=== block 1 ===
[src/rtl/mem_arbiter.sv]
// mem_arbiter
// Shares one memory port between two clients. A whole transaction is
// granted at a time: the request is accepted in IDLE, then the grant is
// held until every data beat of that burst has been moved.
//
// Ports:
//   clock, reset                  clock, asynchronous active-high reset
//   cN_req_* (N=0,1)              client request channel (valid/ready)
//   cN_wr_valid/bits              client write beats
//   cN_rd_valid/bits/ready        client read beats
//   mem_req_*                     request pulse to memory
//   mem_wr_valid/bits             write beats to memory (no back-pressure)
//   mem_rd_valid/bits/ready       read beats from memory
//
// Optional build macro: MEM_ARB_FIXED_PRIO_EN
//   defined   -> client 0 wins whenever both clients request
//   undefined -> round-robin between the two clients
module mem_arbiter #(
    parameter int MEM_LEN_BITS  = 8,
    parameter int MEM_ADDR_BITS = 64,
    parameter int MEM_DATA_BITS = 64
) (
    input  logic                     clock,
    input  logic                     reset,
    input  logic                     c0_req_valid,
    input  logic                     c0_req_opcode,
    input  logic [MEM_LEN_BITS-1:0]  c0_req_len,
    input  logic [MEM_ADDR_BITS-1:0] c0_req_addr,
    output logic                     c0_req_ready,
    input  logic                     c0_wr_valid,
    input  logic [MEM_DATA_BITS-1:0] c0_wr_bits,
    output logic                     c0_rd_valid,
    output logic [MEM_DATA_BITS-1:0] c0_rd_bits,
    input  logic                     c0_rd_ready,
    input  logic                     c1_req_valid,
    input  logic                     c1_req_opcode,
    input  logic [MEM_LEN_BITS-1:0]  c1_req_len,
    input  logic [MEM_ADDR_BITS-1:0] c1_req_addr,
    output logic                     c1_req_ready,
    input  logic                     c1_wr_valid,
    input  logic [MEM_DATA_BITS-1:0] c1_wr_bits,
    output logic                     c1_rd_valid,
    output logic [MEM_DATA_BITS-1:0] c1_rd_bits,
    input  logic                     c1_rd_ready,
    output logic                     mem_req_valid,
    output logic                     mem_req_opcode,
    output logic [MEM_LEN_BITS-1:0]  mem_req_len,
    output logic [MEM_ADDR_BITS-1:0] mem_req_addr,
    output logic                     mem_wr_valid,
    output logic [MEM_DATA_BITS-1:0] mem_wr_bits,
    input  logic                     mem_rd_valid,
    input  logic [MEM_DATA_BITS-1:0] mem_rd_bits,
    output logic                     mem_rd_ready
);

    typedef enum logic [1:0] {
        S_IDLE  = 2'd0,
        S_READ  = 2'd1,
        S_WRITE = 2'd2
    } state_t;

    state_t                  r_state, w_state_next;
    logic                    r_owner, w_owner_next;
    logic                    r_last, w_last_next;
    logic [MEM_LEN_BITS-1:0] r_cnt, w_cnt_next;
    logic [MEM_LEN_BITS-1:0] r_len_q, w_len_q_next;

    logic w_any;
    logic w_sel;
    logic w_beat;
    logic w_rd_ready;

    always_ff @(posedge clock or posedge reset) begin
        if (reset) begin
            r_state <= S_IDLE;
            r_owner <= 1'b0;
            r_last  <= 1'b1;   // client 0 gets first priority after reset
            r_cnt   <= '0;
            r_len_q <= '0;
        end else begin
            r_state <= w_state_next;
            r_owner <= w_owner_next;
            r_last  <= w_last_next;
            r_cnt   <= w_cnt_next;
            r_len_q <= w_len_q_next;
        end
    end

    always_comb begin
        w_state_next   = r_state;
        w_owner_next   = r_owner;
        w_last_next    = r_last;
        w_cnt_next     = r_cnt;
        w_len_q_next   = r_len_q;
        w_beat         = 1'b0;
        w_rd_ready     = 1'b0;

        c0_req_ready   = 1'b0;
        c1_req_ready   = 1'b0;
        c0_rd_valid    = 1'b0;
        c0_rd_bits     = '0;
        c1_rd_valid    = 1'b0;
        c1_rd_bits     = '0;
        mem_req_valid  = 1'b0;
        mem_req_opcode = 1'b0;
        mem_req_len    = '0;
        mem_req_addr   = '0;
        mem_wr_valid   = 1'b0;
        mem_wr_bits    = '0;
        mem_rd_ready   = 1'b0;

        w_any = c0_req_valid | c1_req_valid;
        // With a single requester, sel points at it (sel=1 iff client 0 idle).
`ifdef MEM_ARB_FIXED_PRIO_EN
        w_sel = ~c0_req_valid;
`else
        w_sel = (c0_req_valid && c1_req_valid) ? ~r_last : ~c0_req_valid;
`endif

        case (r_state)
            S_IDLE: begin
                if (w_any) begin
                    c0_req_ready   = ~w_sel;
                    c1_req_ready   = w_sel;
                    mem_req_valid  = 1'b1;
                    mem_req_opcode = w_sel ? c1_req_opcode : c0_req_opcode;
                    mem_req_len    = w_sel ? c1_req_len    : c0_req_len;
                    mem_req_addr   = w_sel ? c1_req_addr   : c0_req_addr;
                    w_owner_next   = w_sel;
                    w_last_next    = w_sel;
                    w_len_q_next   = mem_req_len;
                    w_cnt_next     = '0;
                    w_state_next   = mem_req_opcode ? S_WRITE : S_READ;
                end
            end
            S_READ: begin
                w_rd_ready   = r_owner ? c1_rd_ready : c0_rd_ready;
                mem_rd_ready = w_rd_ready;
                if (r_owner) begin
                    c1_rd_valid = mem_rd_valid;
                    c1_rd_bits  = mem_rd_bits;
                end else begin
                    c0_rd_valid = mem_rd_valid;
                    c0_rd_bits  = mem_rd_bits;
                end
                w_beat = mem_rd_valid & w_rd_ready;
            end
            S_WRITE: begin
                mem_wr_valid = r_owner ? c1_wr_valid : c0_wr_valid;
                mem_wr_bits  = r_owner ? c1_wr_bits  : c0_wr_bits;
                w_beat       = r_owner ? c1_wr_valid : c0_wr_valid;
            end
            default: begin
                w_state_next = S_IDLE;
            end
        endcase

        // The equality test against len_q ends the burst before cnt could
        // ever wrap, so len = all-ones still yields 2^MEM_LEN_BITS beats.
        if (w_beat) begin
            if (r_cnt == r_len_q) begin
                w_state_next = S_IDLE;
                w_cnt_next   = '0;
            end else begin
                w_cnt_next = r_cnt + MEM_LEN_BITS'(1);
            end
        end

        // Every output is forced low while reset is held.
        if (reset) begin
            c0_req_ready   = 1'b0;
            c1_req_ready   = 1'b0;
            c0_rd_valid    = 1'b0;
            c0_rd_bits     = '0;
            c1_rd_valid    = 1'b0;
            c1_rd_bits     = '0;
            mem_req_valid  = 1'b0;
            mem_req_opcode = 1'b0;
            mem_req_len    = '0;
            mem_req_addr   = '0;
            mem_wr_valid   = 1'b0;
            mem_wr_bits    = '0;
            mem_rd_ready   = 1'b0;
        end
    end

endmodule

[config.mk]
export PLATFORM = sky130hd
export DESIGN_NAME = mem_arbiter
export DESIGN_NICKNAME = d
export VERILOG_FILES = /design/src/rtl/mem_arbiter.sv
export SDC_FILE = /design/constraint.sdc
export NUM_CORES = 1
export LEC_CHECK = 0
export ABC_AREA = 1
export CORE_AREA = 5 5 235 237
export DETAILED_ROUTE_END_ITERATION = 10
export DIE_AREA = 0 0 240 242
export PLACE_DENSITY = 0.46
export SLEW_MARGIN = 0
export SYNTH_ARGS = -nofsm -noshare
export SYNTH_HDL_FRONTEND = slang
export SYNTH_SLANG_ARGS = --single-unit
[constraint.sdc]
create_clock -name clock -period 3.1 [get_ports clock]
set_input_delay 0.465 -clock clock [delete_from_list [all_inputs] [get_ports clock]]
set_output_delay 0.465 -clock clock [all_outputs]
set_load 0.02 [all_outputs]
=== block 2 ===
`src/rtl/window_gen_kxk.sv`:
```
// K x K sliding-window generator for raster pixel streams; windows are emitted only when fully inside the image.
// One-cycle latency from accepted pixel to Window/Valid_OUT; no backpressure, Valid_IN=0 simply stalls.
module window_gen_kxk #(
  parameter int K          = 7,
  parameter int IMG_Width  = 8,
  parameter int IMG_Height = 8,
  parameter int Datawidth  = 8,
  parameter int CW         = (IMG_Width  > 1) ? $clog2(IMG_Width)  : 1,
  parameter int RW         = (IMG_Height > 1) ? $clog2(IMG_Height) : 1
) (
  input  logic                       CLK,
  input  logic                       CLR,
  input  logic [Datawidth-1:0]       In,
  input  logic                       Valid_IN,
  output logic [K*K*Datawidth-1:0]   Window,
  output logic                       Valid_OUT,
  output logic [RW-1:0]              Row_Idx,
  output logic [CW-1:0]              Col_Idx,
  output logic                       Frame_Done
);

  localparam logic [CW-1:0] X_LAST  = CW'(IMG_Width - 1);
  localparam logic [RW-1:0] Y_LAST  = RW'(IMG_Height - 1);
  localparam logic [CW-1:0] X_FIRST = CW'(K - 1);
  localparam logic [RW-1:0] Y_FIRST = RW'(K - 1);

  logic [Datawidth-1:0] lb_mem [K-1][IMG_Width];
  logic [Datawidth-1:0] row_feed [K];
  logic [Datawidth-1:0] taps [K][K];
  logic [CW-1:0]        ptr;
  logic [CW-1:0]        x;
  logic [RW-1:0]        y;
  logic                 accept;

  assign accept = Valid_IN & ~CLR;

  // Entry K-1 is the live pixel; entry r is line buffer r, read before this edge's write.
  always_comb begin
    for (int r = 0; r < K - 1; r++) begin
      row_feed[r] = lb_mem[r][ptr];
    end
    row_feed[K-1] = In;
  end

  // Each buffer takes the row below it, so buffer 0 holds the pixel K-1 rows back.
  always_ff @(posedge CLK) begin
    if (accept) begin
      for (int r = 0; r < K - 1; r++) begin
        lb_mem[r][ptr] <= row_feed[r+1];
      end
    end
  end

  always_ff @(posedge CLK) begin
    if (CLR) begin
      for (int r = 0; r < K; r++) begin
        for (int c = 0; c < K; c++) begin
          taps[r][c] <= '0;
        end
      end
      ptr        <= '0;
      x          <= '0;
      y          <= '0;
      Row_Idx    <= '0;
      Col_Idx    <= '0;
      Valid_OUT  <= 1'b0;
      Frame_Done <= 1'b0;
    end else begin
      Valid_OUT  <= 1'b0;
      Frame_Done <= 1'b0;
      if (Valid_IN) begin
        for (int r = 0; r < K; r++) begin
          for (int c = 0; c < K - 1; c++) begin
            taps[r][c] <= taps[r][c+1];
          end
          taps[r][K-1] <= row_feed[r];
        end
        ptr <= (ptr == X_LAST) ? '0 : ptr + CW'(1);
        x   <= (x == X_LAST) ? '0 : x + CW'(1);
        if (x == X_LAST) begin
          y <= (y == Y_LAST) ? '0 : y + RW'(1);
        end
        Row_Idx    <= y;
        Col_Idx    <= x;
        Valid_OUT  <= (y >= Y_FIRST) && (x >= X_FIRST);
        Frame_Done <= (y == Y_LAST) && (x == X_LAST);
      end
    end
  end

  for (genvar r = 0; r < K; r++) begin : g_row
    for (genvar c = 0; c < K; c++) begin : g_col
      assign Window[(r*K+c)*Datawidth +: Datawidth] = taps[r][c];
    end
  end

endmodule
```
`config.mk`:
```
export PLATFORM = sky130hd
export DESIGN_NAME = window_gen_kxk
export DESIGN_NICKNAME = d
export VERILOG_FILES = /design/src/rtl/window_gen_kxk.sv
export SDC_FILE = /design/constraint.sdc
export NUM_CORES = 1
export LEC_CHECK = 0
export CAP_MARGIN = 20
export CELL_PAD_IN_SITES_DETAIL_PLACEMENT = 0
export CELL_PAD_IN_SITES_GLOBAL_PLACEMENT = 1
export CORE_MARGIN = 1
export CORE_UTILIZATION = 48
export CTS_BUF_LIST = sky130_fd_sc_hd__clkbuf_4 sky130_fd_sc_hd__clkbuf_8
export DETAILED_ROUTE_END_ITERATION = 7
export PLACE_DENSITY = 0.83
export REMOVE_ABC_BUFFERS = 1
export SLEW_MARGIN = 20
export SYNTH_ARGS = -nofsm -noshare
export SYNTH_HDL_FRONTEND = slang
export SYNTH_SLANG_ARGS = --single-unit
```
`constraint.sdc`:
```
create_clock -name CLK -period 8.75 [get_ports CLK]
set_input_delay 2.1875 -clock CLK [delete_from_list [all_inputs] [get_ports CLK]]
set_output_delay 2.1875 -clock CLK [all_outputs]
set_load 0.05 [all_outputs]
```
=== block 3 ===
### config.mk
export PLATFORM = sky130hd
export DESIGN_NAME = serial_adder
export DESIGN_NICKNAME = d
export VERILOG_FILES = /design/src/rtl/serial_adder_pkg.sv /design/src/rtl/full_adder_cell.sv /design/src/rtl/serial_adder.sv
export SDC_FILE = /design/constraint.sdc
export NUM_CORES = 1
export LEC_CHECK = 0
export CORE_ASPECT_RATIO = 0.6
export CORE_UTILIZATION = 35
export CTS_BUF_LIST = sky130_fd_sc_hd__clkbuf_4 sky130_fd_sc_hd__clkbuf_8
export CTS_CLUSTER_DIAMETER = 40
export CTS_CLUSTER_SIZE = 30
export DETAILED_ROUTE_END_ITERATION = 8
export MAX_ROUTING_LAYER = met4
export PLACE_DENSITY = 0.7
export RECOVER_POWER = 50
export SLEW_MARGIN = 30
export SYNTH_ARGS = -nofsm -noshare
export SYNTH_HDL_FRONTEND = slang
export SYNTH_SLANG_ARGS = --single-unit
### constraint.sdc
create_clock -name clk -period 1.8 [get_ports clk]
set_input_delay 0.27 -clock clk [delete_from_list [all_inputs] [get_ports clk]]
set_output_delay 0.27 -clock clk [all_outputs]
set_load 0.01 [all_outputs]
### src/rtl/serial_adder_pkg.sv
// rtl/serial_adder_pkg.sv - shared state encodings and helpers for serial_adder
//
// Purpose: common definitions for the bit-serial adder/subtractor.
//   state_t : FSM encodings ST_IDLE / ST_RUN / ST_DONE
//   clog2() : bit counter width for a given operand width (minimum 1)
package serial_adder_pkg;

    typedef enum logic [1:0] {
        ST_IDLE = 2'd0,
        ST_RUN  = 2'd1,
        ST_DONE = 2'd2
    } state_t;

    // Counter width for values 0..n-1; never narrower than one bit so that
    // WIDTH=1 still gets a real register.
    function automatic int clog2(input int n);
        int r;
        r = 0;
        while ((1 << r) < n) begin
            r = r + 1;
        end
        return (r < 1) ? 1 : r;
    endfunction

endpackage

### src/rtl/full_adder_cell.sv
// rtl/full_adder_cell.sv - combinational one-bit full adder
//
// Purpose: the single full-adder cell reused every cycle by serial_adder.
// Ports:
//   a, b, cin : operand bits and carry in
//   s         : sum bit
//   cout      : carry out
module full_adder_cell (
    input  logic a,
    input  logic b,
    input  logic cin,
    output logic s,
    output logic cout
);

    assign s    = a ^ b ^ cin;
    assign cout = (a & b) | (a & cin) | (b & cin);

endmodule

### src/rtl/serial_adder.sv
// rtl/serial_adder.sv - bit-serial WIDTH-bit adder/subtractor with start/done
//
// Purpose: adds or subtracts two WIDTH-bit operands LSB-first, one bit per
// clock, through a single full_adder_cell.
// Ports:
//   clk, rst : clock (rising edge), asynchronous active-high reset
//   start    : request, sampled only while idle
//   sub      : 0 = a+b, 1 = a-b (latched with the operands)
//   a, b     : operands, latched on an accepted start
//   busy     : high while running and during the done cycle
//   done     : one-cycle pulse when sum/cout/ovf are valid
//   sum      : result modulo 2^WIDTH
//   cout     : carry out (for subtract, 1 = no borrow)
//   ovf      : two's-complement overflow
module serial_adder
    import serial_adder_pkg::*;
#(
    parameter int WIDTH = 8
) (
    input  logic             clk,
    input  logic             rst,
    input  logic             start,
    input  logic             sub,
    input  logic [WIDTH-1:0] a,
    input  logic [WIDTH-1:0] b,
    output logic             busy,
    output logic             done,
    output logic [WIDTH-1:0] sum,
    output logic             cout,
    output logic             ovf
);

    localparam int             CW   = clog2(WIDTH);
    localparam logic [CW-1:0]  LAST = CW'(WIDTH - 1);

    state_t           state;
    logic [WIDTH-1:0] a_sh;
    logic [WIDTH-1:0] b_sh;
    logic             carry;
    logic [CW-1:0]    cnt;
    logic             fa_s;
    logic             fa_c;

    full_adder_cell u_fa (
        .a    (a_sh[0]),
        .b    (b_sh[0]),
        .cin  (carry),
        .s    (fa_s),
        .cout (fa_c)
    );

    always_ff @(posedge clk or posedge rst) begin
        if (rst) begin
            state <= ST_IDLE;
            a_sh  <= '0;
            b_sh  <= '0;
            carry <= 1'b0;
            cnt   <= '0;
            busy  <= 1'b0;
            done  <= 1'b0;
            sum   <= '0;
            cout  <= 1'b0;
            ovf   <= 1'b0;
        end else begin
            case (state)
                ST_IDLE: begin
                    done <= 1'b0;
                    if (start) begin
                        state <= ST_RUN;
                        busy  <= 1'b1;
                        a_sh  <= a;
                        // Subtraction is a + ~b + 1: invert B here and use
                        // the initial carry as the +1.
                        b_sh  <= sub ? ~b : b;
                        carry <= sub;
                        cnt   <= '0;
                        sum   <= '0;
                        cout  <= 1'b0;
                        ovf   <= 1'b0;
                    end
                end
                ST_RUN: begin
                    // New bit enters at the MSB so the LSB-first stream
                    // ends up in place after WIDTH shifts.
                    sum   <= (sum >> 1) | (WIDTH'(fa_s) << (WIDTH - 1));
                    a_sh  <= a_sh >> 1;
                    b_sh  <= b_sh >> 1;
                    carry <= fa_c;
                    cnt   <= cnt + CW'(1);
                    if (cnt == LAST) begin
                        // carry still holds the carry into the MSB here.
                        cout  <= fa_c;
                        ovf   <= carry ^ fa_c;
                        done  <= 1'b1;
                        state <= ST_DONE;
                    end
                end
                ST_DONE: begin
                    done  <= 1'b0;
                    busy  <= 1'b0;
                    state <= ST_IDLE;
                end
                default: begin
                    done  <= 1'b0;
                    busy  <= 1'b0;
                    state <= ST_IDLE;
                end
            endcase
        end
    end

endmodule

=== block 4 ===
### config.mk
export PLATFORM = sky130hd
export DESIGN_NAME = band_mixer_flat
export DESIGN_NICKNAME = d
export VERILOG_FILES = /design/src/rtl/band_mixer_if.sv /design/src/rtl/band_mixer.sv /design/src/flat_wrapper.sv
export SDC_FILE = /design/constraint.sdc
export NUM_CORES = 1
export LEC_CHECK = 0
export CORE_ASPECT_RATIO = 0.75
export CORE_MARGIN = 2
export CORE_UTILIZATION = 60
export DETAILED_ROUTE_END_ITERATION = 7
export GPL_TIMING_DRIVEN = 0
export PLACE_DENSITY = 0.93
export SYNTH_ARGS = -nofsm -noshare
export SYNTH_HDL_FRONTEND = slang
export SYNTH_SLANG_ARGS = --single-unit
### constraint.sdc
create_clock -name clk -period 32.9 [get_ports clk]
set_input_delay 6.58 -clock clk [delete_from_list [all_inputs] [get_ports clk]]
set_output_delay 6.58 -clock clk [all_outputs]
set_load 0.02 [all_outputs]
### src/rtl/band_mixer_if.sv
`default_nettype none
// ============================================================================
// band_mixer_if : band sample/gain inputs and mixed-sample outputs
// Rev 1.0
// ============================================================================
interface band_mixer_if #(
  parameter int NUM_BANDS = 8,
  parameter int GAIN_W    = 8
);
  logic [NUM_BANDS*16-1:0]     band_data;
  logic [NUM_BANDS-1:0]        band_valid;
  logic [NUM_BANDS*GAIN_W-1:0] band_gain;
  logic [15:0]                 mix_out;
  logic                        mix_valid;
  logic                        overrun;

  modport master (
    output band_data, band_valid, band_gain,
    input  mix_out, mix_valid, overrun
  );

  modport slave (
    input  band_data, band_valid, band_gain,
    output mix_out, mix_valid, overrun
  );
endinterface
`default_nettype wire

### src/rtl/band_mixer.sv
`default_nettype none
// ============================================================================
// band_mixer : per-band gain and saturating sum using one shared multiplier
// Rev 1.0
// ============================================================================
module band_mixer #(
  parameter int NUM_BANDS  = 8,
  parameter int GAIN_W     = 8,
  parameter int GAIN_SHIFT = 7
) (
  input  logic         clk,
  input  logic         rst,
  band_mixer_if.slave  bus
);

  localparam int c_IDX_W  = $clog2(NUM_BANDS);
  localparam int c_PROD_W = 16 + GAIN_W + 1;
  localparam int c_ACC_W  = 16 + GAIN_W + 1 + $clog2(NUM_BANDS);
  localparam logic signed [c_ACC_W-1:0] c_MAX = c_ACC_W'(32767);
  localparam logic signed [c_ACC_W-1:0] c_MIN = -c_ACC_W'(32768);

  localparam logic [1:0] S_IDLE = 2'd0;
  localparam logic [1:0] S_MAC  = 2'd1;
  localparam logic [1:0] S_OUT  = 2'd2;

  logic [1:0]                  r_state;
  logic [NUM_BANDS-1:0]        r_mask;
  logic signed [15:0]          r_cap  [NUM_BANDS];
  logic signed [15:0]          r_snap [NUM_BANDS];
  logic [NUM_BANDS*GAIN_W-1:0] r_gain_snap;
  logic signed [c_ACC_W-1:0]   r_acc;
  logic [c_IDX_W-1:0]          r_idx;
  logic [15:0]                 r_mix_out;
  logic                        r_mix_valid;
  logic                        r_overrun;

  logic                        w_take;
  logic [GAIN_W-1:0]           w_gain;
  logic signed [c_PROD_W-1:0]  w_prod;
  logic signed [c_ACC_W-1:0]   w_shifted;
  logic [15:0]                 w_sat;

  assign w_take    = (r_state == S_IDLE) && (&r_mask);
  assign w_gain    = r_gain_snap[int'(r_idx)*GAIN_W +: GAIN_W];
  // Gain is zero-extended so the product stays a signed x unsigned multiply.
  assign w_prod    = r_snap[r_idx] * $signed({1'b0, w_gain});
  assign w_shifted = r_acc >>> GAIN_SHIFT;

  always_comb begin
    w_sat = w_shifted[15:0];
    if (w_shifted > c_MAX)
      w_sat = 16'h7FFF;
    else if (w_shifted < c_MIN)
      w_sat = 16'h8000;
  end

  // A strobe landing on the snapshot edge starts the next frame, not an overrun.
  always_ff @(posedge clk or posedge rst) begin
    if (rst) begin
      r_mask    <= '0;
      r_overrun <= 1'b0;
      for (int i = 0; i < NUM_BANDS; i++)
        r_cap[i] <= '0;
    end else begin
      r_mask <= (w_take ? '0 : r_mask) | bus.band_valid;
      if (!w_take && (|(bus.band_valid & r_mask)))
        r_overrun <= 1'b1;
      for (int i = 0; i < NUM_BANDS; i++)
        if (bus.band_valid[i])
          r_cap[i] <= bus.band_data[16*i +: 16];
    end
  end

  always_ff @(posedge clk or posedge rst) begin
    if (rst) begin
      r_state     <= S_IDLE;
      r_gain_snap <= '0;
      r_acc       <= '0;
      r_idx       <= '0;
      r_mix_out   <= '0;
      r_mix_valid <= 1'b0;
      for (int i = 0; i < NUM_BANDS; i++)
        r_snap[i] <= '0;
    end else begin
      r_mix_valid <= 1'b0;
      case (r_state)
        S_IDLE: begin
          if (w_take) begin
            r_snap      <= r_cap;
            r_gain_snap <= bus.band_gain;
            r_acc       <= '0;
            r_idx       <= '0;
            r_state     <= S_MAC;
          end
        end
        S_MAC: begin
          r_acc <= r_acc + w_prod;
          if (r_idx == c_IDX_W'(NUM_BANDS - 1))
            r_state <= S_OUT;
          else
            r_idx <= r_idx + 1'b1;
        end
        S_OUT: begin
          r_mix_out   <= w_sat;
          r_mix_valid <= 1'b1;
          r_state     <= S_IDLE;
        end
        default: r_state <= S_IDLE;
      endcase
    end
  end

  assign bus.mix_out   = r_mix_out;
  assign bus.mix_valid = r_mix_valid;
  assign bus.overrun   = r_overrun;

endmodule
`default_nettype wire

### src/flat_wrapper.sv
// flat-port wrapper written by rule: the top's interface ports become plain ports
module band_mixer_flat 
#(
  parameter int NUM_BANDS  = 8,
  parameter int GAIN_W     = 8,
  parameter int GAIN_SHIFT = 7
)
  (clk, rst, bus_band_data, bus_band_valid, bus_band_gain, bus_mix_out, bus_mix_valid, bus_overrun);
  band_mixer_if #(.NUM_BANDS(NUM_BANDS), .GAIN_W(GAIN_W)) bus_i ();
  input  logic clk;
  input  logic rst;
  input wire logic [$bits(bus_i.band_data)-1:0] bus_band_data;
  input wire logic [$bits(bus_i.band_valid)-1:0] bus_band_valid;
  input wire logic [$bits(bus_i.band_gain)-1:0] bus_band_gain;
  output wire logic [$bits(bus_i.mix_out)-1:0] bus_mix_out;
  output wire logic [$bits(bus_i.mix_valid)-1:0] bus_mix_valid;
  output wire logic [$bits(bus_i.overrun)-1:0] bus_overrun;
  assign bus_i.band_data = bus_band_data;
  assign bus_i.band_valid = bus_band_valid;
  assign bus_i.band_gain = bus_band_gain;
  assign bus_mix_out = bus_i.mix_out;
  assign bus_mix_valid = bus_i.mix_valid;
  assign bus_overrun = bus_i.overrun;
  band_mixer #(.NUM_BANDS(NUM_BANDS), .GAIN_W(GAIN_W), .GAIN_SHIFT(GAIN_SHIFT)) u_core (.clk(clk), .rst(rst), .bus(bus_i));
endmodule
### Track usage over the die, block 4

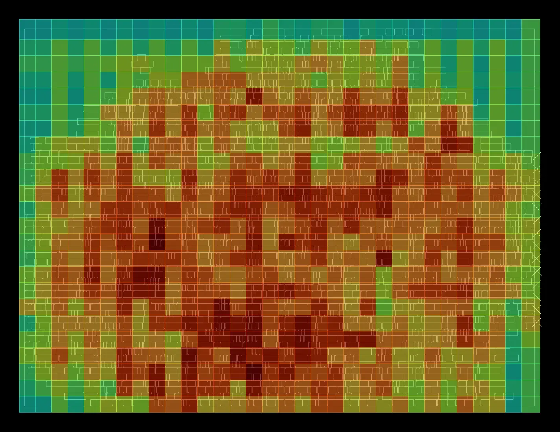
GRT met2 Usage: 53.6%
Avg WL per Cell: 21.7 µm
met3 track demand over resource: 8.53%
gr usage total: 33.8%

==> impl.org, block 4 <==
* Implementation run

** Status
- Run status :: finished with violations
- Failing checks :: DRC

** Clocking
- CTS tree :: done

** Synthesis
- Sequential cells were found to cover 44.5% of the synthesized design area.
- The synthesized design contains 0 enable-type register cells.
- Post-synthesis cell type count :: 58
- Summed over its instances, the top area cell type makes up 44.5% of the synthesized netlist area.
- Post-synthesis cell type with the largest combined area :: sky130_fd_sc_hd__dfrtp_1
- Area fraction in full adders, half adders and majority gates :: 15.7%
- Most numerous cell types in the synthesized netlist :: sky130_fd_sc_hd__nand2_1, sky130_fd_sc_hd__dfrtp_1, sky130_fd_sc_hd__inv_1
- After Yosys synthesis, XOR and XNOR cells account for 0.945% of the synthesized area.

** Setup path
- CP Launch Type :: primary input
- Category of cells accounting for the largest share of critical-path delay :: buffers and inverters
- The critical path maximum fanout is 142.

** Drt
- Number of remaining DRC errors :: 14

** Timing
- Setup repair after global routing left no endpoint under its margin.
- Looking at the max-slew report, the worst-margin pin has a slew of 1.18 ns.

** GRT
- Global-route wire length before repair :: 96700 µm

** Min path
- Worst Hold Class :: reg -> reg

** Run
- Tool warnings :: 34
-- block 4: flip-flops by register name, summed over array words and instances (netlist names) --
signal,count
u_core.r_snap,128
u_core.bus.mix_out,16
u_core.bus.overrun,1
u_core.r_idx,3
u_core.bus.mix_valid,1
u_core.r_acc,28
u_core.r_mask,8
u_core.r_gain_snap,64
u_core.r_cap,128
u_core.r_state,2
-- block 4: metrics by stage --
stage	cell area, µm²	instances	setup WS (ns)	utilization [%]
2_1_floorplan	21300	2084	15.79	-
3_3_place_gp	24000	2752	12.07	68.9
3_5_place_dp	24100	2754	23.96	69.1
4_1_cts	25300	2822	24.50	72.6
6_report	25300	2823	24.55	72.6
5_1_grt	25300	2823	24.24	72.6
-- block 4: final cells by class --
type,instances,area (µm²),area share (%)
multi-input cells,1392,10600,41.9
plain buffers,96,432,1.71
well taps,457,572,2.26
clock buffers,56,1060,4.18
repair buffers,213,2170,8.56
flip-flops and latches,379,9480,37.5
inverters,217,822,3.25
clock inverters,12,173,0.682
diodes,1,2.50,0.00989
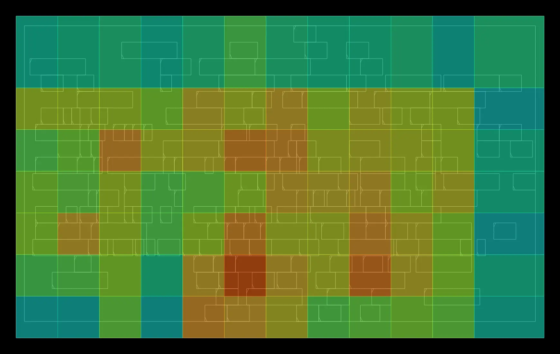
*Track usage over the die, block 3*
met1 usage: 22.7%
GRT met2 Usage: 29.4%

==> impl.org, block 3 <==
* Implementation run

** Synthesis
- After synthesis, the netlist uses 25 different library cells.
- Combined area of all synthesized cells :: 0.00153 mm²
- Sequential fraction of the synthesis area :: 55.5%
- Total cell area reported by yosys after synthesis :: 0.00153 mm²
- In the synthesized netlist, the number of instances is 129.
- Most popular library cell in the synthesized design by count :: sky130_fd_sc_hd__dfrtp_1
- Async SR Flop Fraction :: 100%

** Timing
- Final Hold Slack :: 0.498 ns
- Fin Setup TNS :: 0 ns
- Setup repair after global routing left no endpoint under its margin.

** Drt
- Metal-1 WL :: 1620 µm
- Met3 wirelength from detailed routing :: 156 µm
- The pre-antenna-repair detailed-routing pass consisted of 4 iterations.
- Initial DRC count :: 67

** Setup path
- The timing report gives the biggest stage delay along the critical path as 0.49 ns.

** Min path
- Hold analysis shows the worst path with a depth of 1.
- Worst Hold Class :: reg -> reg

** Placed design
- Placed cell count :: 220
- Final weighted congestion in routability-driven placement :: 0.805

** Clocking
- Looking at the worst setup and hold paths, the clock pins of their registers show a slew of 0.07 ns.
- Clock Sinks :: 34

** GRT
- Per the GRT congestion report, total overflow comes to 0.

** Status
- The flow ran to the end, and the final reports show no timing, DRC or antenna violations.
[block 3: cells by family after synthesis]
group	count (synthesis)	share of synthesized area [%]
compound gates	43	21.8
xor+xnor	9	5.14
fa+ha+maj	3	2.94
buf+inv	13	3.83
flops	34	55.5
mux	1	0.734
simple gates	26	10.1
[block 3: worst max-delay path, delay by kind of cell (launching register included)]
kind	cells	cell delay (ns)
compound gates	2	0.43
xor+xnor	1	0.19
flops	1	0.42
fa+ha+maj	1	0.49
[block 3: cell type report]
| class | count | area, µm² |
|---|---|---|
| Clock buffer | 6 | 82.6 |
| Clock inverter | 2 | 12.5 |
| Fill cell | 391 | 2090 |
| Inverter | 3 | 11.3 |
| Multi-Input combinational cell | 82 | 628 |
| Sequential cell | 34 | 851 |
| Tap cell | 60 | 75.1 |
| Timing Repair Buffer | 41 | 392 |
[block 3: through the flow]
| stage | instance area [µm²] | worst slack [ns] | util [%] |
|---|---|---|---|
| after floorplan | 1530 | 0.233 | - |
| final | 2050 | 0.160 | 49.5 |
| after detailed placement | 1960 | 0.112 | 47.4 |
| after global placement | 1960 | 0.169 | 47.4 |
| after CTS | 2060 | 0.164 | 49.7 |
| after global routing | 2050 | 0.0833 | 49.5 |
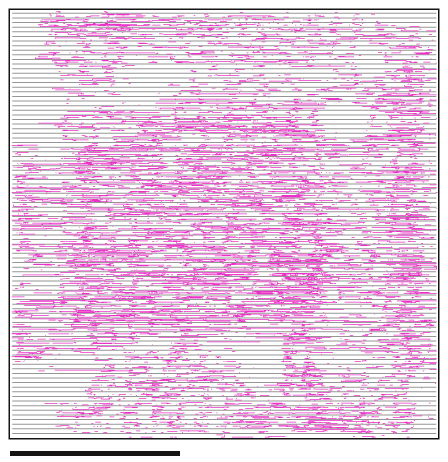
*Signal wires on met1, block 2*
Scale bar: 100 µm. Supply wires on this layer in gray.
The layer holds 41% of the routed length. The longest straight run is 86.5 µm.

==> impl.org, block 2 <==
* Implementation run

** Synthesis
- The synthesized netlist devotes 9.07% of its cell area to simple gates.
- Number of flops mapped to enable cells by yosys :: 776
- Top-area cell type share of the netlist area :: 77.6%
- Yosys Warn Count :: 0
- Measured against the total synthesized area, the mux share comes to 6.14%.

** Timing
- Derived from the worst setup path, the maximum achievable clock frequency is 0.200 GHz.

** Setup path
- Measured in cells, the most critical reg-to-reg path has a length of 4.
- According to the timing report, the data required time at the worst endpoint equals 9.30 ns.
- On the critical path, the stage with the largest delay is an instance of sky130_fd_sc_hd__clkdlybuf4s50_1.
- Worst Setup SP :: CLR
- End point of the critical path :: taps[0][3]$_SDFFCE_PN0P_

** Clocking
- Post-cts sizing count :: 0

** Finish
- Register ranked first by flip-flop count :: taps
- The final report lists a non-filler cell total of 3072.

** Run
- The stage logs contain a warning count of 38.
- Per the run summary, max-cap violations total 0.

** Die
- The floorplan has 91 rows.

** Drt
- Avg WL per Cell :: 19.6 µm
- Summing over every cut layer, the via total after detailed routing is 15700.

** Status
- Run status :: finished clean

** Placed design
- Total of buffers placed on input and output ports :: 410
## block 2: metrics by stage
stage               utilization [%]  setup slack [ns]  hold slack, ns  TNS [ns]
floorplan                         -             -4.80           0.457  -1930.98
global placement               56.6              3.06           0.482         0
detailed placement             56.6              2.91           0.499         0
CTS                            60.8              3.75           0.514         0
global route                   60.8              3.47           0.524         0
finish                         60.8              3.74           0.504         0
## block 2: metal layers
layer,vias to the layer above,share of wire (%),global-route usage [%]
met5,-,0,0
met1,7933,40,23.5
met2,462,52,32.2
met3,84,5.6,5.03
li1,7236,-,-
met4,0,1.9,6.89
## block 2: layout make-up
type / count / share of cell area, %
sequential: 793 / 62.9
clock inverter: 59 / 1.06
inverter: 2 / 0.0200
multi-input combinational: 763 / 15.8
tap: 837 / 2.79
antenna: 1 / 0.00666
clock buffer: 183 / 5.90
timing repair buffer: 434 / 11.5
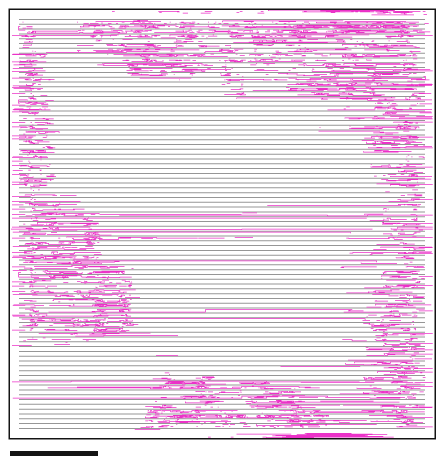
*Signal wires on met1, block 1*
Scale bar: 50 µm. Supply wires on this layer in gray.
1576 nets have wire on it. The wires run mostly horizontal. The layer holds 42% of the routed length. The longest straight run is 201 µm. The layer carries 16200 µm of wire.
total vias in the final route: 7633
met1 usage: 15.3%
wirelength, routed: 38400 µm

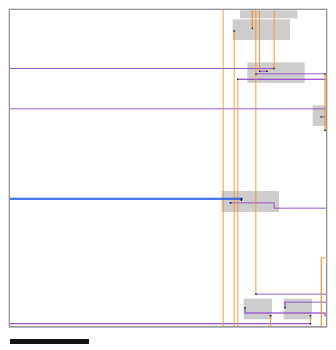
*Layout detail, block 1*
Scale bar: 10 µm. Window x 160 to 200, y 40 to 80 µm. Cells in gray, sequential cells in the stronger gray; small squares are vias.
Key: metal 2 = orange; metal 1 = purple; metal 3 = blue
Sequential cells in the window: 0. Most frequent: buf_12 (3), clkdlybuf4s50_1 (2). 5 logic cells have their middle in the window.

==> impl.org, block 1 <==
* Implementation run

** Status
- The run finished with clean final reports.

** Setup path
- In this run the critical register-to-register path is launched from r_owner$_DFFE_PP0P_.
- Max stage delay on crit path :: 0.65 ns
- End point of the critical path :: mem_req_addr[4]
- Series of cell instances along the critical path :: clkdlybuf4s50_1 > buf_4 > a21boi_4 > nor2_4 > nand2_1 > inv_2 > buf_12 > buf_4 > nand2_2 > nand2_1 > clkdlybuf4s50_1

** GRT
- For this run the aggregate overflow at the end of global routing stands at 0.
- The first global-routing pass estimated 53800 µm of wire.

** Drt
- Remaining antenna violation count :: 0
- For this run, the detailed router reports a per-instance via density of 3.56.
- Avg WL per Cell :: 17.9 µm

** Clocking
- Buffers added to address setup during post-CTS repair amount to 0.

** Finish
- Top logic cell by instance count in the layout :: sky130_fd_sc_hd__clkdlybuf4s50_1
- The layout summary lists the proportion of cells stronger than drive strength 1 as 8.10%.

** Timing
- Setup slack closes at 0.0967 ns.
- Fin Setup TNS :: 0 ns
- Highest attainable clock frequency :: 0.333 GHz

** Synthesis
- In the Yosys report the total cell count is 848.
- Post-synthesis cell type count :: 29
## block 1: layout make-up
class	count	area, µm²
Inverter	89	334
Fill cell	5999	41400
Multi-Input combinational cell	671	3030
Antenna cell	2	5.00
Clock buffer	4	88.8
Timing Repair Buffer	660	6830
Sequential cell	20	503
Tap cell	696	871
## block 1: per-stage QoR
stage          cell area [µm²]  util (%)
2_1_floorplan             4180         -
3_3_place_gp             11500      21.7
3_5_place_dp             11500      21.7
4_1_cts                  11600      21.8
5_1_grt                  11700      22.0
6_report                 11700      22.0
## block 1: cells by family (layout without fill, tap and decap cells)
family / Yosys count / in the layout / synth area share (%)
simple gates: 575 / 575 / 58.1
buf+inv: 157 / 753 / 16.1
compound gates: 82 / 82 / 10.5
flops: 20 / 20 / 12.0
xor+xnor: 10 / 10 / 2.10
fa+ha+maj: 4 / 4 / 1.20
other cells: 0 / 2 / 0

=== block 5 ===
### Logic cells by family, block 5

Scale bar: 50 µm.
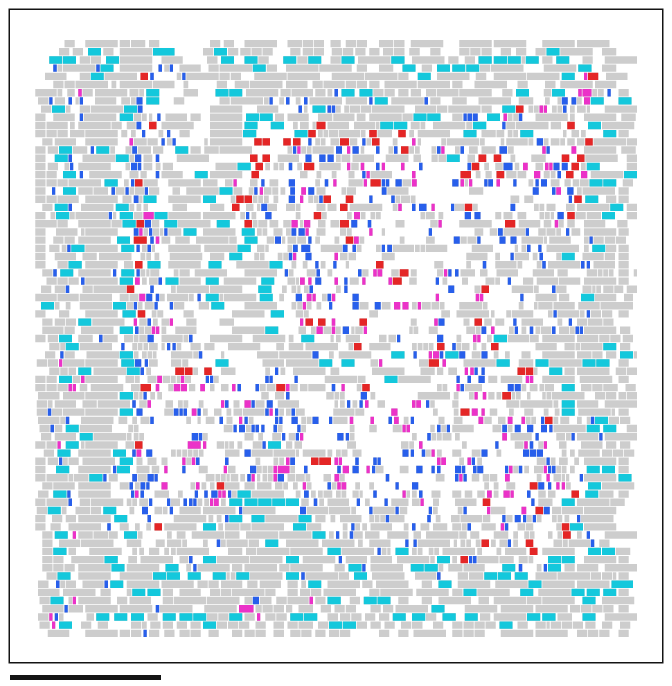

==> src/rtl/mul_pp_tail_pipe_if.sv <==
// Handshake and data bundle for the partial-product tail adder pipeline.
// The DUT uses the slave modport and the producer/consumer side uses master.
interface mul_pp_tail_pipe_if #(
    parameter int unsigned W = 64
);
    logic           InValid;
    logic           InReady;
    logic [2*W-1:0] SumIn;
    logic [2*W-1:0] CarryIn;
    logic           CorrBit;
    logic           Flush;
    logic           OutValid;
    logic           OutReady;
    logic [2*W-1:0] Product;
    logic           Done;
    logic [3:0]     InFlight;

    modport master (
        output InValid, SumIn, CarryIn, CorrBit, Flush, OutReady,
        input  InReady, OutValid, Product, Done, InFlight
    );

    modport slave (
        input  InValid, SumIn, CarryIn, CorrBit, Flush, OutReady,
        output InReady, OutValid, Product, Done, InFlight
    );
endinterface

==> src/rtl/mul_pp_tail_pipe.sv <==
// Multiplier tail: 3:2 compression of sum/carry/correction, optional delay stages,
// then a carry-propagate add into a registered Product with valid/ready flow control.
module mul_pp_tail_pipe #(
    parameter int unsigned W        = 64,
    parameter int unsigned STAGES   = 2,
    parameter int unsigned CORR_POS = W - 2
) (
    input logic               Clk,
    input logic               Rst,
    mul_pp_tail_pipe_if.slave bus
);
    localparam int unsigned PW = 2 * W;

    // vldQ[0] belongs to the compression stage, vldQ[STAGES-1] to Product.
    logic [STAGES-1:0] vldQ;
    logic [PW-1:0]     sumQ   [STAGES-1];
    logic [PW-1:0]     carryQ [STAGES-1];
    logic [PW-1:0]     productQ;
    logic              doneQ;
    logic [3:0]        inFlight;

    logic          stall;
    logic          advance;
    logic          accept;
    logic [PW-1:0] corrVec;
    logic [PW-1:0] csaSum;
    logic [PW-1:0] csaCarry;

    // A stalled output freezes the whole pipe, bubbles included.
    assign stall   = vldQ[STAGES-1] && !bus.OutReady;
    assign advance = !stall;
    assign bus.InReady = advance && !bus.Flush;
    assign accept  = bus.InValid && bus.InReady;

    assign corrVec  = PW'(bus.CorrBit) << CORR_POS;
    assign csaSum   = bus.SumIn ^ bus.CarryIn ^ corrVec;
    assign csaCarry = ((bus.SumIn & bus.CarryIn) | (bus.SumIn & corrVec)
                      | (bus.CarryIn & corrVec)) << 1;

    always_ff @(posedge Clk) begin
        if (advance) begin
            sumQ[0]   <= csaSum;
            carryQ[0] <= csaCarry;
            for (int i = 1; i < int'(STAGES) - 1; i++) begin
                sumQ[i]   <= sumQ[i-1];
                carryQ[i] <= carryQ[i-1];
            end
        end
    end

    always_ff @(posedge Clk) begin
        if (!Rst) begin
            vldQ     <= '0;
            productQ <= '0;
            doneQ    <= 1'b0;
        end else begin
            // A handshake in the flush cycle still completes and reports Done.
            doneQ <= vldQ[STAGES-1] && bus.OutReady;
            if (bus.Flush) begin
                vldQ <= '0;
            end else if (advance) begin
                vldQ <= {vldQ[STAGES-2:0], accept};
            end
            if (advance) begin
                productQ <= sumQ[STAGES-2] + carryQ[STAGES-2];
            end
        end
    end

    always_comb begin
        inFlight = '0;
        for (int i = 0; i < int'(STAGES); i++) begin
            inFlight = inFlight + 4'(vldQ[i]);
        end
    end

    assign bus.OutValid = vldQ[STAGES-1];
    assign bus.Product  = productQ;
    assign bus.Done     = doneQ;
    assign bus.InFlight = inFlight;
endmodule
==> src/flat_wrapper.sv <==
// flat-port wrapper written by rule: the top's interface ports become plain ports
module mul_pp_tail_pipe_flat 
#(
    parameter int unsigned W        = 64,
    parameter int unsigned STAGES   = 2,
    parameter int unsigned CORR_POS = W - 2
)
  (Clk, Rst, bus_InValid, bus_SumIn, bus_CarryIn, bus_CorrBit, bus_Flush, bus_OutReady, bus_InReady, bus_OutValid, bus_Product, bus_Done, bus_InFlight);
  mul_pp_tail_pipe_if #(.W(W)) bus_i ();
  input logic Clk;
  input logic Rst;
  input wire logic [$bits(bus_i.InValid)-1:0] bus_InValid;
  input wire logic [$bits(bus_i.SumIn)-1:0] bus_SumIn;
  input wire logic [$bits(bus_i.CarryIn)-1:0] bus_CarryIn;
  input wire logic [$bits(bus_i.CorrBit)-1:0] bus_CorrBit;
  input wire logic [$bits(bus_i.Flush)-1:0] bus_Flush;
  input wire logic [$bits(bus_i.OutReady)-1:0] bus_OutReady;
  output wire logic [$bits(bus_i.InReady)-1:0] bus_InReady;
  output wire logic [$bits(bus_i.OutValid)-1:0] bus_OutValid;
  output wire logic [$bits(bus_i.Product)-1:0] bus_Product;
  output wire logic [$bits(bus_i.Done)-1:0] bus_Done;
  output wire logic [$bits(bus_i.InFlight)-1:0] bus_InFlight;
  assign bus_i.InValid = bus_InValid;
  assign bus_i.SumIn = bus_SumIn;
  assign bus_i.CarryIn = bus_CarryIn;
  assign bus_i.CorrBit = bus_CorrBit;
  assign bus_i.Flush = bus_Flush;
  assign bus_i.OutReady = bus_OutReady;
  assign bus_InReady = bus_i.InReady;
  assign bus_OutValid = bus_i.OutValid;
  assign bus_Product = bus_i.Product;
  assign bus_Done = bus_i.Done;
  assign bus_InFlight = bus_i.InFlight;
  mul_pp_tail_pipe #(.W(W), .STAGES(STAGES), .CORR_POS(CORR_POS)) u_core (.Clk(Clk), .Rst(Rst), .bus(bus_i));
endmodule
==> config.mk <==
export PLATFORM = sky130hd
export DESIGN_NAME = mul_pp_tail_pipe_flat
export DESIGN_NICKNAME = d
export VERILOG_FILES = /design/src/rtl/mul_pp_tail_pipe_if.sv /design/src/rtl/mul_pp_tail_pipe.sv /design/src/flat_wrapper.sv
export SDC_FILE = /design/constraint.sdc
export NUM_CORES = 1
export LEC_CHECK = 0
export ABC_CLOCK_PERIOD_IN_PS = 11250
export CORE_MARGIN = 8
export CORE_UTILIZATION = 55
export CTS_BUF_LIST = sky130_fd_sc_hd__clkbuf_8
export CTS_CLUSTER_SIZE = 40
export DETAILED_ROUTE_END_ITERATION = 7
export HOLD_SLACK_MARGIN = 0.05
export PLACE_DENSITY = 0.83
export SETUP_SLACK_MARGIN = 0.4
export SYNTH_ARGS = -nofsm -noshare
export SYNTH_HDL_FRONTEND = slang
export SYNTH_SLANG_ARGS = --single-unit
export TNS_END_PERCENT = 20
==> constraint.sdc <==
create_clock -name Clk -period 11.25 [get_ports Clk]
set_input_delay 1.125 -clock Clk [delete_from_list [all_inputs] [get_ports Clk]]
set_output_delay 1.125 -clock Clk [all_outputs]
set_load 0.03 [all_outputs]
=== block 6 ===
--- src/rtl/reg_wb_arbiter.sv ---
// Register-file writeback arbiter: A has priority, B is forced through after STARVE_LIMIT denied cycles.
// Latency: grant is combinational, the write appears on we/waddr/wdata one cycle after acceptance.
// Backpressure: the loser sees ready=0 and holds its request; REG_WB_SCOREBOARD_EN adds the busy scoreboard.
module reg_wb_arbiter #(
    parameter int XLEN         = 64,
    parameter int STARVE_LIMIT = 3
) (
    input  logic            clk,
    input  logic            rst,
    input  logic            a_valid,
    input  logic [4:0]      a_addr,
    input  logic [XLEN-1:0] a_data,
    output logic            a_ready,
    input  logic            b_valid,
    input  logic [4:0]      b_addr,
    input  logic [XLEN-1:0] b_data,
    output logic            b_ready,
    output logic            we,
    output logic [4:0]      waddr,
    output logic [XLEN-1:0] wdata,
    input  logic            issue_valid,
    input  logic [4:0]      issue_rd,
    output logic [31:0]     busy
);
    localparam int CW = (STARVE_LIMIT < 1) ? 1 : $clog2(STARVE_LIMIT + 1);
    localparam logic [CW-1:0] LIMIT = CW'(STARVE_LIMIT);

    typedef enum logic {PRIO_A, FORCE_B} state_t;

    state_t          state;
    logic [CW-1:0]   starve_cnt;
    logic [CW-1:0]   starve_nxt;
    logic            a_xfer;
    logic            b_xfer;
    logic            xfer;
    logic [4:0]      xfer_addr;
    logic [XLEN-1:0] xfer_data;

    always_comb begin
        a_ready = 1'b0;
        b_ready = 1'b0;
        if (!rst) begin
            if (state == FORCE_B) begin
                b_ready = b_valid;
                a_ready = a_valid & ~b_valid;
            end else begin
                a_ready = a_valid;
                b_ready = b_valid & ~a_valid;
            end
        end
    end

    assign a_xfer    = a_valid & a_ready;
    assign b_xfer    = b_valid & b_ready;
    assign xfer      = a_xfer | b_xfer;
    assign xfer_addr = b_xfer ? b_addr : a_addr;
    assign xfer_data = b_xfer ? b_data : a_data;

    always_comb begin
        starve_nxt = '0;
        if (b_valid && !b_xfer)
            starve_nxt = (starve_cnt >= LIMIT) ? LIMIT : starve_cnt + 1'b1;
    end

    always_ff @(posedge clk) begin
        if (rst) begin
            state      <= PRIO_A;
            starve_cnt <= '0;
            we         <= 1'b0;
            waddr      <= '0;
            wdata      <= '0;
        end else begin
            starve_cnt <= starve_nxt;
            if (b_xfer)
                state <= PRIO_A;
            else if (starve_nxt >= LIMIT)
                state <= FORCE_B;
            // Writes to x0 are consumed but never reach the register file.
            we <= xfer && (xfer_addr != 5'd0);
            if (xfer && (xfer_addr != 5'd0)) begin
                waddr <= xfer_addr;
                wdata <= xfer_data;
            end
        end
    end

`ifdef REG_WB_SCOREBOARD_EN
    logic [31:1] busy_q;
    logic [31:0] set_mask;
    logic [31:0] clr_mask;

    assign set_mask = issue_valid ? (32'd1 << issue_rd) : 32'd0;
    assign clr_mask = xfer ? (32'd1 << xfer_addr) : 32'd0;

    // A same-cycle issue to the register being written back keeps it busy.
    always_ff @(posedge clk) begin
        if (rst)
            busy_q <= '0;
        else
            busy_q <= (busy_q & ~clr_mask[31:1]) | set_mask[31:1];
    end

    assign busy = {busy_q, 1'b0};
`else
    logic unused_issue;
    assign unused_issue = ^{issue_valid, issue_rd};
    assign busy         = 32'h0;
`endif
endmodule

--- config.mk ---
export PLATFORM = sky130hd
export DESIGN_NAME = reg_wb_arbiter
export DESIGN_NICKNAME = d
export VERILOG_FILES = /design/src/rtl/reg_wb_arbiter.sv
export SDC_FILE = /design/constraint.sdc
export NUM_CORES = 1
export LEC_CHECK = 0
export ABC_AREA = 1
export CAP_MARGIN = 20
export CORE_MARGIN = 2
export CORE_UTILIZATION = 41
export DETAILED_ROUTE_END_ITERATION = 10
export PLACE_DENSITY_LB_ADDON = 0.25
export SETUP_SLACK_MARGIN = 0.2
export SYNTH_ARGS = -nofsm -noshare
export SYNTH_HDL_FRONTEND = slang
export SYNTH_SLANG_ARGS = --single-unit
--- constraint.sdc ---
create_clock -name clk -period 4.9 [get_ports clk]
set_clock_uncertainty 0.05 [all_clocks]
set_input_delay 1.47 -clock clk [delete_from_list [all_inputs] [get_ports clk]]
set_output_delay 1.47 -clock clk [all_outputs]
set_load 0.01 [all_outputs]
### Signal wires on met1, block 6

Scale bar: 20 µm. Supply wires on this layer in gray.
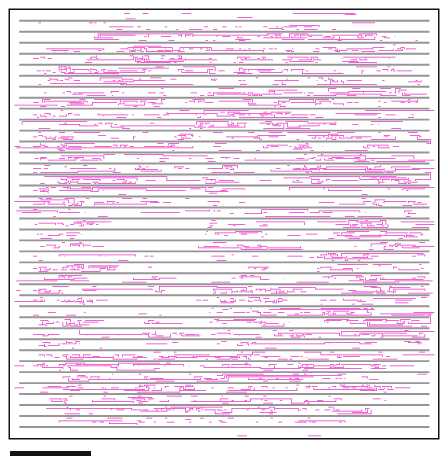
915 nets have wire on it. The wires run mostly horizontal. The longest straight run is 43.7 µm. The layer holds 42% of the routed length.

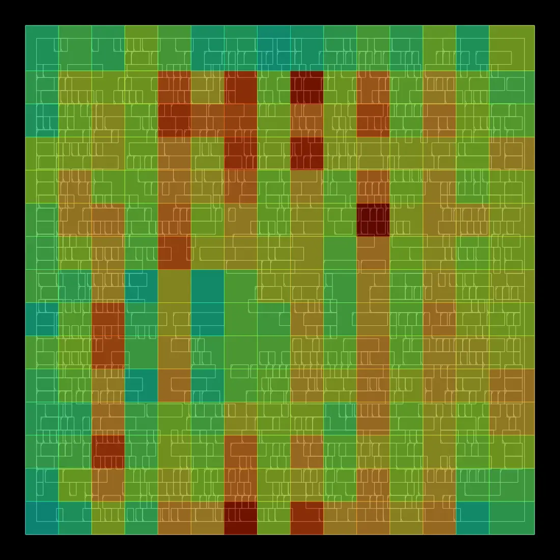
*Track usage over the die, block 6*
met1 usage: 23.8%
GRT met2 Usage: 37.5%
share of the core filled with cells: 63.6%
gr usage total: 21.1%

==> impl.org, block 6 <==
* Implementation run

** Timing
- Number of max-slew violations in the final report :: 0
- Endpoints with negative setup slack in the final report add up to 0.

** Synthesis
- Post-Synth AOI/OAI Area :: 1.47%
- In this run, distinct cell masters in the synthesized netlist total 23.
- Dominant kind of combinational cell :: simple AND/OR/NAND/NOR gates

** Setup path
- Counting stages on the worst path, the most repeated cell is sky130_fd_sc_hd__clkdlybuf4s50_1.
- The data required time reported for the critical path is 3.38 ns.
- The timing report notes that buffer and inverter cells on the critical path total 2.
- Broken down by cell family, the worst path's largest delay share belongs to buffers and inverters.

** Clocking
- TritonCTS built the clock tree.
- The post-CTS hold buffer count recorded in the log is 0.
- The clock H-tree reported by CTS has 3 levels.

** GRT
- Per the GRT log, the top usage layer is met2.

** Drt
- Per the detail_route log, the uppermost layer with routed signals is met4.
- Pre-antenna DRT Iters :: 4
- Total vias in the final route :: 4565

** Placed design
- Placed wire-length estimate :: 8110 µm

** Status
- The flow ran to the end, and the final reports show no timing, DRC or antenna violations.

** Power
- Net switching is 27.7% of the power.
- Switching pwr :: 0.462 mW

** Die
- Die X-Extent :: 106 µm
==> block 6: area by class of cell <==
| type | count | area [µm²] | area share [%] |
|---|---|---|---|
| Clock buffer | 10 | 138 | 2.11 |
| Multi-Input combinational cell | 529 | 2150 | 33.1 |
| Timing Repair Buffer | 221 | 2200 | 33.9 |
| Sequential cell | 73 | 1460 | 22.4 |
| Tap cell | 136 | 170 | 2.61 |
| Inverter | 81 | 305 | 4.69 |
| Clock inverter | 5 | 78.8 | 1.21 |
==> block 6: metrics by stage <==
stage	area (µm²)	hold WS, ns	instances	util, %	setup slack [ns]
2_1_floorplan	4390	0.369	758	-	1.19
3_3_place_gp	6290	0.384	1040	61.5	0.520
3_5_place_dp	6290	0.401	1040	61.5	0.517
4_1_cts	6510	0.418	1055	63.6	0.518
5_1_grt	6510	0.440	1055	63.6	0.460
6_report	6510	0.415	1055	63.6	0.528
==> block 6: power by group through the flow <==
stage	clock [mW]	combinational, mW	sequential, mW
global route	0.566	0.532	0.677
CTS	0.532	0.483	0.671
detailed placement	0	0.481	0.685
finish	0.519	0.478	0.670
global placement	0	0.479	0.682
floorplan	0	0.223	0.709
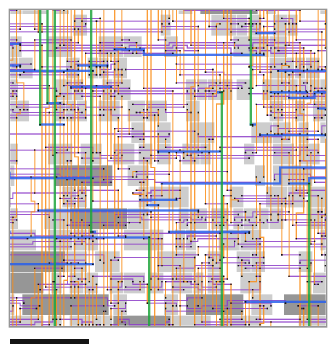
*Layout detail, block 5*
Scale bar: 10 µm. Window x 142 to 182, y 34 to 74 µm. Cells in gray, sequential cells in the stronger gray; small squares are vias.
Key: metal 2 = orange; metal 3 = blue; metal 1 = purple; metal 4 = green
Netlist names of flops here include u_core.bus.Product (4), u_core.sumQ (2). Sequential cells in the window: 6. 133 logic cells have their middle in the window. Most frequent: nand2_1 (25), a21oi_1 (20), nor2_1 (12).

About 'Logic cells by family' of block 5:
Key: fa/ha/maj cells = cyan [cells 255, where all over the die]; non-inverting ao/oa cells = red [cells 90]; nor cells = magenta [cells 188]; nand cells = blue [cells 421]
non-filler cells, final: 3174
fraction of standard cell area in multi-input logic: 40.5%
top logic cell by instance count in the layout: sky130_fd_sc_hd__clkdlybuf4s50_1

==> impl.org, block 5 <==
* Implementation run

** Timing
- Setup repair after global routing left no endpoint under its margin.
- In the final report, the number of pins over their slew limit comes to 0.

** Power
- Worst IR Drop VDD :: 0.114 mV
- Power in combinational cells :: 1.40 mW
- Post-route total power :: 4.50 mW
- Internal power comes to 2.96 mW.

** Drt
- Wirelength, routed :: 71900 µm
- Ratio of routed vias to standard cells :: 6.02

** Min path
- The startpoint identified for the worst hold timing path is u_core.bus.Product[88]$_SDFFE_PN0N_.

** GRT
- The first global-routing pass estimated 110000 µm of wire.
- Pin count of the biggest net entering global routing :: 101

** Synthesis
- The chip area line in the Yosys stat output reads 0.0221 mm².

** Status
- The flow ran to the end, and the final reports show no timing, DRC or antenna violations.

** Setup path
- The cell family contributing the most delay on the critical path is AND-OR/OR-AND gates.
- STA shows the worst reg2reg path with a cell count of 13.

** Clocking
- Number of hold-repair buffers added at the cts stage :: 0

** Die
- Die X-Extent :: 217 µm
block 5: layer usage:
layer / part of all wire [%] / up-vias
met5: 0.096 / -
met1: 41 / 9079
met2: 47 / 870
met3: 8.2 / 154
li1: - / 8999
met4: 3.3 / 10
block 5: worst register-to-register path: stages, from the launching register on:
cell	delay, ns
sky130_fd_sc_hd__edfxtp_1	0.37
sky130_fd_sc_hd__ha_1	0.25
sky130_fd_sc_hd__fa_1	0.42
sky130_fd_sc_hd__a21oi_1	0.25
sky130_fd_sc_hd__o211ai_2	0.19
sky130_fd_sc_hd__nand4_1	0.23
sky130_fd_sc_hd__a21oi_1	0.10
sky130_fd_sc_hd__nor2_1	0.32
sky130_fd_sc_hd__o22ai_1	0.18
sky130_fd_sc_hd__buf_4	0.21
sky130_fd_sc_hd__a211oi_1	0.74
sky130_fd_sc_hd__o21ai_0	0.31
sky130_fd_sc_hd__xnor2_1	0.20
sky130_fd_sc_hd__a211oi_1	0.24

=== block 7 ===
### Met3 routing, block 7

Scale bar: 20 µm. Cells faint in the background.
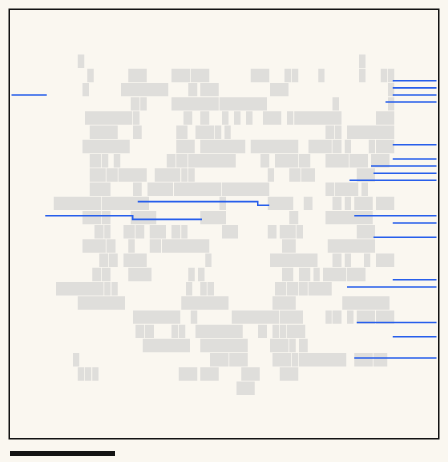

File: src/rtl/thresholding_cfg_loader.sv
// Threshold configuration sequencer: streams thresholds into the thresholding cfg port with per-channel
// ascending-order checking. Defining THRESH_CFG_VERIFY_EN adds a readback pass that counts mismatches.
module thresholding_cfg_loader #(
    parameter int N = 4,
    parameter int K = 8,
    parameter int C = 4,
    parameter int PE = 2,
    parameter bit SIGNED = 1'b1,
    localparam int CF = C / PE,
    localparam int AW = $clog2(CF) + $clog2(PE) + N
) (
    input  logic          clk,
    input  logic          rst,
    input  logic          start,
    input  logic          s_vld,
    output logic          s_rdy,
    input  logic [K-1:0]  s_dat,
    output logic          cfg_en,
    output logic          cfg_we,
    output logic [AW-1:0] cfg_a,
    output logic [K-1:0]  cfg_d,
    input  logic          cfg_rack,
    input  logic [K-1:0]  cfg_q,
    output logic          busy,
    output logic          done,
    output logic          order_err,
    output logic [15:0]   mism_cnt
);

    localparam int CFB = (CF > 1) ? $clog2(CF) : 1;
    localparam int PEB = (PE > 1) ? $clog2(PE) : 1;
    localparam logic [N-1:0]   IDX_LAST = N'(2 ** N - 2);
    localparam logic [CFB-1:0] CF_LAST  = CFB'(CF - 1);
    localparam logic [PEB-1:0] PE_LAST  = PEB'(PE - 1);

    if ((C % PE) != 0) begin : g_bad_cfg
        $error("thresholding_cfg_loader: C must be a multiple of PE");
    end

    typedef enum logic [2:0] {
        ST_IDLE   = 3'd0,
        ST_LOAD   = 3'd1,
        ST_VERIFY = 3'd2,
        ST_DRAIN  = 3'd3,
        ST_FIN    = 3'd4
    } state_t;

    state_t         state_r;
    logic [N-1:0]   idx_r, idx_nx_s;
    logic [PEB-1:0] pe_r, pe_nx_s;
    logic [CFB-1:0] cf_r, cf_nx_s;
    logic [K-1:0]   prev_r;
    logic           hs_s, last_s, start_acc_s, pending_s;

    // Address packing tolerates PE or CF equal to 1 (zero-width fields).
    function automatic logic [AW-1:0] make_addr(input logic [CFB-1:0] cf, input logic [PEB-1:0] pe,
                                                input logic [N-1:0] idx);
        logic [31:0] a;
        a = (32'(cf) << ($clog2(PE) + N)) | (32'(pe) << N) | 32'(idx);
        return a[AW-1:0];
    endfunction

    function automatic logic not_ascending(input logic [K-1:0] cur, input logic [K-1:0] prev);
        logic r;
        if (SIGNED) r = ($signed(cur) <= $signed(prev));
        else        r = (cur <= prev);
        return r;
    endfunction

    assign hs_s        = s_vld && s_rdy;
    assign start_acc_s = start && (state_r == ST_IDLE);
    assign last_s      = (idx_r == IDX_LAST) && (pe_r == PE_LAST) && (cf_r == CF_LAST);

    // Next address: idx innermost (skipping 2^N-1), then pe, then cf.
    always_comb begin
        idx_nx_s = idx_r + N'(1);
        pe_nx_s  = pe_r;
        cf_nx_s  = cf_r;
        if (idx_r == IDX_LAST) begin
            idx_nx_s = {N{1'b0}};
            if (pe_r == PE_LAST) begin
                pe_nx_s = {PEB{1'b0}};
                cf_nx_s = (cf_r == CF_LAST) ? {CFB{1'b0}} : cf_r + CFB'(1);
            end else begin
                pe_nx_s = pe_r + PEB'(1);
            end
        end else begin
            idx_nx_s = idx_r + N'(1);
        end
    end

    // Sequencer FSM with registered stream and cfg outputs.
    always_ff @(posedge clk or negedge rst) begin
        if (!rst) begin
            state_r   <= ST_IDLE;
            s_rdy     <= 1'b0;
            cfg_en    <= 1'b0;
            cfg_we    <= 1'b0;
            cfg_a     <= {AW{1'b0}};
            cfg_d     <= {K{1'b0}};
            busy      <= 1'b0;
            done      <= 1'b0;
            order_err <= 1'b0;
            idx_r     <= {N{1'b0}};
            pe_r      <= {PEB{1'b0}};
            cf_r      <= {CFB{1'b0}};
            prev_r    <= {K{1'b0}};
        end else begin
            done   <= 1'b0;
            cfg_en <= 1'b0;
            cfg_we <= 1'b0;
            case (state_r)
                ST_IDLE: begin
                    if (start_acc_s) begin
                        state_r   <= ST_LOAD;
                        busy      <= 1'b1;
                        s_rdy     <= 1'b1;
                        order_err <= 1'b0;
                        idx_r     <= {N{1'b0}};
                        pe_r      <= {PEB{1'b0}};
                        cf_r      <= {CFB{1'b0}};
                    end
                end
                ST_LOAD: begin
                    if (hs_s) begin
                        cfg_en <= 1'b1;
                        cfg_we <= 1'b1;
                        cfg_a  <= make_addr(cf_r, pe_r, idx_r);
                        cfg_d  <= s_dat;
                        prev_r <= s_dat;
                        if ((idx_r != {N{1'b0}}) && not_ascending(s_dat, prev_r)) order_err <= 1'b1;
                        idx_r  <= idx_nx_s;
                        pe_r   <= pe_nx_s;
                        cf_r   <= cf_nx_s;
                        if (last_s) begin
`ifdef THRESH_CFG_VERIFY_EN
                            state_r <= ST_VERIFY;
`else
                            state_r <= ST_FIN;
                            s_rdy   <= 1'b0;
`endif
                        end
                    end
                end
`ifdef THRESH_CFG_VERIFY_EN
                ST_VERIFY: begin
                    if (hs_s) begin
                        // cfg_d carries the expected value into the readback shift register.
                        cfg_en <= 1'b1;
                        cfg_a  <= make_addr(cf_r, pe_r, idx_r);
                        cfg_d  <= s_dat;
                        idx_r  <= idx_nx_s;
                        pe_r   <= pe_nx_s;
                        cf_r   <= cf_nx_s;
                        if (last_s) begin
                            state_r <= ST_DRAIN;
                            s_rdy   <= 1'b0;
                        end
                    end
                end
                ST_DRAIN: begin
                    if (!pending_s) state_r <= ST_FIN;
                end
`endif
                ST_FIN: begin
                    done    <= 1'b1;
                    busy    <= 1'b0;
                    state_r <= ST_IDLE;
                end
                default: begin
                    state_r <= ST_IDLE;
                    s_rdy   <= 1'b0;
                    busy    <= 1'b0;
                end
            endcase
        end
    end

`ifdef THRESH_CFG_VERIFY_EN
    localparam logic [N-1:0] PEND_MASK = N'((1 << (N - 1)) - 1);

    logic [N-1:0] sr_vld_r;
    logic [K-1:0] sr_dat_r [N];
    logic         rb_bad_s;

    // Only the entry being acknowledged this cycle may remain when DRAIN exits.
    assign pending_s = (cfg_en && !cfg_we) || ((sr_vld_r & PEND_MASK) != {N{1'b0}});
    assign rb_bad_s  = cfg_rack && (!sr_vld_r[N-1] || (cfg_q != sr_dat_r[N-1]));

    // Expected-value delay line aligned to the readback latency, plus mismatch counter.
    always_ff @(posedge clk or negedge rst) begin
        if (!rst) begin
            sr_vld_r <= {N{1'b0}};
            for (int i = 0; i < N; i++) sr_dat_r[i] <= {K{1'b0}};
            mism_cnt <= 16'h0000;
        end else begin
            sr_vld_r[0] <= cfg_en && !cfg_we;
            sr_dat_r[0] <= cfg_d;
            for (int i = 1; i < N; i++) begin
                sr_vld_r[i] <= sr_vld_r[i-1];
                sr_dat_r[i] <= sr_dat_r[i-1];
            end
            if (start_acc_s)                               mism_cnt <= 16'h0000;
            else if (rb_bad_s && (mism_cnt != 16'hFFFF))   mism_cnt <= mism_cnt + 16'h0001;
            else                                           mism_cnt <= mism_cnt;
        end
    end
`else
    logic unused_rb_s;

    assign pending_s   = 1'b0;
    assign mism_cnt    = 16'h0000;
    assign unused_rb_s = ^{cfg_rack, cfg_q, pending_s};
`endif

endmodule

File: config.mk
export PLATFORM = sky130hd
export DESIGN_NAME = thresholding_cfg_loader
export DESIGN_NICKNAME = d
export VERILOG_FILES = /design/src/rtl/thresholding_cfg_loader.sv
export SDC_FILE = /design/constraint.sdc
export NUM_CORES = 1
export LEC_CHECK = 0
export ABC_CLOCK_PERIOD_IN_PS = 2800
export CAP_MARGIN = 25
export CELL_PAD_IN_SITES_DETAIL_PLACEMENT = 0
export CELL_PAD_IN_SITES_GLOBAL_PLACEMENT = 1
export CORE_MARGIN = 8
export CORE_UTILIZATION = 35
export DETAILED_ROUTE_END_ITERATION = 16
export PLACE_DENSITY_LB_ADDON = 0.1
export SLEW_MARGIN = 20
export SYNTH_ARGS = -nofsm -noshare
export SYNTH_HDL_FRONTEND = slang
export SYNTH_SLANG_ARGS = --single-unit
File: constraint.sdc
create_clock -name clk -period 2.8 [get_ports clk]
set_input_delay 0.28 -clock clk [delete_from_list [all_inputs] [get_ports clk]]
set_output_delay 0.28 -clock clk [all_outputs]
set_load 0.005 [all_outputs]
=== block 8 ===
File: config.mk
export PLATFORM = sky130hd
export DESIGN_NAME = bitbang_spi_master_flat
export DESIGN_NICKNAME = d
export VERILOG_FILES = /design/src/rtl/bitbang_spi_master_pkg.sv /design/src/rtl/bitbang_spi_master_if.sv /design/src/rtl/bitbang_spi_master_shift_reg.sv /design/src/rtl/bitbang_spi_master.sv /design/src/flat_wrapper.sv
export SDC_FILE = /design/constraint.sdc
export NUM_CORES = 1
export LEC_CHECK = 0
export CAP_MARGIN = 30
export CORE_ASPECT_RATIO = 1.4
export CORE_MARGIN = 2
export CORE_UTILIZATION = 46
export CTS_BUF_LIST = sky130_fd_sc_hd__clkbuf_16
export DETAILED_ROUTE_END_ITERATION = 7
export MAX_ROUTING_LAYER = met4
export PLACE_DENSITY = 0.74
export REMOVE_ABC_BUFFERS = 1
export SETUP_SLACK_MARGIN = 0.3
export SLEW_MARGIN = 20
export SYNTH_ARGS = -nofsm -noshare
export SYNTH_HDL_FRONTEND = slang
export SYNTH_SLANG_ARGS = --single-unit
File: constraint.sdc
create_clock -name clock -period 1.5 [get_ports clock]
set_clock_uncertainty 0.05 [all_clocks]
set_input_delay 0.3 -clock clock [delete_from_list [all_inputs] [get_ports clock]]
set_output_delay 0.3 -clock clock [all_outputs]
set_load 0.03 [all_outputs]
File: src/rtl/bitbang_spi_master_pkg.sv
// Shared constants and state encoding for the bit-banged SPI master.
// Also carries the length of the companion greeting source.
package bitbang_spi_master_pkg;

  localparam int W_DEF     = 8;
  localparam int HELLO_LEN = 14;

  typedef enum logic [1:0] {
    IDLE = 2'd0,
    LOW  = 2'd1,
    HIGH = 2'd2
  } state_t;

endpackage

File: src/rtl/bitbang_spi_master_if.sv
// Source handshake, received-word strobe and SPI pins of the master.
// master = the SPI block, slave = its environment.
interface bitbang_spi_master_if
  import bitbang_spi_master_pkg::*;
#(
  parameter int W = W_DEF
);

  logic [W-1:0] in;
  logic         get;
  logic         empty;
  logic [W-1:0] out;
  logic         put;
  logic         spi_cs_n;
  logic         spi_clock;
  logic         spi_mosi;
  logic         spi_miso;

  modport master (
    input  in, empty, spi_miso,
    output get, out, put,
    output spi_cs_n, spi_clock, spi_mosi
  );

  modport slave (
    output in, empty, spi_miso,
    input  get, out, put,
    input  spi_cs_n, spi_clock, spi_mosi
  );

endinterface

File: src/rtl/bitbang_spi_master_shift_reg.sv
// TX shift register (MSB first) and RX capture register.
// Load takes priority over shift on the TX side.
module spi_shift_reg #(
  parameter int W = 8
) (
  input  logic         clk,
  input  logic         rst_n,
  input  logic         load,
  input  logic         shift,
  input  logic         sample,
  input  logic [W-1:0] d,
  input  logic         miso,
  output logic         msb,
  output logic [W-1:0] cap
);

  logic [W-1:0] tx;
  logic [W-1:0] rx;

  always_ff @(posedge clk or negedge rst_n) begin
    if (!rst_n) begin
      tx <= '0;
      rx <= '0;
    end else begin
      if (load)
        tx <= d;
      else if (shift)
        tx <= {tx[W-2:0], 1'b0};
      if (sample)
        rx <= {rx[W-2:0], miso};
    end
  end

  assign msb = tx[W-1];
  assign cap = rx;

endmodule

File: src/rtl/bitbang_spi_master.sv
// Bit-banged SPI mode-0 master: pops words, shifts MSB first,
// returns each captured MISO word on a one-cycle put strobe.
module bitbang_spi_master
  import bitbang_spi_master_pkg::*;
#(
  parameter int W = W_DEF
) (
  input  logic                  clock,
  input  logic                  reset,
  bitbang_spi_master_if.master  bus
);

  localparam int CW = $clog2(W);

  state_t         state;
  state_t         nstate;
  logic [CW-1:0]  cnt;
  logic           last;
  logic           pop;
  logic           load;
  logic           shift;
  logic           sample;
  logic [W-1:0]   ld_data;
  logic [W-1:0]   cap;
  logic           msb;
  logic           cs_n_q;
  logic           sck_q;
  logic           put_q;
  logic [W-1:0]   out_q;

  assign last = (cnt == CW'(W - 1));

  always_comb begin
    nstate = state;
    pop    = 1'b0;
    load   = 1'b0;
    shift  = 1'b0;
    sample = 1'b0;
    unique case (state)
      IDLE: begin
        if (!bus.empty) begin
          pop    = 1'b1;
          load   = 1'b1;
          nstate = LOW;
        end
      end
      LOW: begin
        sample = 1'b1;
        nstate = HIGH;
      end
      HIGH: begin
        if (!last) begin
          shift  = 1'b1;
          nstate = LOW;
        end else if (!bus.empty) begin
          pop    = 1'b1;
          load   = 1'b1;
          nstate = LOW;
        end else begin
          // reload with zero so MOSI idles low
          load   = 1'b1;
          nstate = IDLE;
        end
      end
      default: nstate = IDLE;
    endcase
  end

  assign ld_data = pop ? bus.in : '0;

  always_ff @(posedge clock or negedge reset) begin
    if (!reset) begin
      state  <= IDLE;
      cnt    <= '0;
      cs_n_q <= 1'b1;
      sck_q  <= 1'b0;
      put_q  <= 1'b0;
      out_q  <= '0;
    end else begin
      state  <= nstate;
      cs_n_q <= (nstate == IDLE);
      sck_q  <= (nstate == HIGH);
      put_q  <= (state == HIGH) && last;
      if (load)
        cnt <= '0;
      else if (shift)
        cnt <= cnt + 1'b1;
      if ((state == HIGH) && last)
        out_q <= cap;
    end
  end

  spi_shift_reg #(
    .W (W)
  ) u_sr (
    .clk    (clock),
    .rst_n  (reset),
    .load   (load),
    .shift  (shift),
    .sample (sample),
    .d      (ld_data),
    .miso   (bus.spi_miso),
    .msb    (msb),
    .cap    (cap)
  );

  // no pop may reach the source while reset is held
  assign bus.get       = pop & reset;
  assign bus.out       = out_q;
  assign bus.put       = put_q;
  assign bus.spi_cs_n  = cs_n_q;
  assign bus.spi_clock = sck_q;
  assign bus.spi_mosi  = msb;

endmodule

File: src/flat_wrapper.sv
// flat-port wrapper written by rule: the top's interface ports become plain ports
module bitbang_spi_master_flat import bitbang_spi_master_pkg::*;
#(
  parameter int W = W_DEF
)
  (clock, reset, bus_in, bus_empty, bus_spi_miso, bus_get, bus_out, bus_put, bus_spi_cs_n, bus_spi_clock, bus_spi_mosi);
  bitbang_spi_master_if #(.W(W)) bus_i ();
  input  logic clock;
  input  logic reset;
  input wire logic [$bits(bus_i.in)-1:0] bus_in;
  input wire logic [$bits(bus_i.empty)-1:0] bus_empty;
  input wire logic [$bits(bus_i.spi_miso)-1:0] bus_spi_miso;
  output wire logic [$bits(bus_i.get)-1:0] bus_get;
  output wire logic [$bits(bus_i.out)-1:0] bus_out;
  output wire logic [$bits(bus_i.put)-1:0] bus_put;
  output wire logic [$bits(bus_i.spi_cs_n)-1:0] bus_spi_cs_n;
  output wire logic [$bits(bus_i.spi_clock)-1:0] bus_spi_clock;
  output wire logic [$bits(bus_i.spi_mosi)-1:0] bus_spi_mosi;
  assign bus_i.in = bus_in;
  assign bus_i.empty = bus_empty;
  assign bus_i.spi_miso = bus_spi_miso;
  assign bus_get = bus_i.get;
  assign bus_out = bus_i.out;
  assign bus_put = bus_i.put;
  assign bus_spi_cs_n = bus_i.spi_cs_n;
  assign bus_spi_clock = bus_i.spi_clock;
  assign bus_spi_mosi = bus_i.spi_mosi;
  bitbang_spi_master #(.W(W)) u_core (.clock(clock), .reset(reset), .bus(bus_i));
endmodule
=== block 9 ===
### src/rtl/ll_tx_framer.sv
// ----------------------------------------------------------------------------
// ll_tx_framer: FWFT FIFO to Aurora LocalLink TX framer; optional per-frame sequence header via TX_SEQ_HEADER_EN
// Revision 1.0 - initial release
// ----------------------------------------------------------------------------
`default_nettype none

module ll_tx_framer #(
  parameter int DATA_W     = 16,
  parameter int PKT_LEN    = 64,
  parameter int IFG_CYCLES = 4
) (
  input  logic              clk,
  input  logic              rst_n,
  input  logic              channel_up,
  input  logic              fifo_hold,
  input  logic [DATA_W-1:0] fifo_dout,
  output logic              fifo_rd_en,
  output logic [DATA_W-1:0] tx_d,
  output logic              tx_sof_n,
  output logic              tx_eof_n,
  output logic              tx_src_rdy_n,
  input  logic              tx_dst_rdy_n,
  output logic [15:0]       frame_cnt,
  output logic [7:0]        abort_cnt
);

  typedef enum logic [1:0] {
    S_IDLE  = 2'd0,
    S_SEND  = 2'd1,
    S_GAP   = 2'd2,
    S_DRAIN = 2'd3
  } state_e;

  localparam logic [7:0] LAST_IDX = 8'(PKT_LEN - 1);
  localparam logic [3:0] GAP_LAST = 4'(IFG_CYCLES - 1);
  localparam bit         HAS_GAP  = (IFG_CYCLES != 0);

  state_e      state_q, state_d;
  logic [7:0]  word_cnt_q, word_cnt_d;
  logic [3:0]  gap_cnt_q, gap_cnt_d;
  logic [15:0] frame_cnt_q, frame_cnt_d;
  logic [7:0]  abort_cnt_q, abort_cnt_d;
  logic        xfer;
  logic        started;
  logic        link_ok;

`ifdef TX_SEQ_HEADER_EN
  logic        hdr_q, hdr_d;
  logic [7:0]  seq_q, seq_d;
  logic [15:0] hdr_word;
  assign hdr_word = {8'hA5, seq_q};
`endif

  assign link_ok   = channel_up & ~fifo_hold;
  assign frame_cnt = frame_cnt_q;
  assign abort_cnt = abort_cnt_q;

  always_ff @(posedge clk or negedge rst_n) begin
    if (!rst_n) begin
      state_q     <= S_IDLE;
      word_cnt_q  <= 8'd0;
      gap_cnt_q   <= 4'd0;
      frame_cnt_q <= 16'd0;
      abort_cnt_q <= 8'd0;
`ifdef TX_SEQ_HEADER_EN
      hdr_q       <= 1'b0;
      seq_q       <= 8'd0;
`endif
    end else begin
      state_q     <= state_d;
      word_cnt_q  <= word_cnt_d;
      gap_cnt_q   <= gap_cnt_d;
      frame_cnt_q <= frame_cnt_d;
      abort_cnt_q <= abort_cnt_d;
`ifdef TX_SEQ_HEADER_EN
      hdr_q       <= hdr_d;
      seq_q       <= seq_d;
`endif
    end
  end

  always_comb begin
    state_d      = state_q;
    word_cnt_d   = word_cnt_q;
    gap_cnt_d    = gap_cnt_q;
    frame_cnt_d  = frame_cnt_q;
    abort_cnt_d  = abort_cnt_q;
    fifo_rd_en   = 1'b0;
    tx_d         = '0;
    tx_sof_n     = 1'b1;
    tx_eof_n     = 1'b1;
    tx_src_rdy_n = 1'b1;
    xfer         = 1'b0;
    started      = 1'b0;
`ifdef TX_SEQ_HEADER_EN
    hdr_d        = hdr_q;
    seq_d        = seq_q;
`endif

    unique case (state_q)
      S_IDLE: begin
        if (link_ok) begin
          state_d = S_SEND;
`ifdef TX_SEQ_HEADER_EN
          hdr_d   = 1'b1;
`endif
        end
      end

      S_SEND: begin
`ifdef TX_SEQ_HEADER_EN
        if (hdr_q) begin
          // Header is generated locally, so only the link state gates it.
          tx_src_rdy_n = ~channel_up;
          xfer         = channel_up & ~tx_dst_rdy_n;
          if (channel_up) begin
            tx_d     = DATA_W'(hdr_word);
            tx_sof_n = 1'b0;
          end
          if (!channel_up) begin
            state_d = S_IDLE;
            hdr_d   = 1'b0;
          end else if (xfer) begin
            hdr_d = 1'b0;
          end
        end else
`endif
        begin
          tx_src_rdy_n = ~link_ok;
          xfer         = link_ok & ~tx_dst_rdy_n;
          fifo_rd_en   = xfer;
          if (link_ok) begin
            tx_d     = fifo_dout;
`ifndef TX_SEQ_HEADER_EN
            tx_sof_n = ~(word_cnt_q == 8'd0);
`endif
            tx_eof_n = ~(word_cnt_q == LAST_IDX);
          end
`ifdef TX_SEQ_HEADER_EN
          started = 1'b1;
`else
          started = (word_cnt_q != 8'd0);
`endif
          if (!channel_up) begin
            if (started && abort_cnt_q != 8'hFF) begin
              abort_cnt_d = abort_cnt_q + 8'd1;
            end
            // Words already popped must be matched by a drain to keep packet alignment.
            state_d = (word_cnt_q != 8'd0) ? S_DRAIN : S_IDLE;
          end else if (xfer) begin
            if (word_cnt_q == LAST_IDX) begin
              word_cnt_d  = 8'd0;
              frame_cnt_d = frame_cnt_q + 16'd1;
              gap_cnt_d   = 4'd0;
              state_d     = HAS_GAP ? S_GAP : S_IDLE;
`ifdef TX_SEQ_HEADER_EN
              seq_d       = seq_q + 8'd1;
`endif
            end else begin
              word_cnt_d = word_cnt_q + 8'd1;
            end
          end
        end
      end

      S_GAP: begin
        if (gap_cnt_q == GAP_LAST) begin
          gap_cnt_d = 4'd0;
          state_d   = S_IDLE;
        end else begin
          gap_cnt_d = gap_cnt_q + 4'd1;
        end
      end

      S_DRAIN: begin
        fifo_rd_en = ~fifo_hold;
        if (!fifo_hold) begin
          if (word_cnt_q == LAST_IDX) begin
            word_cnt_d = 8'd0;
            state_d    = S_IDLE;
          end else begin
            word_cnt_d = word_cnt_q + 8'd1;
          end
        end
      end

      default: begin
        state_d = S_IDLE;
      end
    endcase
  end

endmodule

`default_nettype wire

### config.mk
export PLATFORM = sky130hd
export DESIGN_NAME = ll_tx_framer
export DESIGN_NICKNAME = d
export VERILOG_FILES = /design/src/rtl/ll_tx_framer.sv
export SDC_FILE = /design/constraint.sdc
export NUM_CORES = 1
export LEC_CHECK = 0
export ABC_AREA = 1
export CORE_MARGIN = 4
export CORE_UTILIZATION = 40
export DETAILED_ROUTE_END_ITERATION = 10
export PLACE_DENSITY = 0.7
export SYNTH_ARGS = -nofsm -noshare
export SYNTH_HDL_FRONTEND = slang
export SYNTH_SLANG_ARGS = --single-unit
### constraint.sdc
create_clock -name clk -period 1.73 [get_ports clk]
set_input_delay 0.519 -clock clk [delete_from_list [all_inputs] [get_ports clk]]
set_output_delay 0.519 -clock clk [all_outputs]
set_load 0.01 [all_outputs]
=== block 10 ===
==> src/rtl/kmeans_pkg.sv <==
// kmeans_pkg
//   Shared definitions for the k-means phase controller: 3-bit state
//   encoding, point-RAM owner codes, default run limits and small decode
//   helpers used by the sequencer.
package kmeans_pkg;

  typedef enum logic [2:0] {
    ST_IDLE   = 3'd0,
    ST_ASSIGN = 3'd1,
    ST_GAP_A  = 3'd2,
    ST_SUM    = 3'd3,
    ST_GAP_S  = 3'd4,
    ST_UPDATE = 3'd5,
    ST_CHECK  = 3'd6,
    ST_FINISH = 3'd7
  } state_t;

  // Point-RAM owner codes; code 3 is reserved and never produced.
  localparam logic [1:0] MEM_NONE   = 2'd0;
  localparam logic [1:0] MEM_ASSIGN = 2'd1;
  localparam logic [1:0] MEM_SUM    = 2'd2;

  localparam int DEF_MAX_ITER    = 10;
  localparam int DEF_TIMEOUT_CYC = 4096;

  // RAM owner for a given state. Only ASSIGN and SUM touch the point RAM.
  function automatic logic [1:0] mem_sel_for(input state_t s);
    logic [1:0] sel;
    sel = MEM_NONE;
    if (s == ST_ASSIGN) sel = MEM_ASSIGN;
    else if (s == ST_SUM) sel = MEM_SUM;
    return sel;
  endfunction

  // States in which an external engine is working and may hang.
  function automatic logic phase_active(input state_t s);
    return (s == ST_ASSIGN) || (s == ST_SUM) || (s == ST_UPDATE);
  endfunction

endpackage

==> src/rtl/phase_watchdog.sv <==
// phase_watchdog
//   Cycle counter that measures how long the current phase has been active.
//   Ports:
//     clk, rst_n  clock, asynchronous active-low reset
//     clr         restart the count (phase change)
//     en          count this cycle (a phase is active)
//     expire      high during the TIMEOUT_CYC-th active cycle of a phase
module phase_watchdog #(
  parameter int TMO_W       = 13,
  parameter int TIMEOUT_CYC = 4096
) (
  input  logic clk,
  input  logic rst_n,
  input  logic clr,
  input  logic en,
  output logic expire
);

  localparam logic [TMO_W-1:0] LAST = TMO_W'(TIMEOUT_CYC - 1);

  logic [TMO_W-1:0] count_reg;

  always_ff @(posedge clk or negedge rst_n) begin
    if (!rst_n) begin
      count_reg <= '0;
    end else if (clr || !en) begin
      count_reg <= '0;
    end else begin
      count_reg <= count_reg + 1'b1;
    end
  end

  // count_reg is 0 in the first active cycle, so LAST marks the
  // TIMEOUT_CYC-th cycle spent in the phase.
  assign expire = en && (count_reg == LAST);

endmodule

==> src/rtl/kmeans_sequencer.sv <==
// kmeans_sequencer
//   Phase controller for the k-means engine. Runs assign -> sum -> update
//   per iteration, owns the point-RAM select, counts iterations and ends a
//   run on convergence, on the iteration limit, on a phase timeout or abort.
//   Ports:
//     clk, rst_n         clock, asynchronous active-low reset
//     start, abort       run control pulses
//     assign_en/_done    assign_cluster handshake
//     sum_en/_done       get_sum handshake
//     update_en/_done    division bank handshake, centroid_changed with done
//     mem_sel            point-RAM owner (0 none, 1 assign, 2 sum)
//     busy, done         run in progress, end-of-run pulse
//     converged, error   sticky run result flags
//     iter_count         completed iterations of current/last run
module kmeans_sequencer
  import kmeans_pkg::*;
#(
  parameter int MAX_ITER    = DEF_MAX_ITER,
  parameter int TIMEOUT_CYC = DEF_TIMEOUT_CYC,
  parameter int ITER_W      = 8,
  parameter int TMO_W       = 13
) (
  input  logic              clk,
  input  logic              rst_n,
  input  logic              start,
  input  logic              abort,
  output logic              assign_en,
  input  logic              assign_done,
  output logic              sum_en,
  input  logic              sum_done,
  output logic              update_en,
  input  logic              update_done,
  input  logic              centroid_changed,
  output logic [1:0]        mem_sel,
  output logic              busy,
  output logic              done,
  output logic              converged,
  output logic              error,
  output logic [ITER_W-1:0] iter_count
);

  localparam logic [ITER_W-1:0] ITER_SAT   = '1;
  localparam logic [ITER_W-1:0] ITER_LIMIT = ITER_W'(MAX_ITER);

  state_t            state_reg;
  state_t            state_next;
  logic              chg_q;
  logic              tmo_hit;
  logic              wd_clr;
  logic              wd_en;
  logic              wd_expire;
  logic [ITER_W-1:0] iter_inc;

  assign iter_inc = (iter_count == ITER_SAT) ? iter_count : iter_count + 1'b1;
  assign wd_clr   = (state_next != state_reg);
  assign wd_en    = phase_active(state_reg);

  phase_watchdog #(
    .TMO_W       (TMO_W),
    .TIMEOUT_CYC (TIMEOUT_CYC)
  ) u_watchdog (
    .clk    (clk),
    .rst_n  (rst_n),
    .clr    (wd_clr),
    .en     (wd_en),
    .expire (wd_expire)
  );

  // Each done input is only looked at in its own state, so a done level left
  // over from an earlier phase cannot advance a later one. A done arriving in
  // the same cycle as the timeout counts as completion.
  always_comb begin
    state_next = state_reg;
    tmo_hit    = 1'b0;
    case (state_reg)
      ST_IDLE:   if (start) state_next = ST_ASSIGN;
      ST_ASSIGN: begin
        if (assign_done) state_next = ST_GAP_A;
        else if (wd_expire) begin
          state_next = ST_FINISH;
          tmo_hit    = 1'b1;
        end
      end
      ST_GAP_A:  state_next = ST_SUM;
      ST_SUM: begin
        if (sum_done) state_next = ST_GAP_S;
        else if (wd_expire) begin
          state_next = ST_FINISH;
          tmo_hit    = 1'b1;
        end
      end
      ST_GAP_S:  state_next = ST_UPDATE;
      ST_UPDATE: begin
        if (update_done) state_next = ST_CHECK;
        else if (wd_expire) begin
          state_next = ST_FINISH;
          tmo_hit    = 1'b1;
        end
      end
      ST_CHECK: begin
        if (!chg_q || (iter_inc == ITER_LIMIT)) state_next = ST_FINISH;
        else state_next = ST_ASSIGN;
      end
      ST_FINISH: state_next = ST_IDLE;
      default:   state_next = ST_IDLE;
    endcase
    // Abort overrides every other event, including a same-cycle timeout.
    if (abort && (state_reg != ST_IDLE)) begin
      state_next = ST_IDLE;
      tmo_hit    = 1'b0;
    end
  end

  // Outputs are registered from state_next so they line up with the state
  // register and never glitch.
  always_ff @(posedge clk or negedge rst_n) begin
    if (!rst_n) begin
      state_reg  <= ST_IDLE;
      assign_en  <= 1'b0;
      sum_en     <= 1'b0;
      update_en  <= 1'b0;
      mem_sel    <= MEM_NONE;
      busy       <= 1'b0;
      done       <= 1'b0;
      converged  <= 1'b0;
      error      <= 1'b0;
      iter_count <= '0;
      chg_q      <= 1'b0;
    end else begin
      state_reg <= state_next;
      assign_en <= (state_next == ST_ASSIGN);
      sum_en    <= (state_next == ST_SUM);
      update_en <= (state_next == ST_UPDATE);
      mem_sel   <= mem_sel_for(state_next);
      busy      <= (state_next != ST_IDLE) && (state_next != ST_FINISH);
      done      <= (state_next == ST_FINISH);

      if ((state_reg == ST_IDLE) && start) begin
        iter_count <= '0;
        converged  <= 1'b0;
        error      <= 1'b0;
      end
      if ((state_reg == ST_UPDATE) && update_done && !abort) begin
        chg_q <= centroid_changed;
      end
      if ((state_reg == ST_CHECK) && !abort) begin
        iter_count <= iter_inc;
        if (!chg_q) converged <= 1'b1;
      end
      if (tmo_hit) error <= 1'b1;
    end
  end

endmodule

==> config.mk <==
export PLATFORM = sky130hd
export DESIGN_NAME = kmeans_sequencer
export DESIGN_NICKNAME = d
export VERILOG_FILES = /design/src/rtl/kmeans_pkg.sv /design/src/rtl/phase_watchdog.sv /design/src/rtl/kmeans_sequencer.sv
export SDC_FILE = /design/constraint.sdc
export NUM_CORES = 1
export LEC_CHECK = 0
export ABC_CLOCK_PERIOD_IN_PS = 1900
export CORE_MARGIN = 2
export CORE_UTILIZATION = 45
export CTS_BUF_LIST = sky130_fd_sc_hd__clkbuf_4
export CTS_CLUSTER_DIAMETER = 60
export DETAILED_ROUTE_END_ITERATION = 6
export PLACE_DENSITY = 0.7
export RECOVER_POWER = 100
export SYNTH_ARGS = -nofsm -noshare
export SYNTH_HDL_FRONTEND = slang
export SYNTH_SLANG_ARGS = --single-unit
==> constraint.sdc <==
create_clock -name clk -period 1.9 [get_ports clk]
set_clock_uncertainty 0.1 [all_clocks]
set_input_delay 0.38 -clock clk [delete_from_list [all_inputs] [get_ports clk]]
set_output_delay 0.38 -clock clk [all_outputs]
set_load 0.05 [all_outputs]
### Signal wires on met1, block 10

Scale bar: 20 µm. Supply wires on this layer in gray.
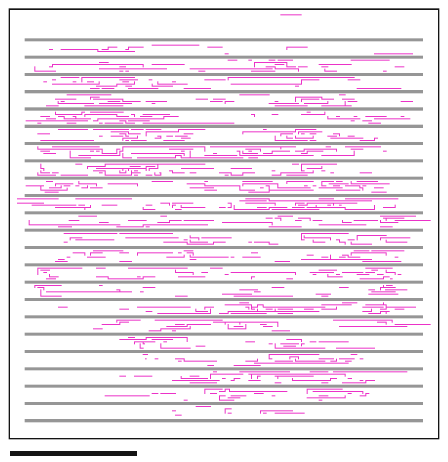
The layer holds 42% of the routed length. 245 nets have wire on it. The longest straight run is 19.8 µm.

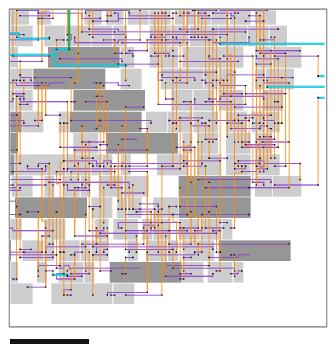
*Layout detail, block 10*
Scale bar: 10 µm. Window x 27 to 67, y 0 to 40 µm. Cells in gray, sequential cells in the stronger gray; small squares are vias.
Key: metal 2 = orange; metal 4 = green; metal 1 = purple; metal 3 = cyan
Most frequent: buf_4 (22), nor2_1 (14), dfrtp_1 (10). 110 logic cells have their middle in the window. Sequential cells in the window: 10. Netlist names of flops here include u_watchdog.count_reg (9), state_reg (1).

==> impl.org, block 10 <==
* Implementation run

** Status
- The flow ran to the end, but the final reports show violations.
- The final reports fail on setup timing.

** Setup path
- The critical path is of the reg -> reg type.
- Minimum setup slack among reg-to-reg paths :: -0.13 ns
- The startpoint identified for the worst register-to-register timing path is iter_count[5]$_DFFE_PN0P_.
- The worst setup path is launched from a flip-flop.

** GRT
- Total gr overflow :: 0

** Placed design
- Final weighted congestion in routability-driven placement :: 0.892

** Run
- Max-cap violation count :: 0

** Synthesis
- Flops after synth :: 33
- Total cell area reported by yosys after synthesis :: 0.00180 mm²
- Counting flops with a built-in enable in the synthesized netlist gives 0.
- Area fraction in full adders, half adders and majority gates :: 1.39%
- The number of nets handed over by synthesis was 197.

** Drt
- Met3 wirelength from detailed routing :: 148 µm
- Avg WL per Cell :: 14.9 µm
- Per the detail_route log, the uppermost layer with routed signals is met4.

** Clocking
- Clock Sinks :: 33
- Number of hold-repair buffers added at the cts stage :: 0

** Finish
- Design Area, Final :: 0.00254 mm²
- Total area of multi-input combinational cells :: 0.00102 mm²

** Timing
- Setup total negative slack on the finished layout was measured at -0.520 ns.
- Fin worst setup slack :: -0.127 ns
- Headroom to the max-slew limit :: 44.8%
- Final setup violating endpoints :: 9
- Final clock period utilization by the worst path :: 107%

** Die
- The die covers 0.00452 mm².

** Power
- Worst IR Drop VDD :: 0.328 mV
==> block 10: per-layer routing <==
layer	vias up	GRT usage, %
li1	828	-
met1	856	27.0
met2	33	39.5
met3	9	5.17
met4	0	6.38
met5	-	0
==> block 10: report_power, final <==
part	total [mW]	leakage [nW]	internal [mW]	switching, mW
Sequential	0.730	0.444	0.716	0.0147
Clock	0.391	0.0338	0.171	0.221
Combinational	0.232	0.630	0.0877	0.145
Total	1.35	1.11	0.974	0.380
==> block 10: kinds of logic (layout without fill, tap and decap cells) <==
| group | after synthesis | after routing |
|---|---|---|
| simple gates | 81 | 81 |
| compound gates | 43 | 43 |
| flops | 33 | 33 |
| buf+inv | 13 | 89 |
| xor+xnor | 11 | 11 |
| mux | 4 | 4 |
| fa+ha+maj | 2 | 2 |
==> block 10: cell type report <==
cell class,instances,share of cell area (%)
Multi-Input combinational cell,141,40.1
Inverter,5,0.740
Sequential cell,33,33.0
Timing Repair Buffer,76,21.6
Clock inverter,1,0.148
Clock buffer,7,2.07
Tap cell,48,2.37
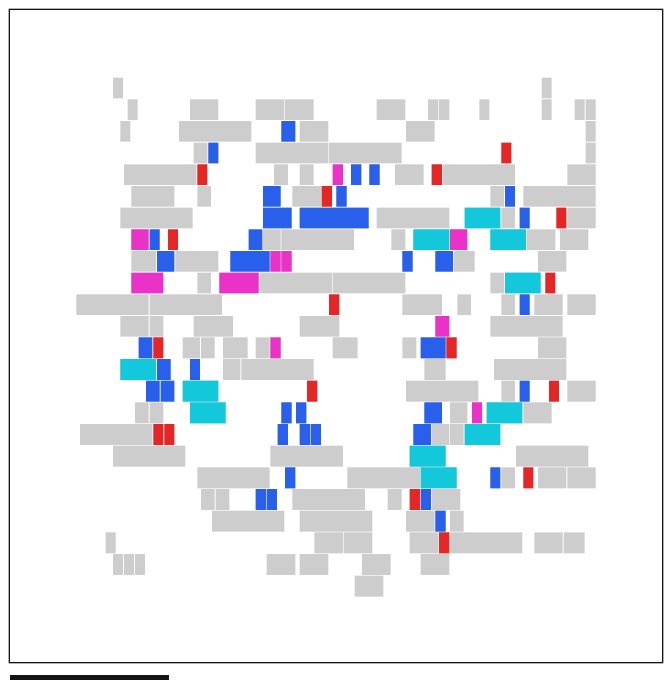
*Logic cells by family, block 7*
Scale bar: 20 µm.
Key: nand cells = blue [cells 37]; nor cells = magenta [cells 10]; fa/ha/maj cells = cyan [cells 11]; inv cells = red [cells 17]
fraction of standard cell area in multi-input logic: 37.0%
non-filler cells, final: 242
top logic cell by instance count in the layout: sky130_fd_sc_hd__clkdlybuf4s50_1

About 'Met3 routing' of block 7:
The longest straight run is 22.8 µm. The wires run mostly horizontal.
wirelength, routed: 3220 µm
total vias in the final route: 1112

==> impl.org, block 7 <==
* Implementation run

** Setup path
- The script reports the combined buffer and inverter count of the critical path as 1.
- The timing report lists the critical path depth as 6 cells.
- Measured in cells, the most critical reg-to-reg path has a length of 6.
- The worst setup path is of the reg -> reg kind.
- RR Endpoint :: pe_r$_DFFE_PN0P_
- R2R Path Start :: idx_r[0]$_DFFE_PN0P_

** Synthesis
- Number of flops mapped to enable cells by yosys :: 0
- Total cell area reported by yosys after synthesis :: 0.00152 mm²
- Yosys cell count :: 159
- After synthesis, the largest family of logic cells by area is simple AND/OR/NAND/NOR gates.
- The synthesized netlist devotes 9.06% of its cell area to adder and majority cells.

** Finish
- After the last flow step, the layout net total stands at 223.
- Most instantiated logic cells after routing :: sky130_fd_sc_hd__clkdlybuf4s50_1, sky130_fd_sc_hd__dfrtp_1, sky130_fd_sc_hd__nand2_1

** Clocking
- Total CTS buffers :: 3
- Clock tree synthesis selected as its root buffer the cell sky130_fd_sc_hd__clkbuf_8.
- Clock-pin slew was measured on the worst setup and hold paths at 0.10 ns.
- According to the CTS report, the clock sink count is 27.
- In this run the number of H-tree levels came out at 1.

** Power
- Post-route total power :: 1.65 mW
- Power per standard cell area :: 891 mW/mm²

** Status
- Run status :: finished clean

** GRT
- Total gr overflow :: 0
- Gr usage total :: 9.72%

** Run
- The number of maximum-capacitance violations recorded for the run is 0.

** Die
- The floorplan has 24 rows.

** Drt
- Avg WL per Cell :: 13.3 µm
==> block 7: routing by layer <==
| layer | wire, µm | up-vias |
|---|---|---|
| met2 | 1620 | 21 |
| met4 | 23 | 0 |
| li1 | - | 561 |
| met5 | 0 | - |
| met3 | 250 | 2 |
| met1 | 1330 | 528 |
==> block 7: sequential cells by signal (all words and copies together), names as in the netlist <==
name       flops
pe_r           1
cfg_we         1
s_rdy          1
busy           1
idx_r          4
cf_r           1
done           1
cfg_a          6
prev_r         8
order_err      1
state_r        2
==> block 7: report_power, final <==
part	switching (mW)	total [mW]	internal, mW
registers	0.125	0.667	0.542
logic	0.349	0.759	0.410
clock network	0.127	0.227	0.0999
total	0.601	1.65	1.05
==> block 7: area by class of cell <==
class	count	area, µm²
inverter	17	63.8
sequential	27	676
fill	412	2410
multi-input combinational	110	687
timing repair buffer	32	318
tap	52	65.1
clock buffer	3	41.3
clock inverter	1	5.00
==> block 7: cell families after synthesis <==
logic type | Yosys count
AND/OR/NAND/NOR | 50
buffers and inverters | 37
AND-OR/OR-AND | 31
flip-flops | 27
adder cells (fa/ha/maj) | 11
multiplexers | 2
other | 1
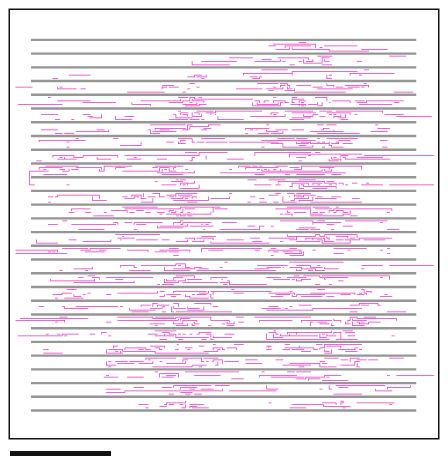
*Signal wires on met1, block 9*
Scale bar: 20 µm. Supply wires on this layer in gray.
The wires run mostly horizontal. 427 nets have wire on it. The layer carries 2700 µm of wire. The longest straight run is 24.8 µm. The layer holds 38% of the routed length.
met1 usage: 20.2%
total vias in the final route: 2638
wirelength, routed: 7040 µm

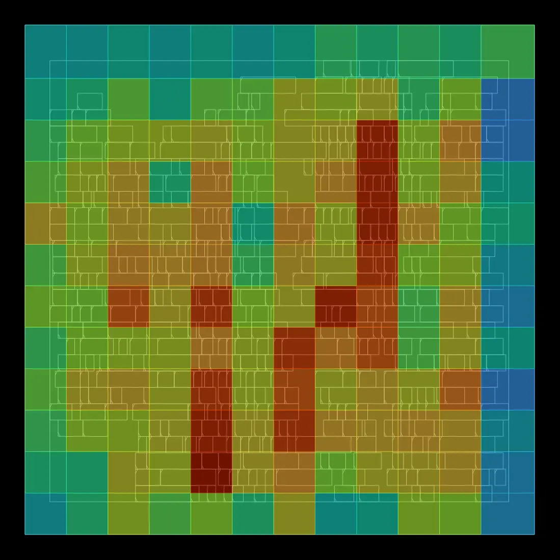
*Track usage over the die, block 9*
most utilized layer in the global route result: met2
gr usage total: 18.9%
Avg WL per Cell: 13.1 µm
GRT met2 Usage: 34.9%

==> impl.org, block 9 <==
* Implementation run

** Status
- Run status :: finished with violations
- Failing checks :: setup timing

** Die
- The die covers 0.00719 mm².

** Timing
- In the post-route analysis, the smallest setup slack over all paths is -0.161 ns.
- The final timing report counts setup violations totalling 21.
- Measured slew at the worst slew-check pin :: 0.491 ns

** Setup path
- Crit path DAT :: 1.37 ns
- Looking at the setup timing report, the critical path kind is reg -> out.
- Per the post-run analysis, buffers plus inverters along the critical path come to 3.

** Synthesis
- Synthesized net count :: 354
- Number of flops mapped to enable cells by yosys :: 0
- Dominant cells by area after synthesis :: sky130_fd_sc_hd__dfrtp_1, sky130_fd_sc_hd__nand2_1, sky130_fd_sc_hd__nor2_1

** Placed design
- The final weighted congestion recorded by global placement is 0.868.
- Place WS :: -0.845 ns

** Clocking
- For reference, the clock transition at the flip-flops on the worst setup and hold paths is 0.08 ns.

** Drt
- After detailed routing, the number of vias per cell comes to 4.89.

** Run
- Across all stage logs, warnings added up to 29.
block 9: sequential cells by signal, summed over array words and instances (netlist names):
name	cells
abort_cnt	8
frame_cnt	16
gap_cnt_q	4
state_q	2
word_cnt_q	8
block 9: metal layers:
metal  global-route usage [%]  wire, µm  up-vias
met5                        0         0        -
met4                     6.76       106        0
met3                     5.40       481       11
met2                     34.9      3760       81
met1                     20.2      2700     1230
li1                         -         -     1316
block 9: report_power, final:
group / total, mW / internal, mW / switching (mW)
registers: 1.21 / 1.06 / 0.147
logic: 2.00 / 0.984 / 1.02
clock network: 0.649 / 0.320 / 0.328
total: 3.86 / 2.37 / 1.49
block 9: cells by family after synthesis:
group / synth area share (%)
xor gates and xnor gates: 7.05
AOI/OAI and AO/OA: 4.56
adders and majority gates: 2.65
DFF: 40.3
and+or+nand+nor: 40.0
buffers and inverters: 5.41
block 9: area by class of cell:
class | instances | area, µm²
clock buffer | 6 | 82.6
clock inverter | 2 | 12.5
fill | 445 | 1570
inverter | 26 | 105
multi-input combinational | 259 | 1500
sequential | 38 | 951
tap | 72 | 90.1
timing repair buffer | 136 | 1300
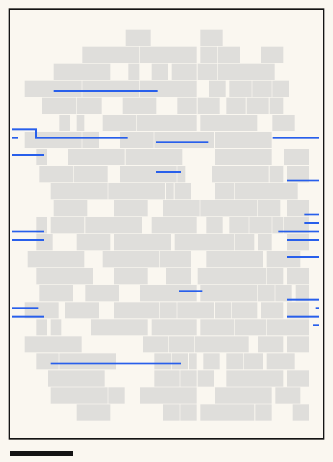
*Met3 routing, block 8*
Scale bar: 10 µm. Cells faint in the background.
The longest straight run is 20.5 µm. 19 nets have wire on it. The layer carries 138 µm of wire. The wires run mostly horizontal. The layer holds 4.4% of the routed length.
met3 track demand over resource: 5.90%
wirelength, routed: 3110 µm
total vias in the final route: 938

==> impl.org, block 8 <==
* Implementation run

** Setup path
- Category of cells accounting for the largest share of critical-path delay :: flip-flops
- Setup slack on the worst reg-to-reg path comes out at -0.36 ns.
- The worst register-to-register path has a depth of 9.

** Finish
- For this run, the post-layout net count is 158.
- Fillers :: 165
- Total area of multi-input combinational cells :: 681 µm²

** Run
- The tool flagged a number of max-cap violations equal to 0.

** Die
- For this configuration, the core starts out at a cell density of 47.8%.

** Timing
- The transition time recorded at the tightest slew-check pin is 0.386 ns.
- Final setup violating endpoints :: 23
- Final clock period utilization by the worst path :: 127%
- Setup slack on the critical path of the routed design comes to -0.403 ns.

** Status
- The run finished, with violations left.
- The checks that failed: setup timing.

** GRT
- The initial antenna violation count is 0.
- Gr usage total :: 20.9%

** Power
- Leakage power summed over all cells :: 1.07 nW
- Combinational logic burns 42.4% of the power.
- Biggest power consumer among the groups :: combinational cells
- Power in combinational cells :: 1.87 mW

** Placed design
- Placed cell areas :: 0.00167 mm²
- As logged by OpenROAD, the buffers inserted on ports number 24.

** Drt
- The first TritonRoute pass finished after 2 iterations.
==> block 8: layout make-up <==
type / count / area share, %
clock buffer: 5 / 5.84
clock inverter: 3 / 1.81
inverter: 2 / 0.350
multi-input combinational: 55 / 31.8
sequential: 31 / 36.4
tap: 37 / 2.16
timing repair buffer: 49 / 21.7
==> block 8: repair_timing <==
| action | 4_1_cts | 5_1_grt |
|---|---|---|
| buffers inserted | 5 | 10 |
| resized | 79 | 22 |
| hold endpoints to repair | 0 | 0 |
| pin swaps | 10 | 1 |
| endpoints found under the setup margin | 43 | 37 |
| gates cloned | 2 | 0 |
==> block 8: flip-flops by register name, summed over array words and instances, names as in the netlist <==
register	flops
u_core.bus.out	8
u_core.cnt	3
u_core.state	1
u_core.bus.spi_cs_n	1
u_core.bus.put	1
u_core.bus.spi_clock	1
u_core.u_sr.tx	8
u_core.u_sr.cap	8
==> block 8: metrics by stage <==
| stage | setup WS, ns | setup TNS [ns] | cells |
|---|---|---|---|
| floorplan | -0.427 | -4.26 | 87 |
| global placement | -0.123 | -0.790 | 157 |
| detailed placement | -0.169 | -1.51 | 157 |
| CTS | -0.376 | -2.42 | 172 |
| global route | -0.423 | -6.11 | 182 |
| finish | -0.403 | -5.32 | 182 |


==> gallery <==
Track usage over the die.
(a)
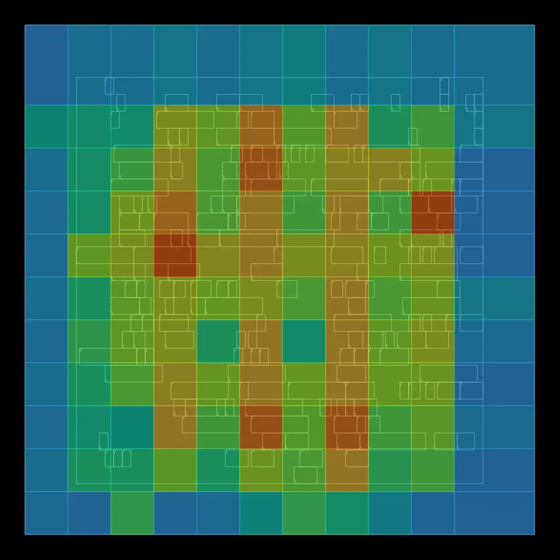
(b)
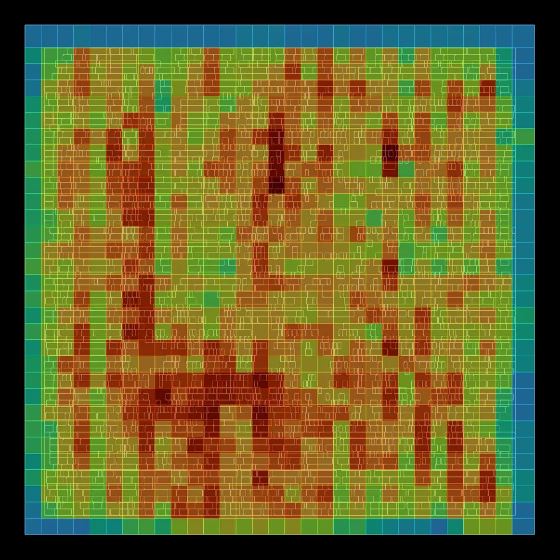
(c)
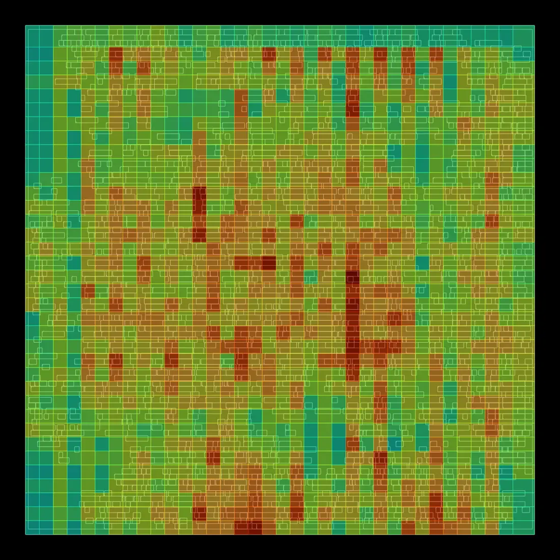
(d)
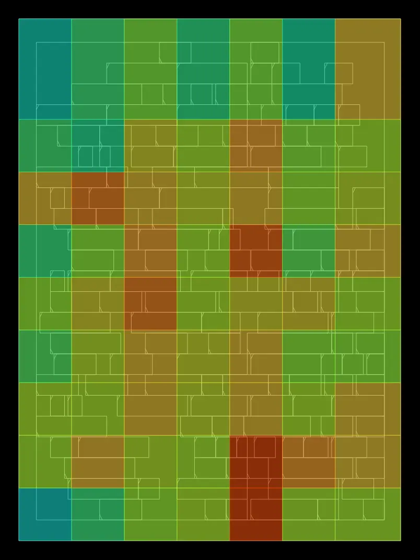
(e)
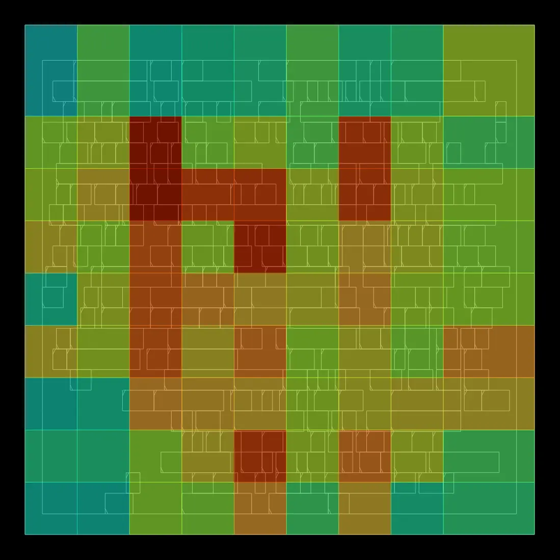
(f)
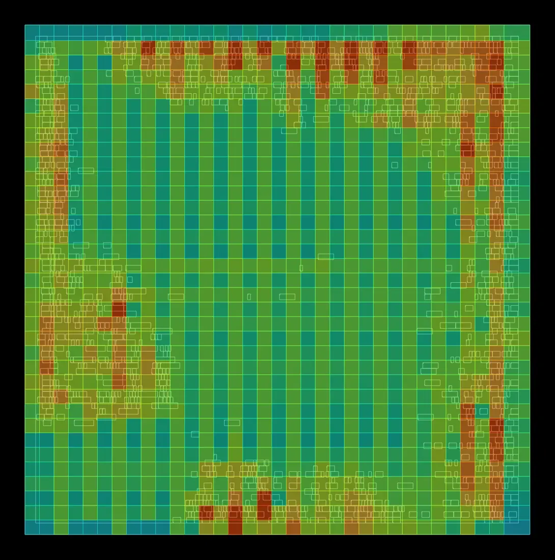
The one with the lowest track usage is (a).
The one with the highest track usage is (b).
(c) -> block 2
(f) -> block 1
(d) -> block 8
(b) -> block 5
(e) -> block 10
(a) -> block 7


==> layout pictures side by side <==
Layout detail.
picture 1
Scale bar: 10 µm. Window x 41 to 81, y 0 to 40 µm. Cells in gray, sequential cells in the stronger gray; small squares are vias.
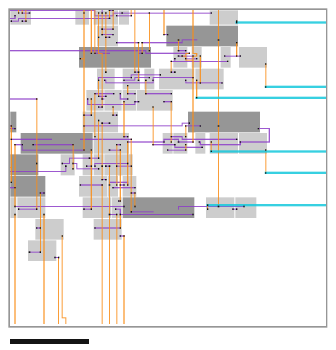
picture 2
Scale bar: 10 µm. Window x 169 to 209, y 43 to 83 µm. Cells in gray, sequential cells in the stronger gray; small squares are vias.
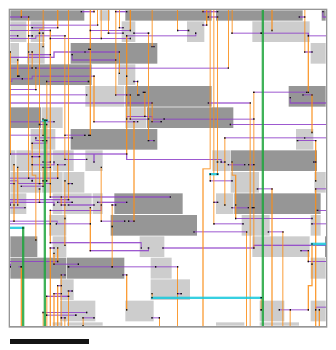
picture 3
Scale bar: 10 µm. Window x 44 to 84, y 1 to 41 µm. Cells in gray, sequential cells in the stronger gray; small squares are vias.
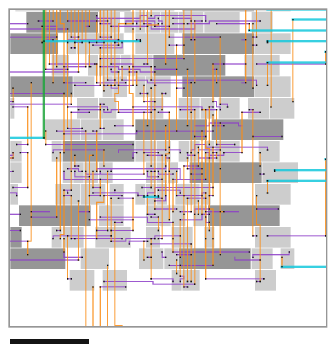
picture 4
Scale bar: 10 µm. Window x 60 to 100, y 7 to 47 µm. Cells in gray, sequential cells in the stronger gray; small squares are vias.
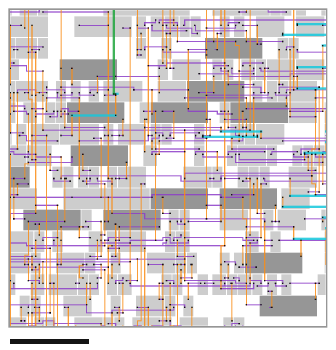
picture 5
Scale bar: 10 µm. Window x 146 to 186, y 22 to 62 µm. Cells in gray, sequential cells in the stronger gray; small squares are vias.
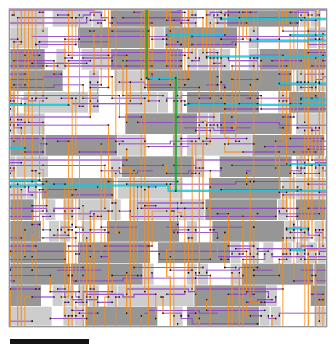
- largest die: picture 2
Block 6 is picture 4.
Block 4 is picture 5.
Block 9 is picture 3.
Block 2 is picture 2.
Block 7 is picture 1.

Key to picture 3:
Key: metal 1 = purple; metal 2 = orange; metal 3 = cyan; metal 4 = green
Most frequent: nand2_1 (20), buf_4 (17), dfrtp_1 (14). Netlist names of flops here include abort_cnt (8), frame_cnt (4), word_cnt_q (2). Sequential cells in the window: 14. 98 logic cells have their middle in the window.

Power and IR drop assume default switching activity.
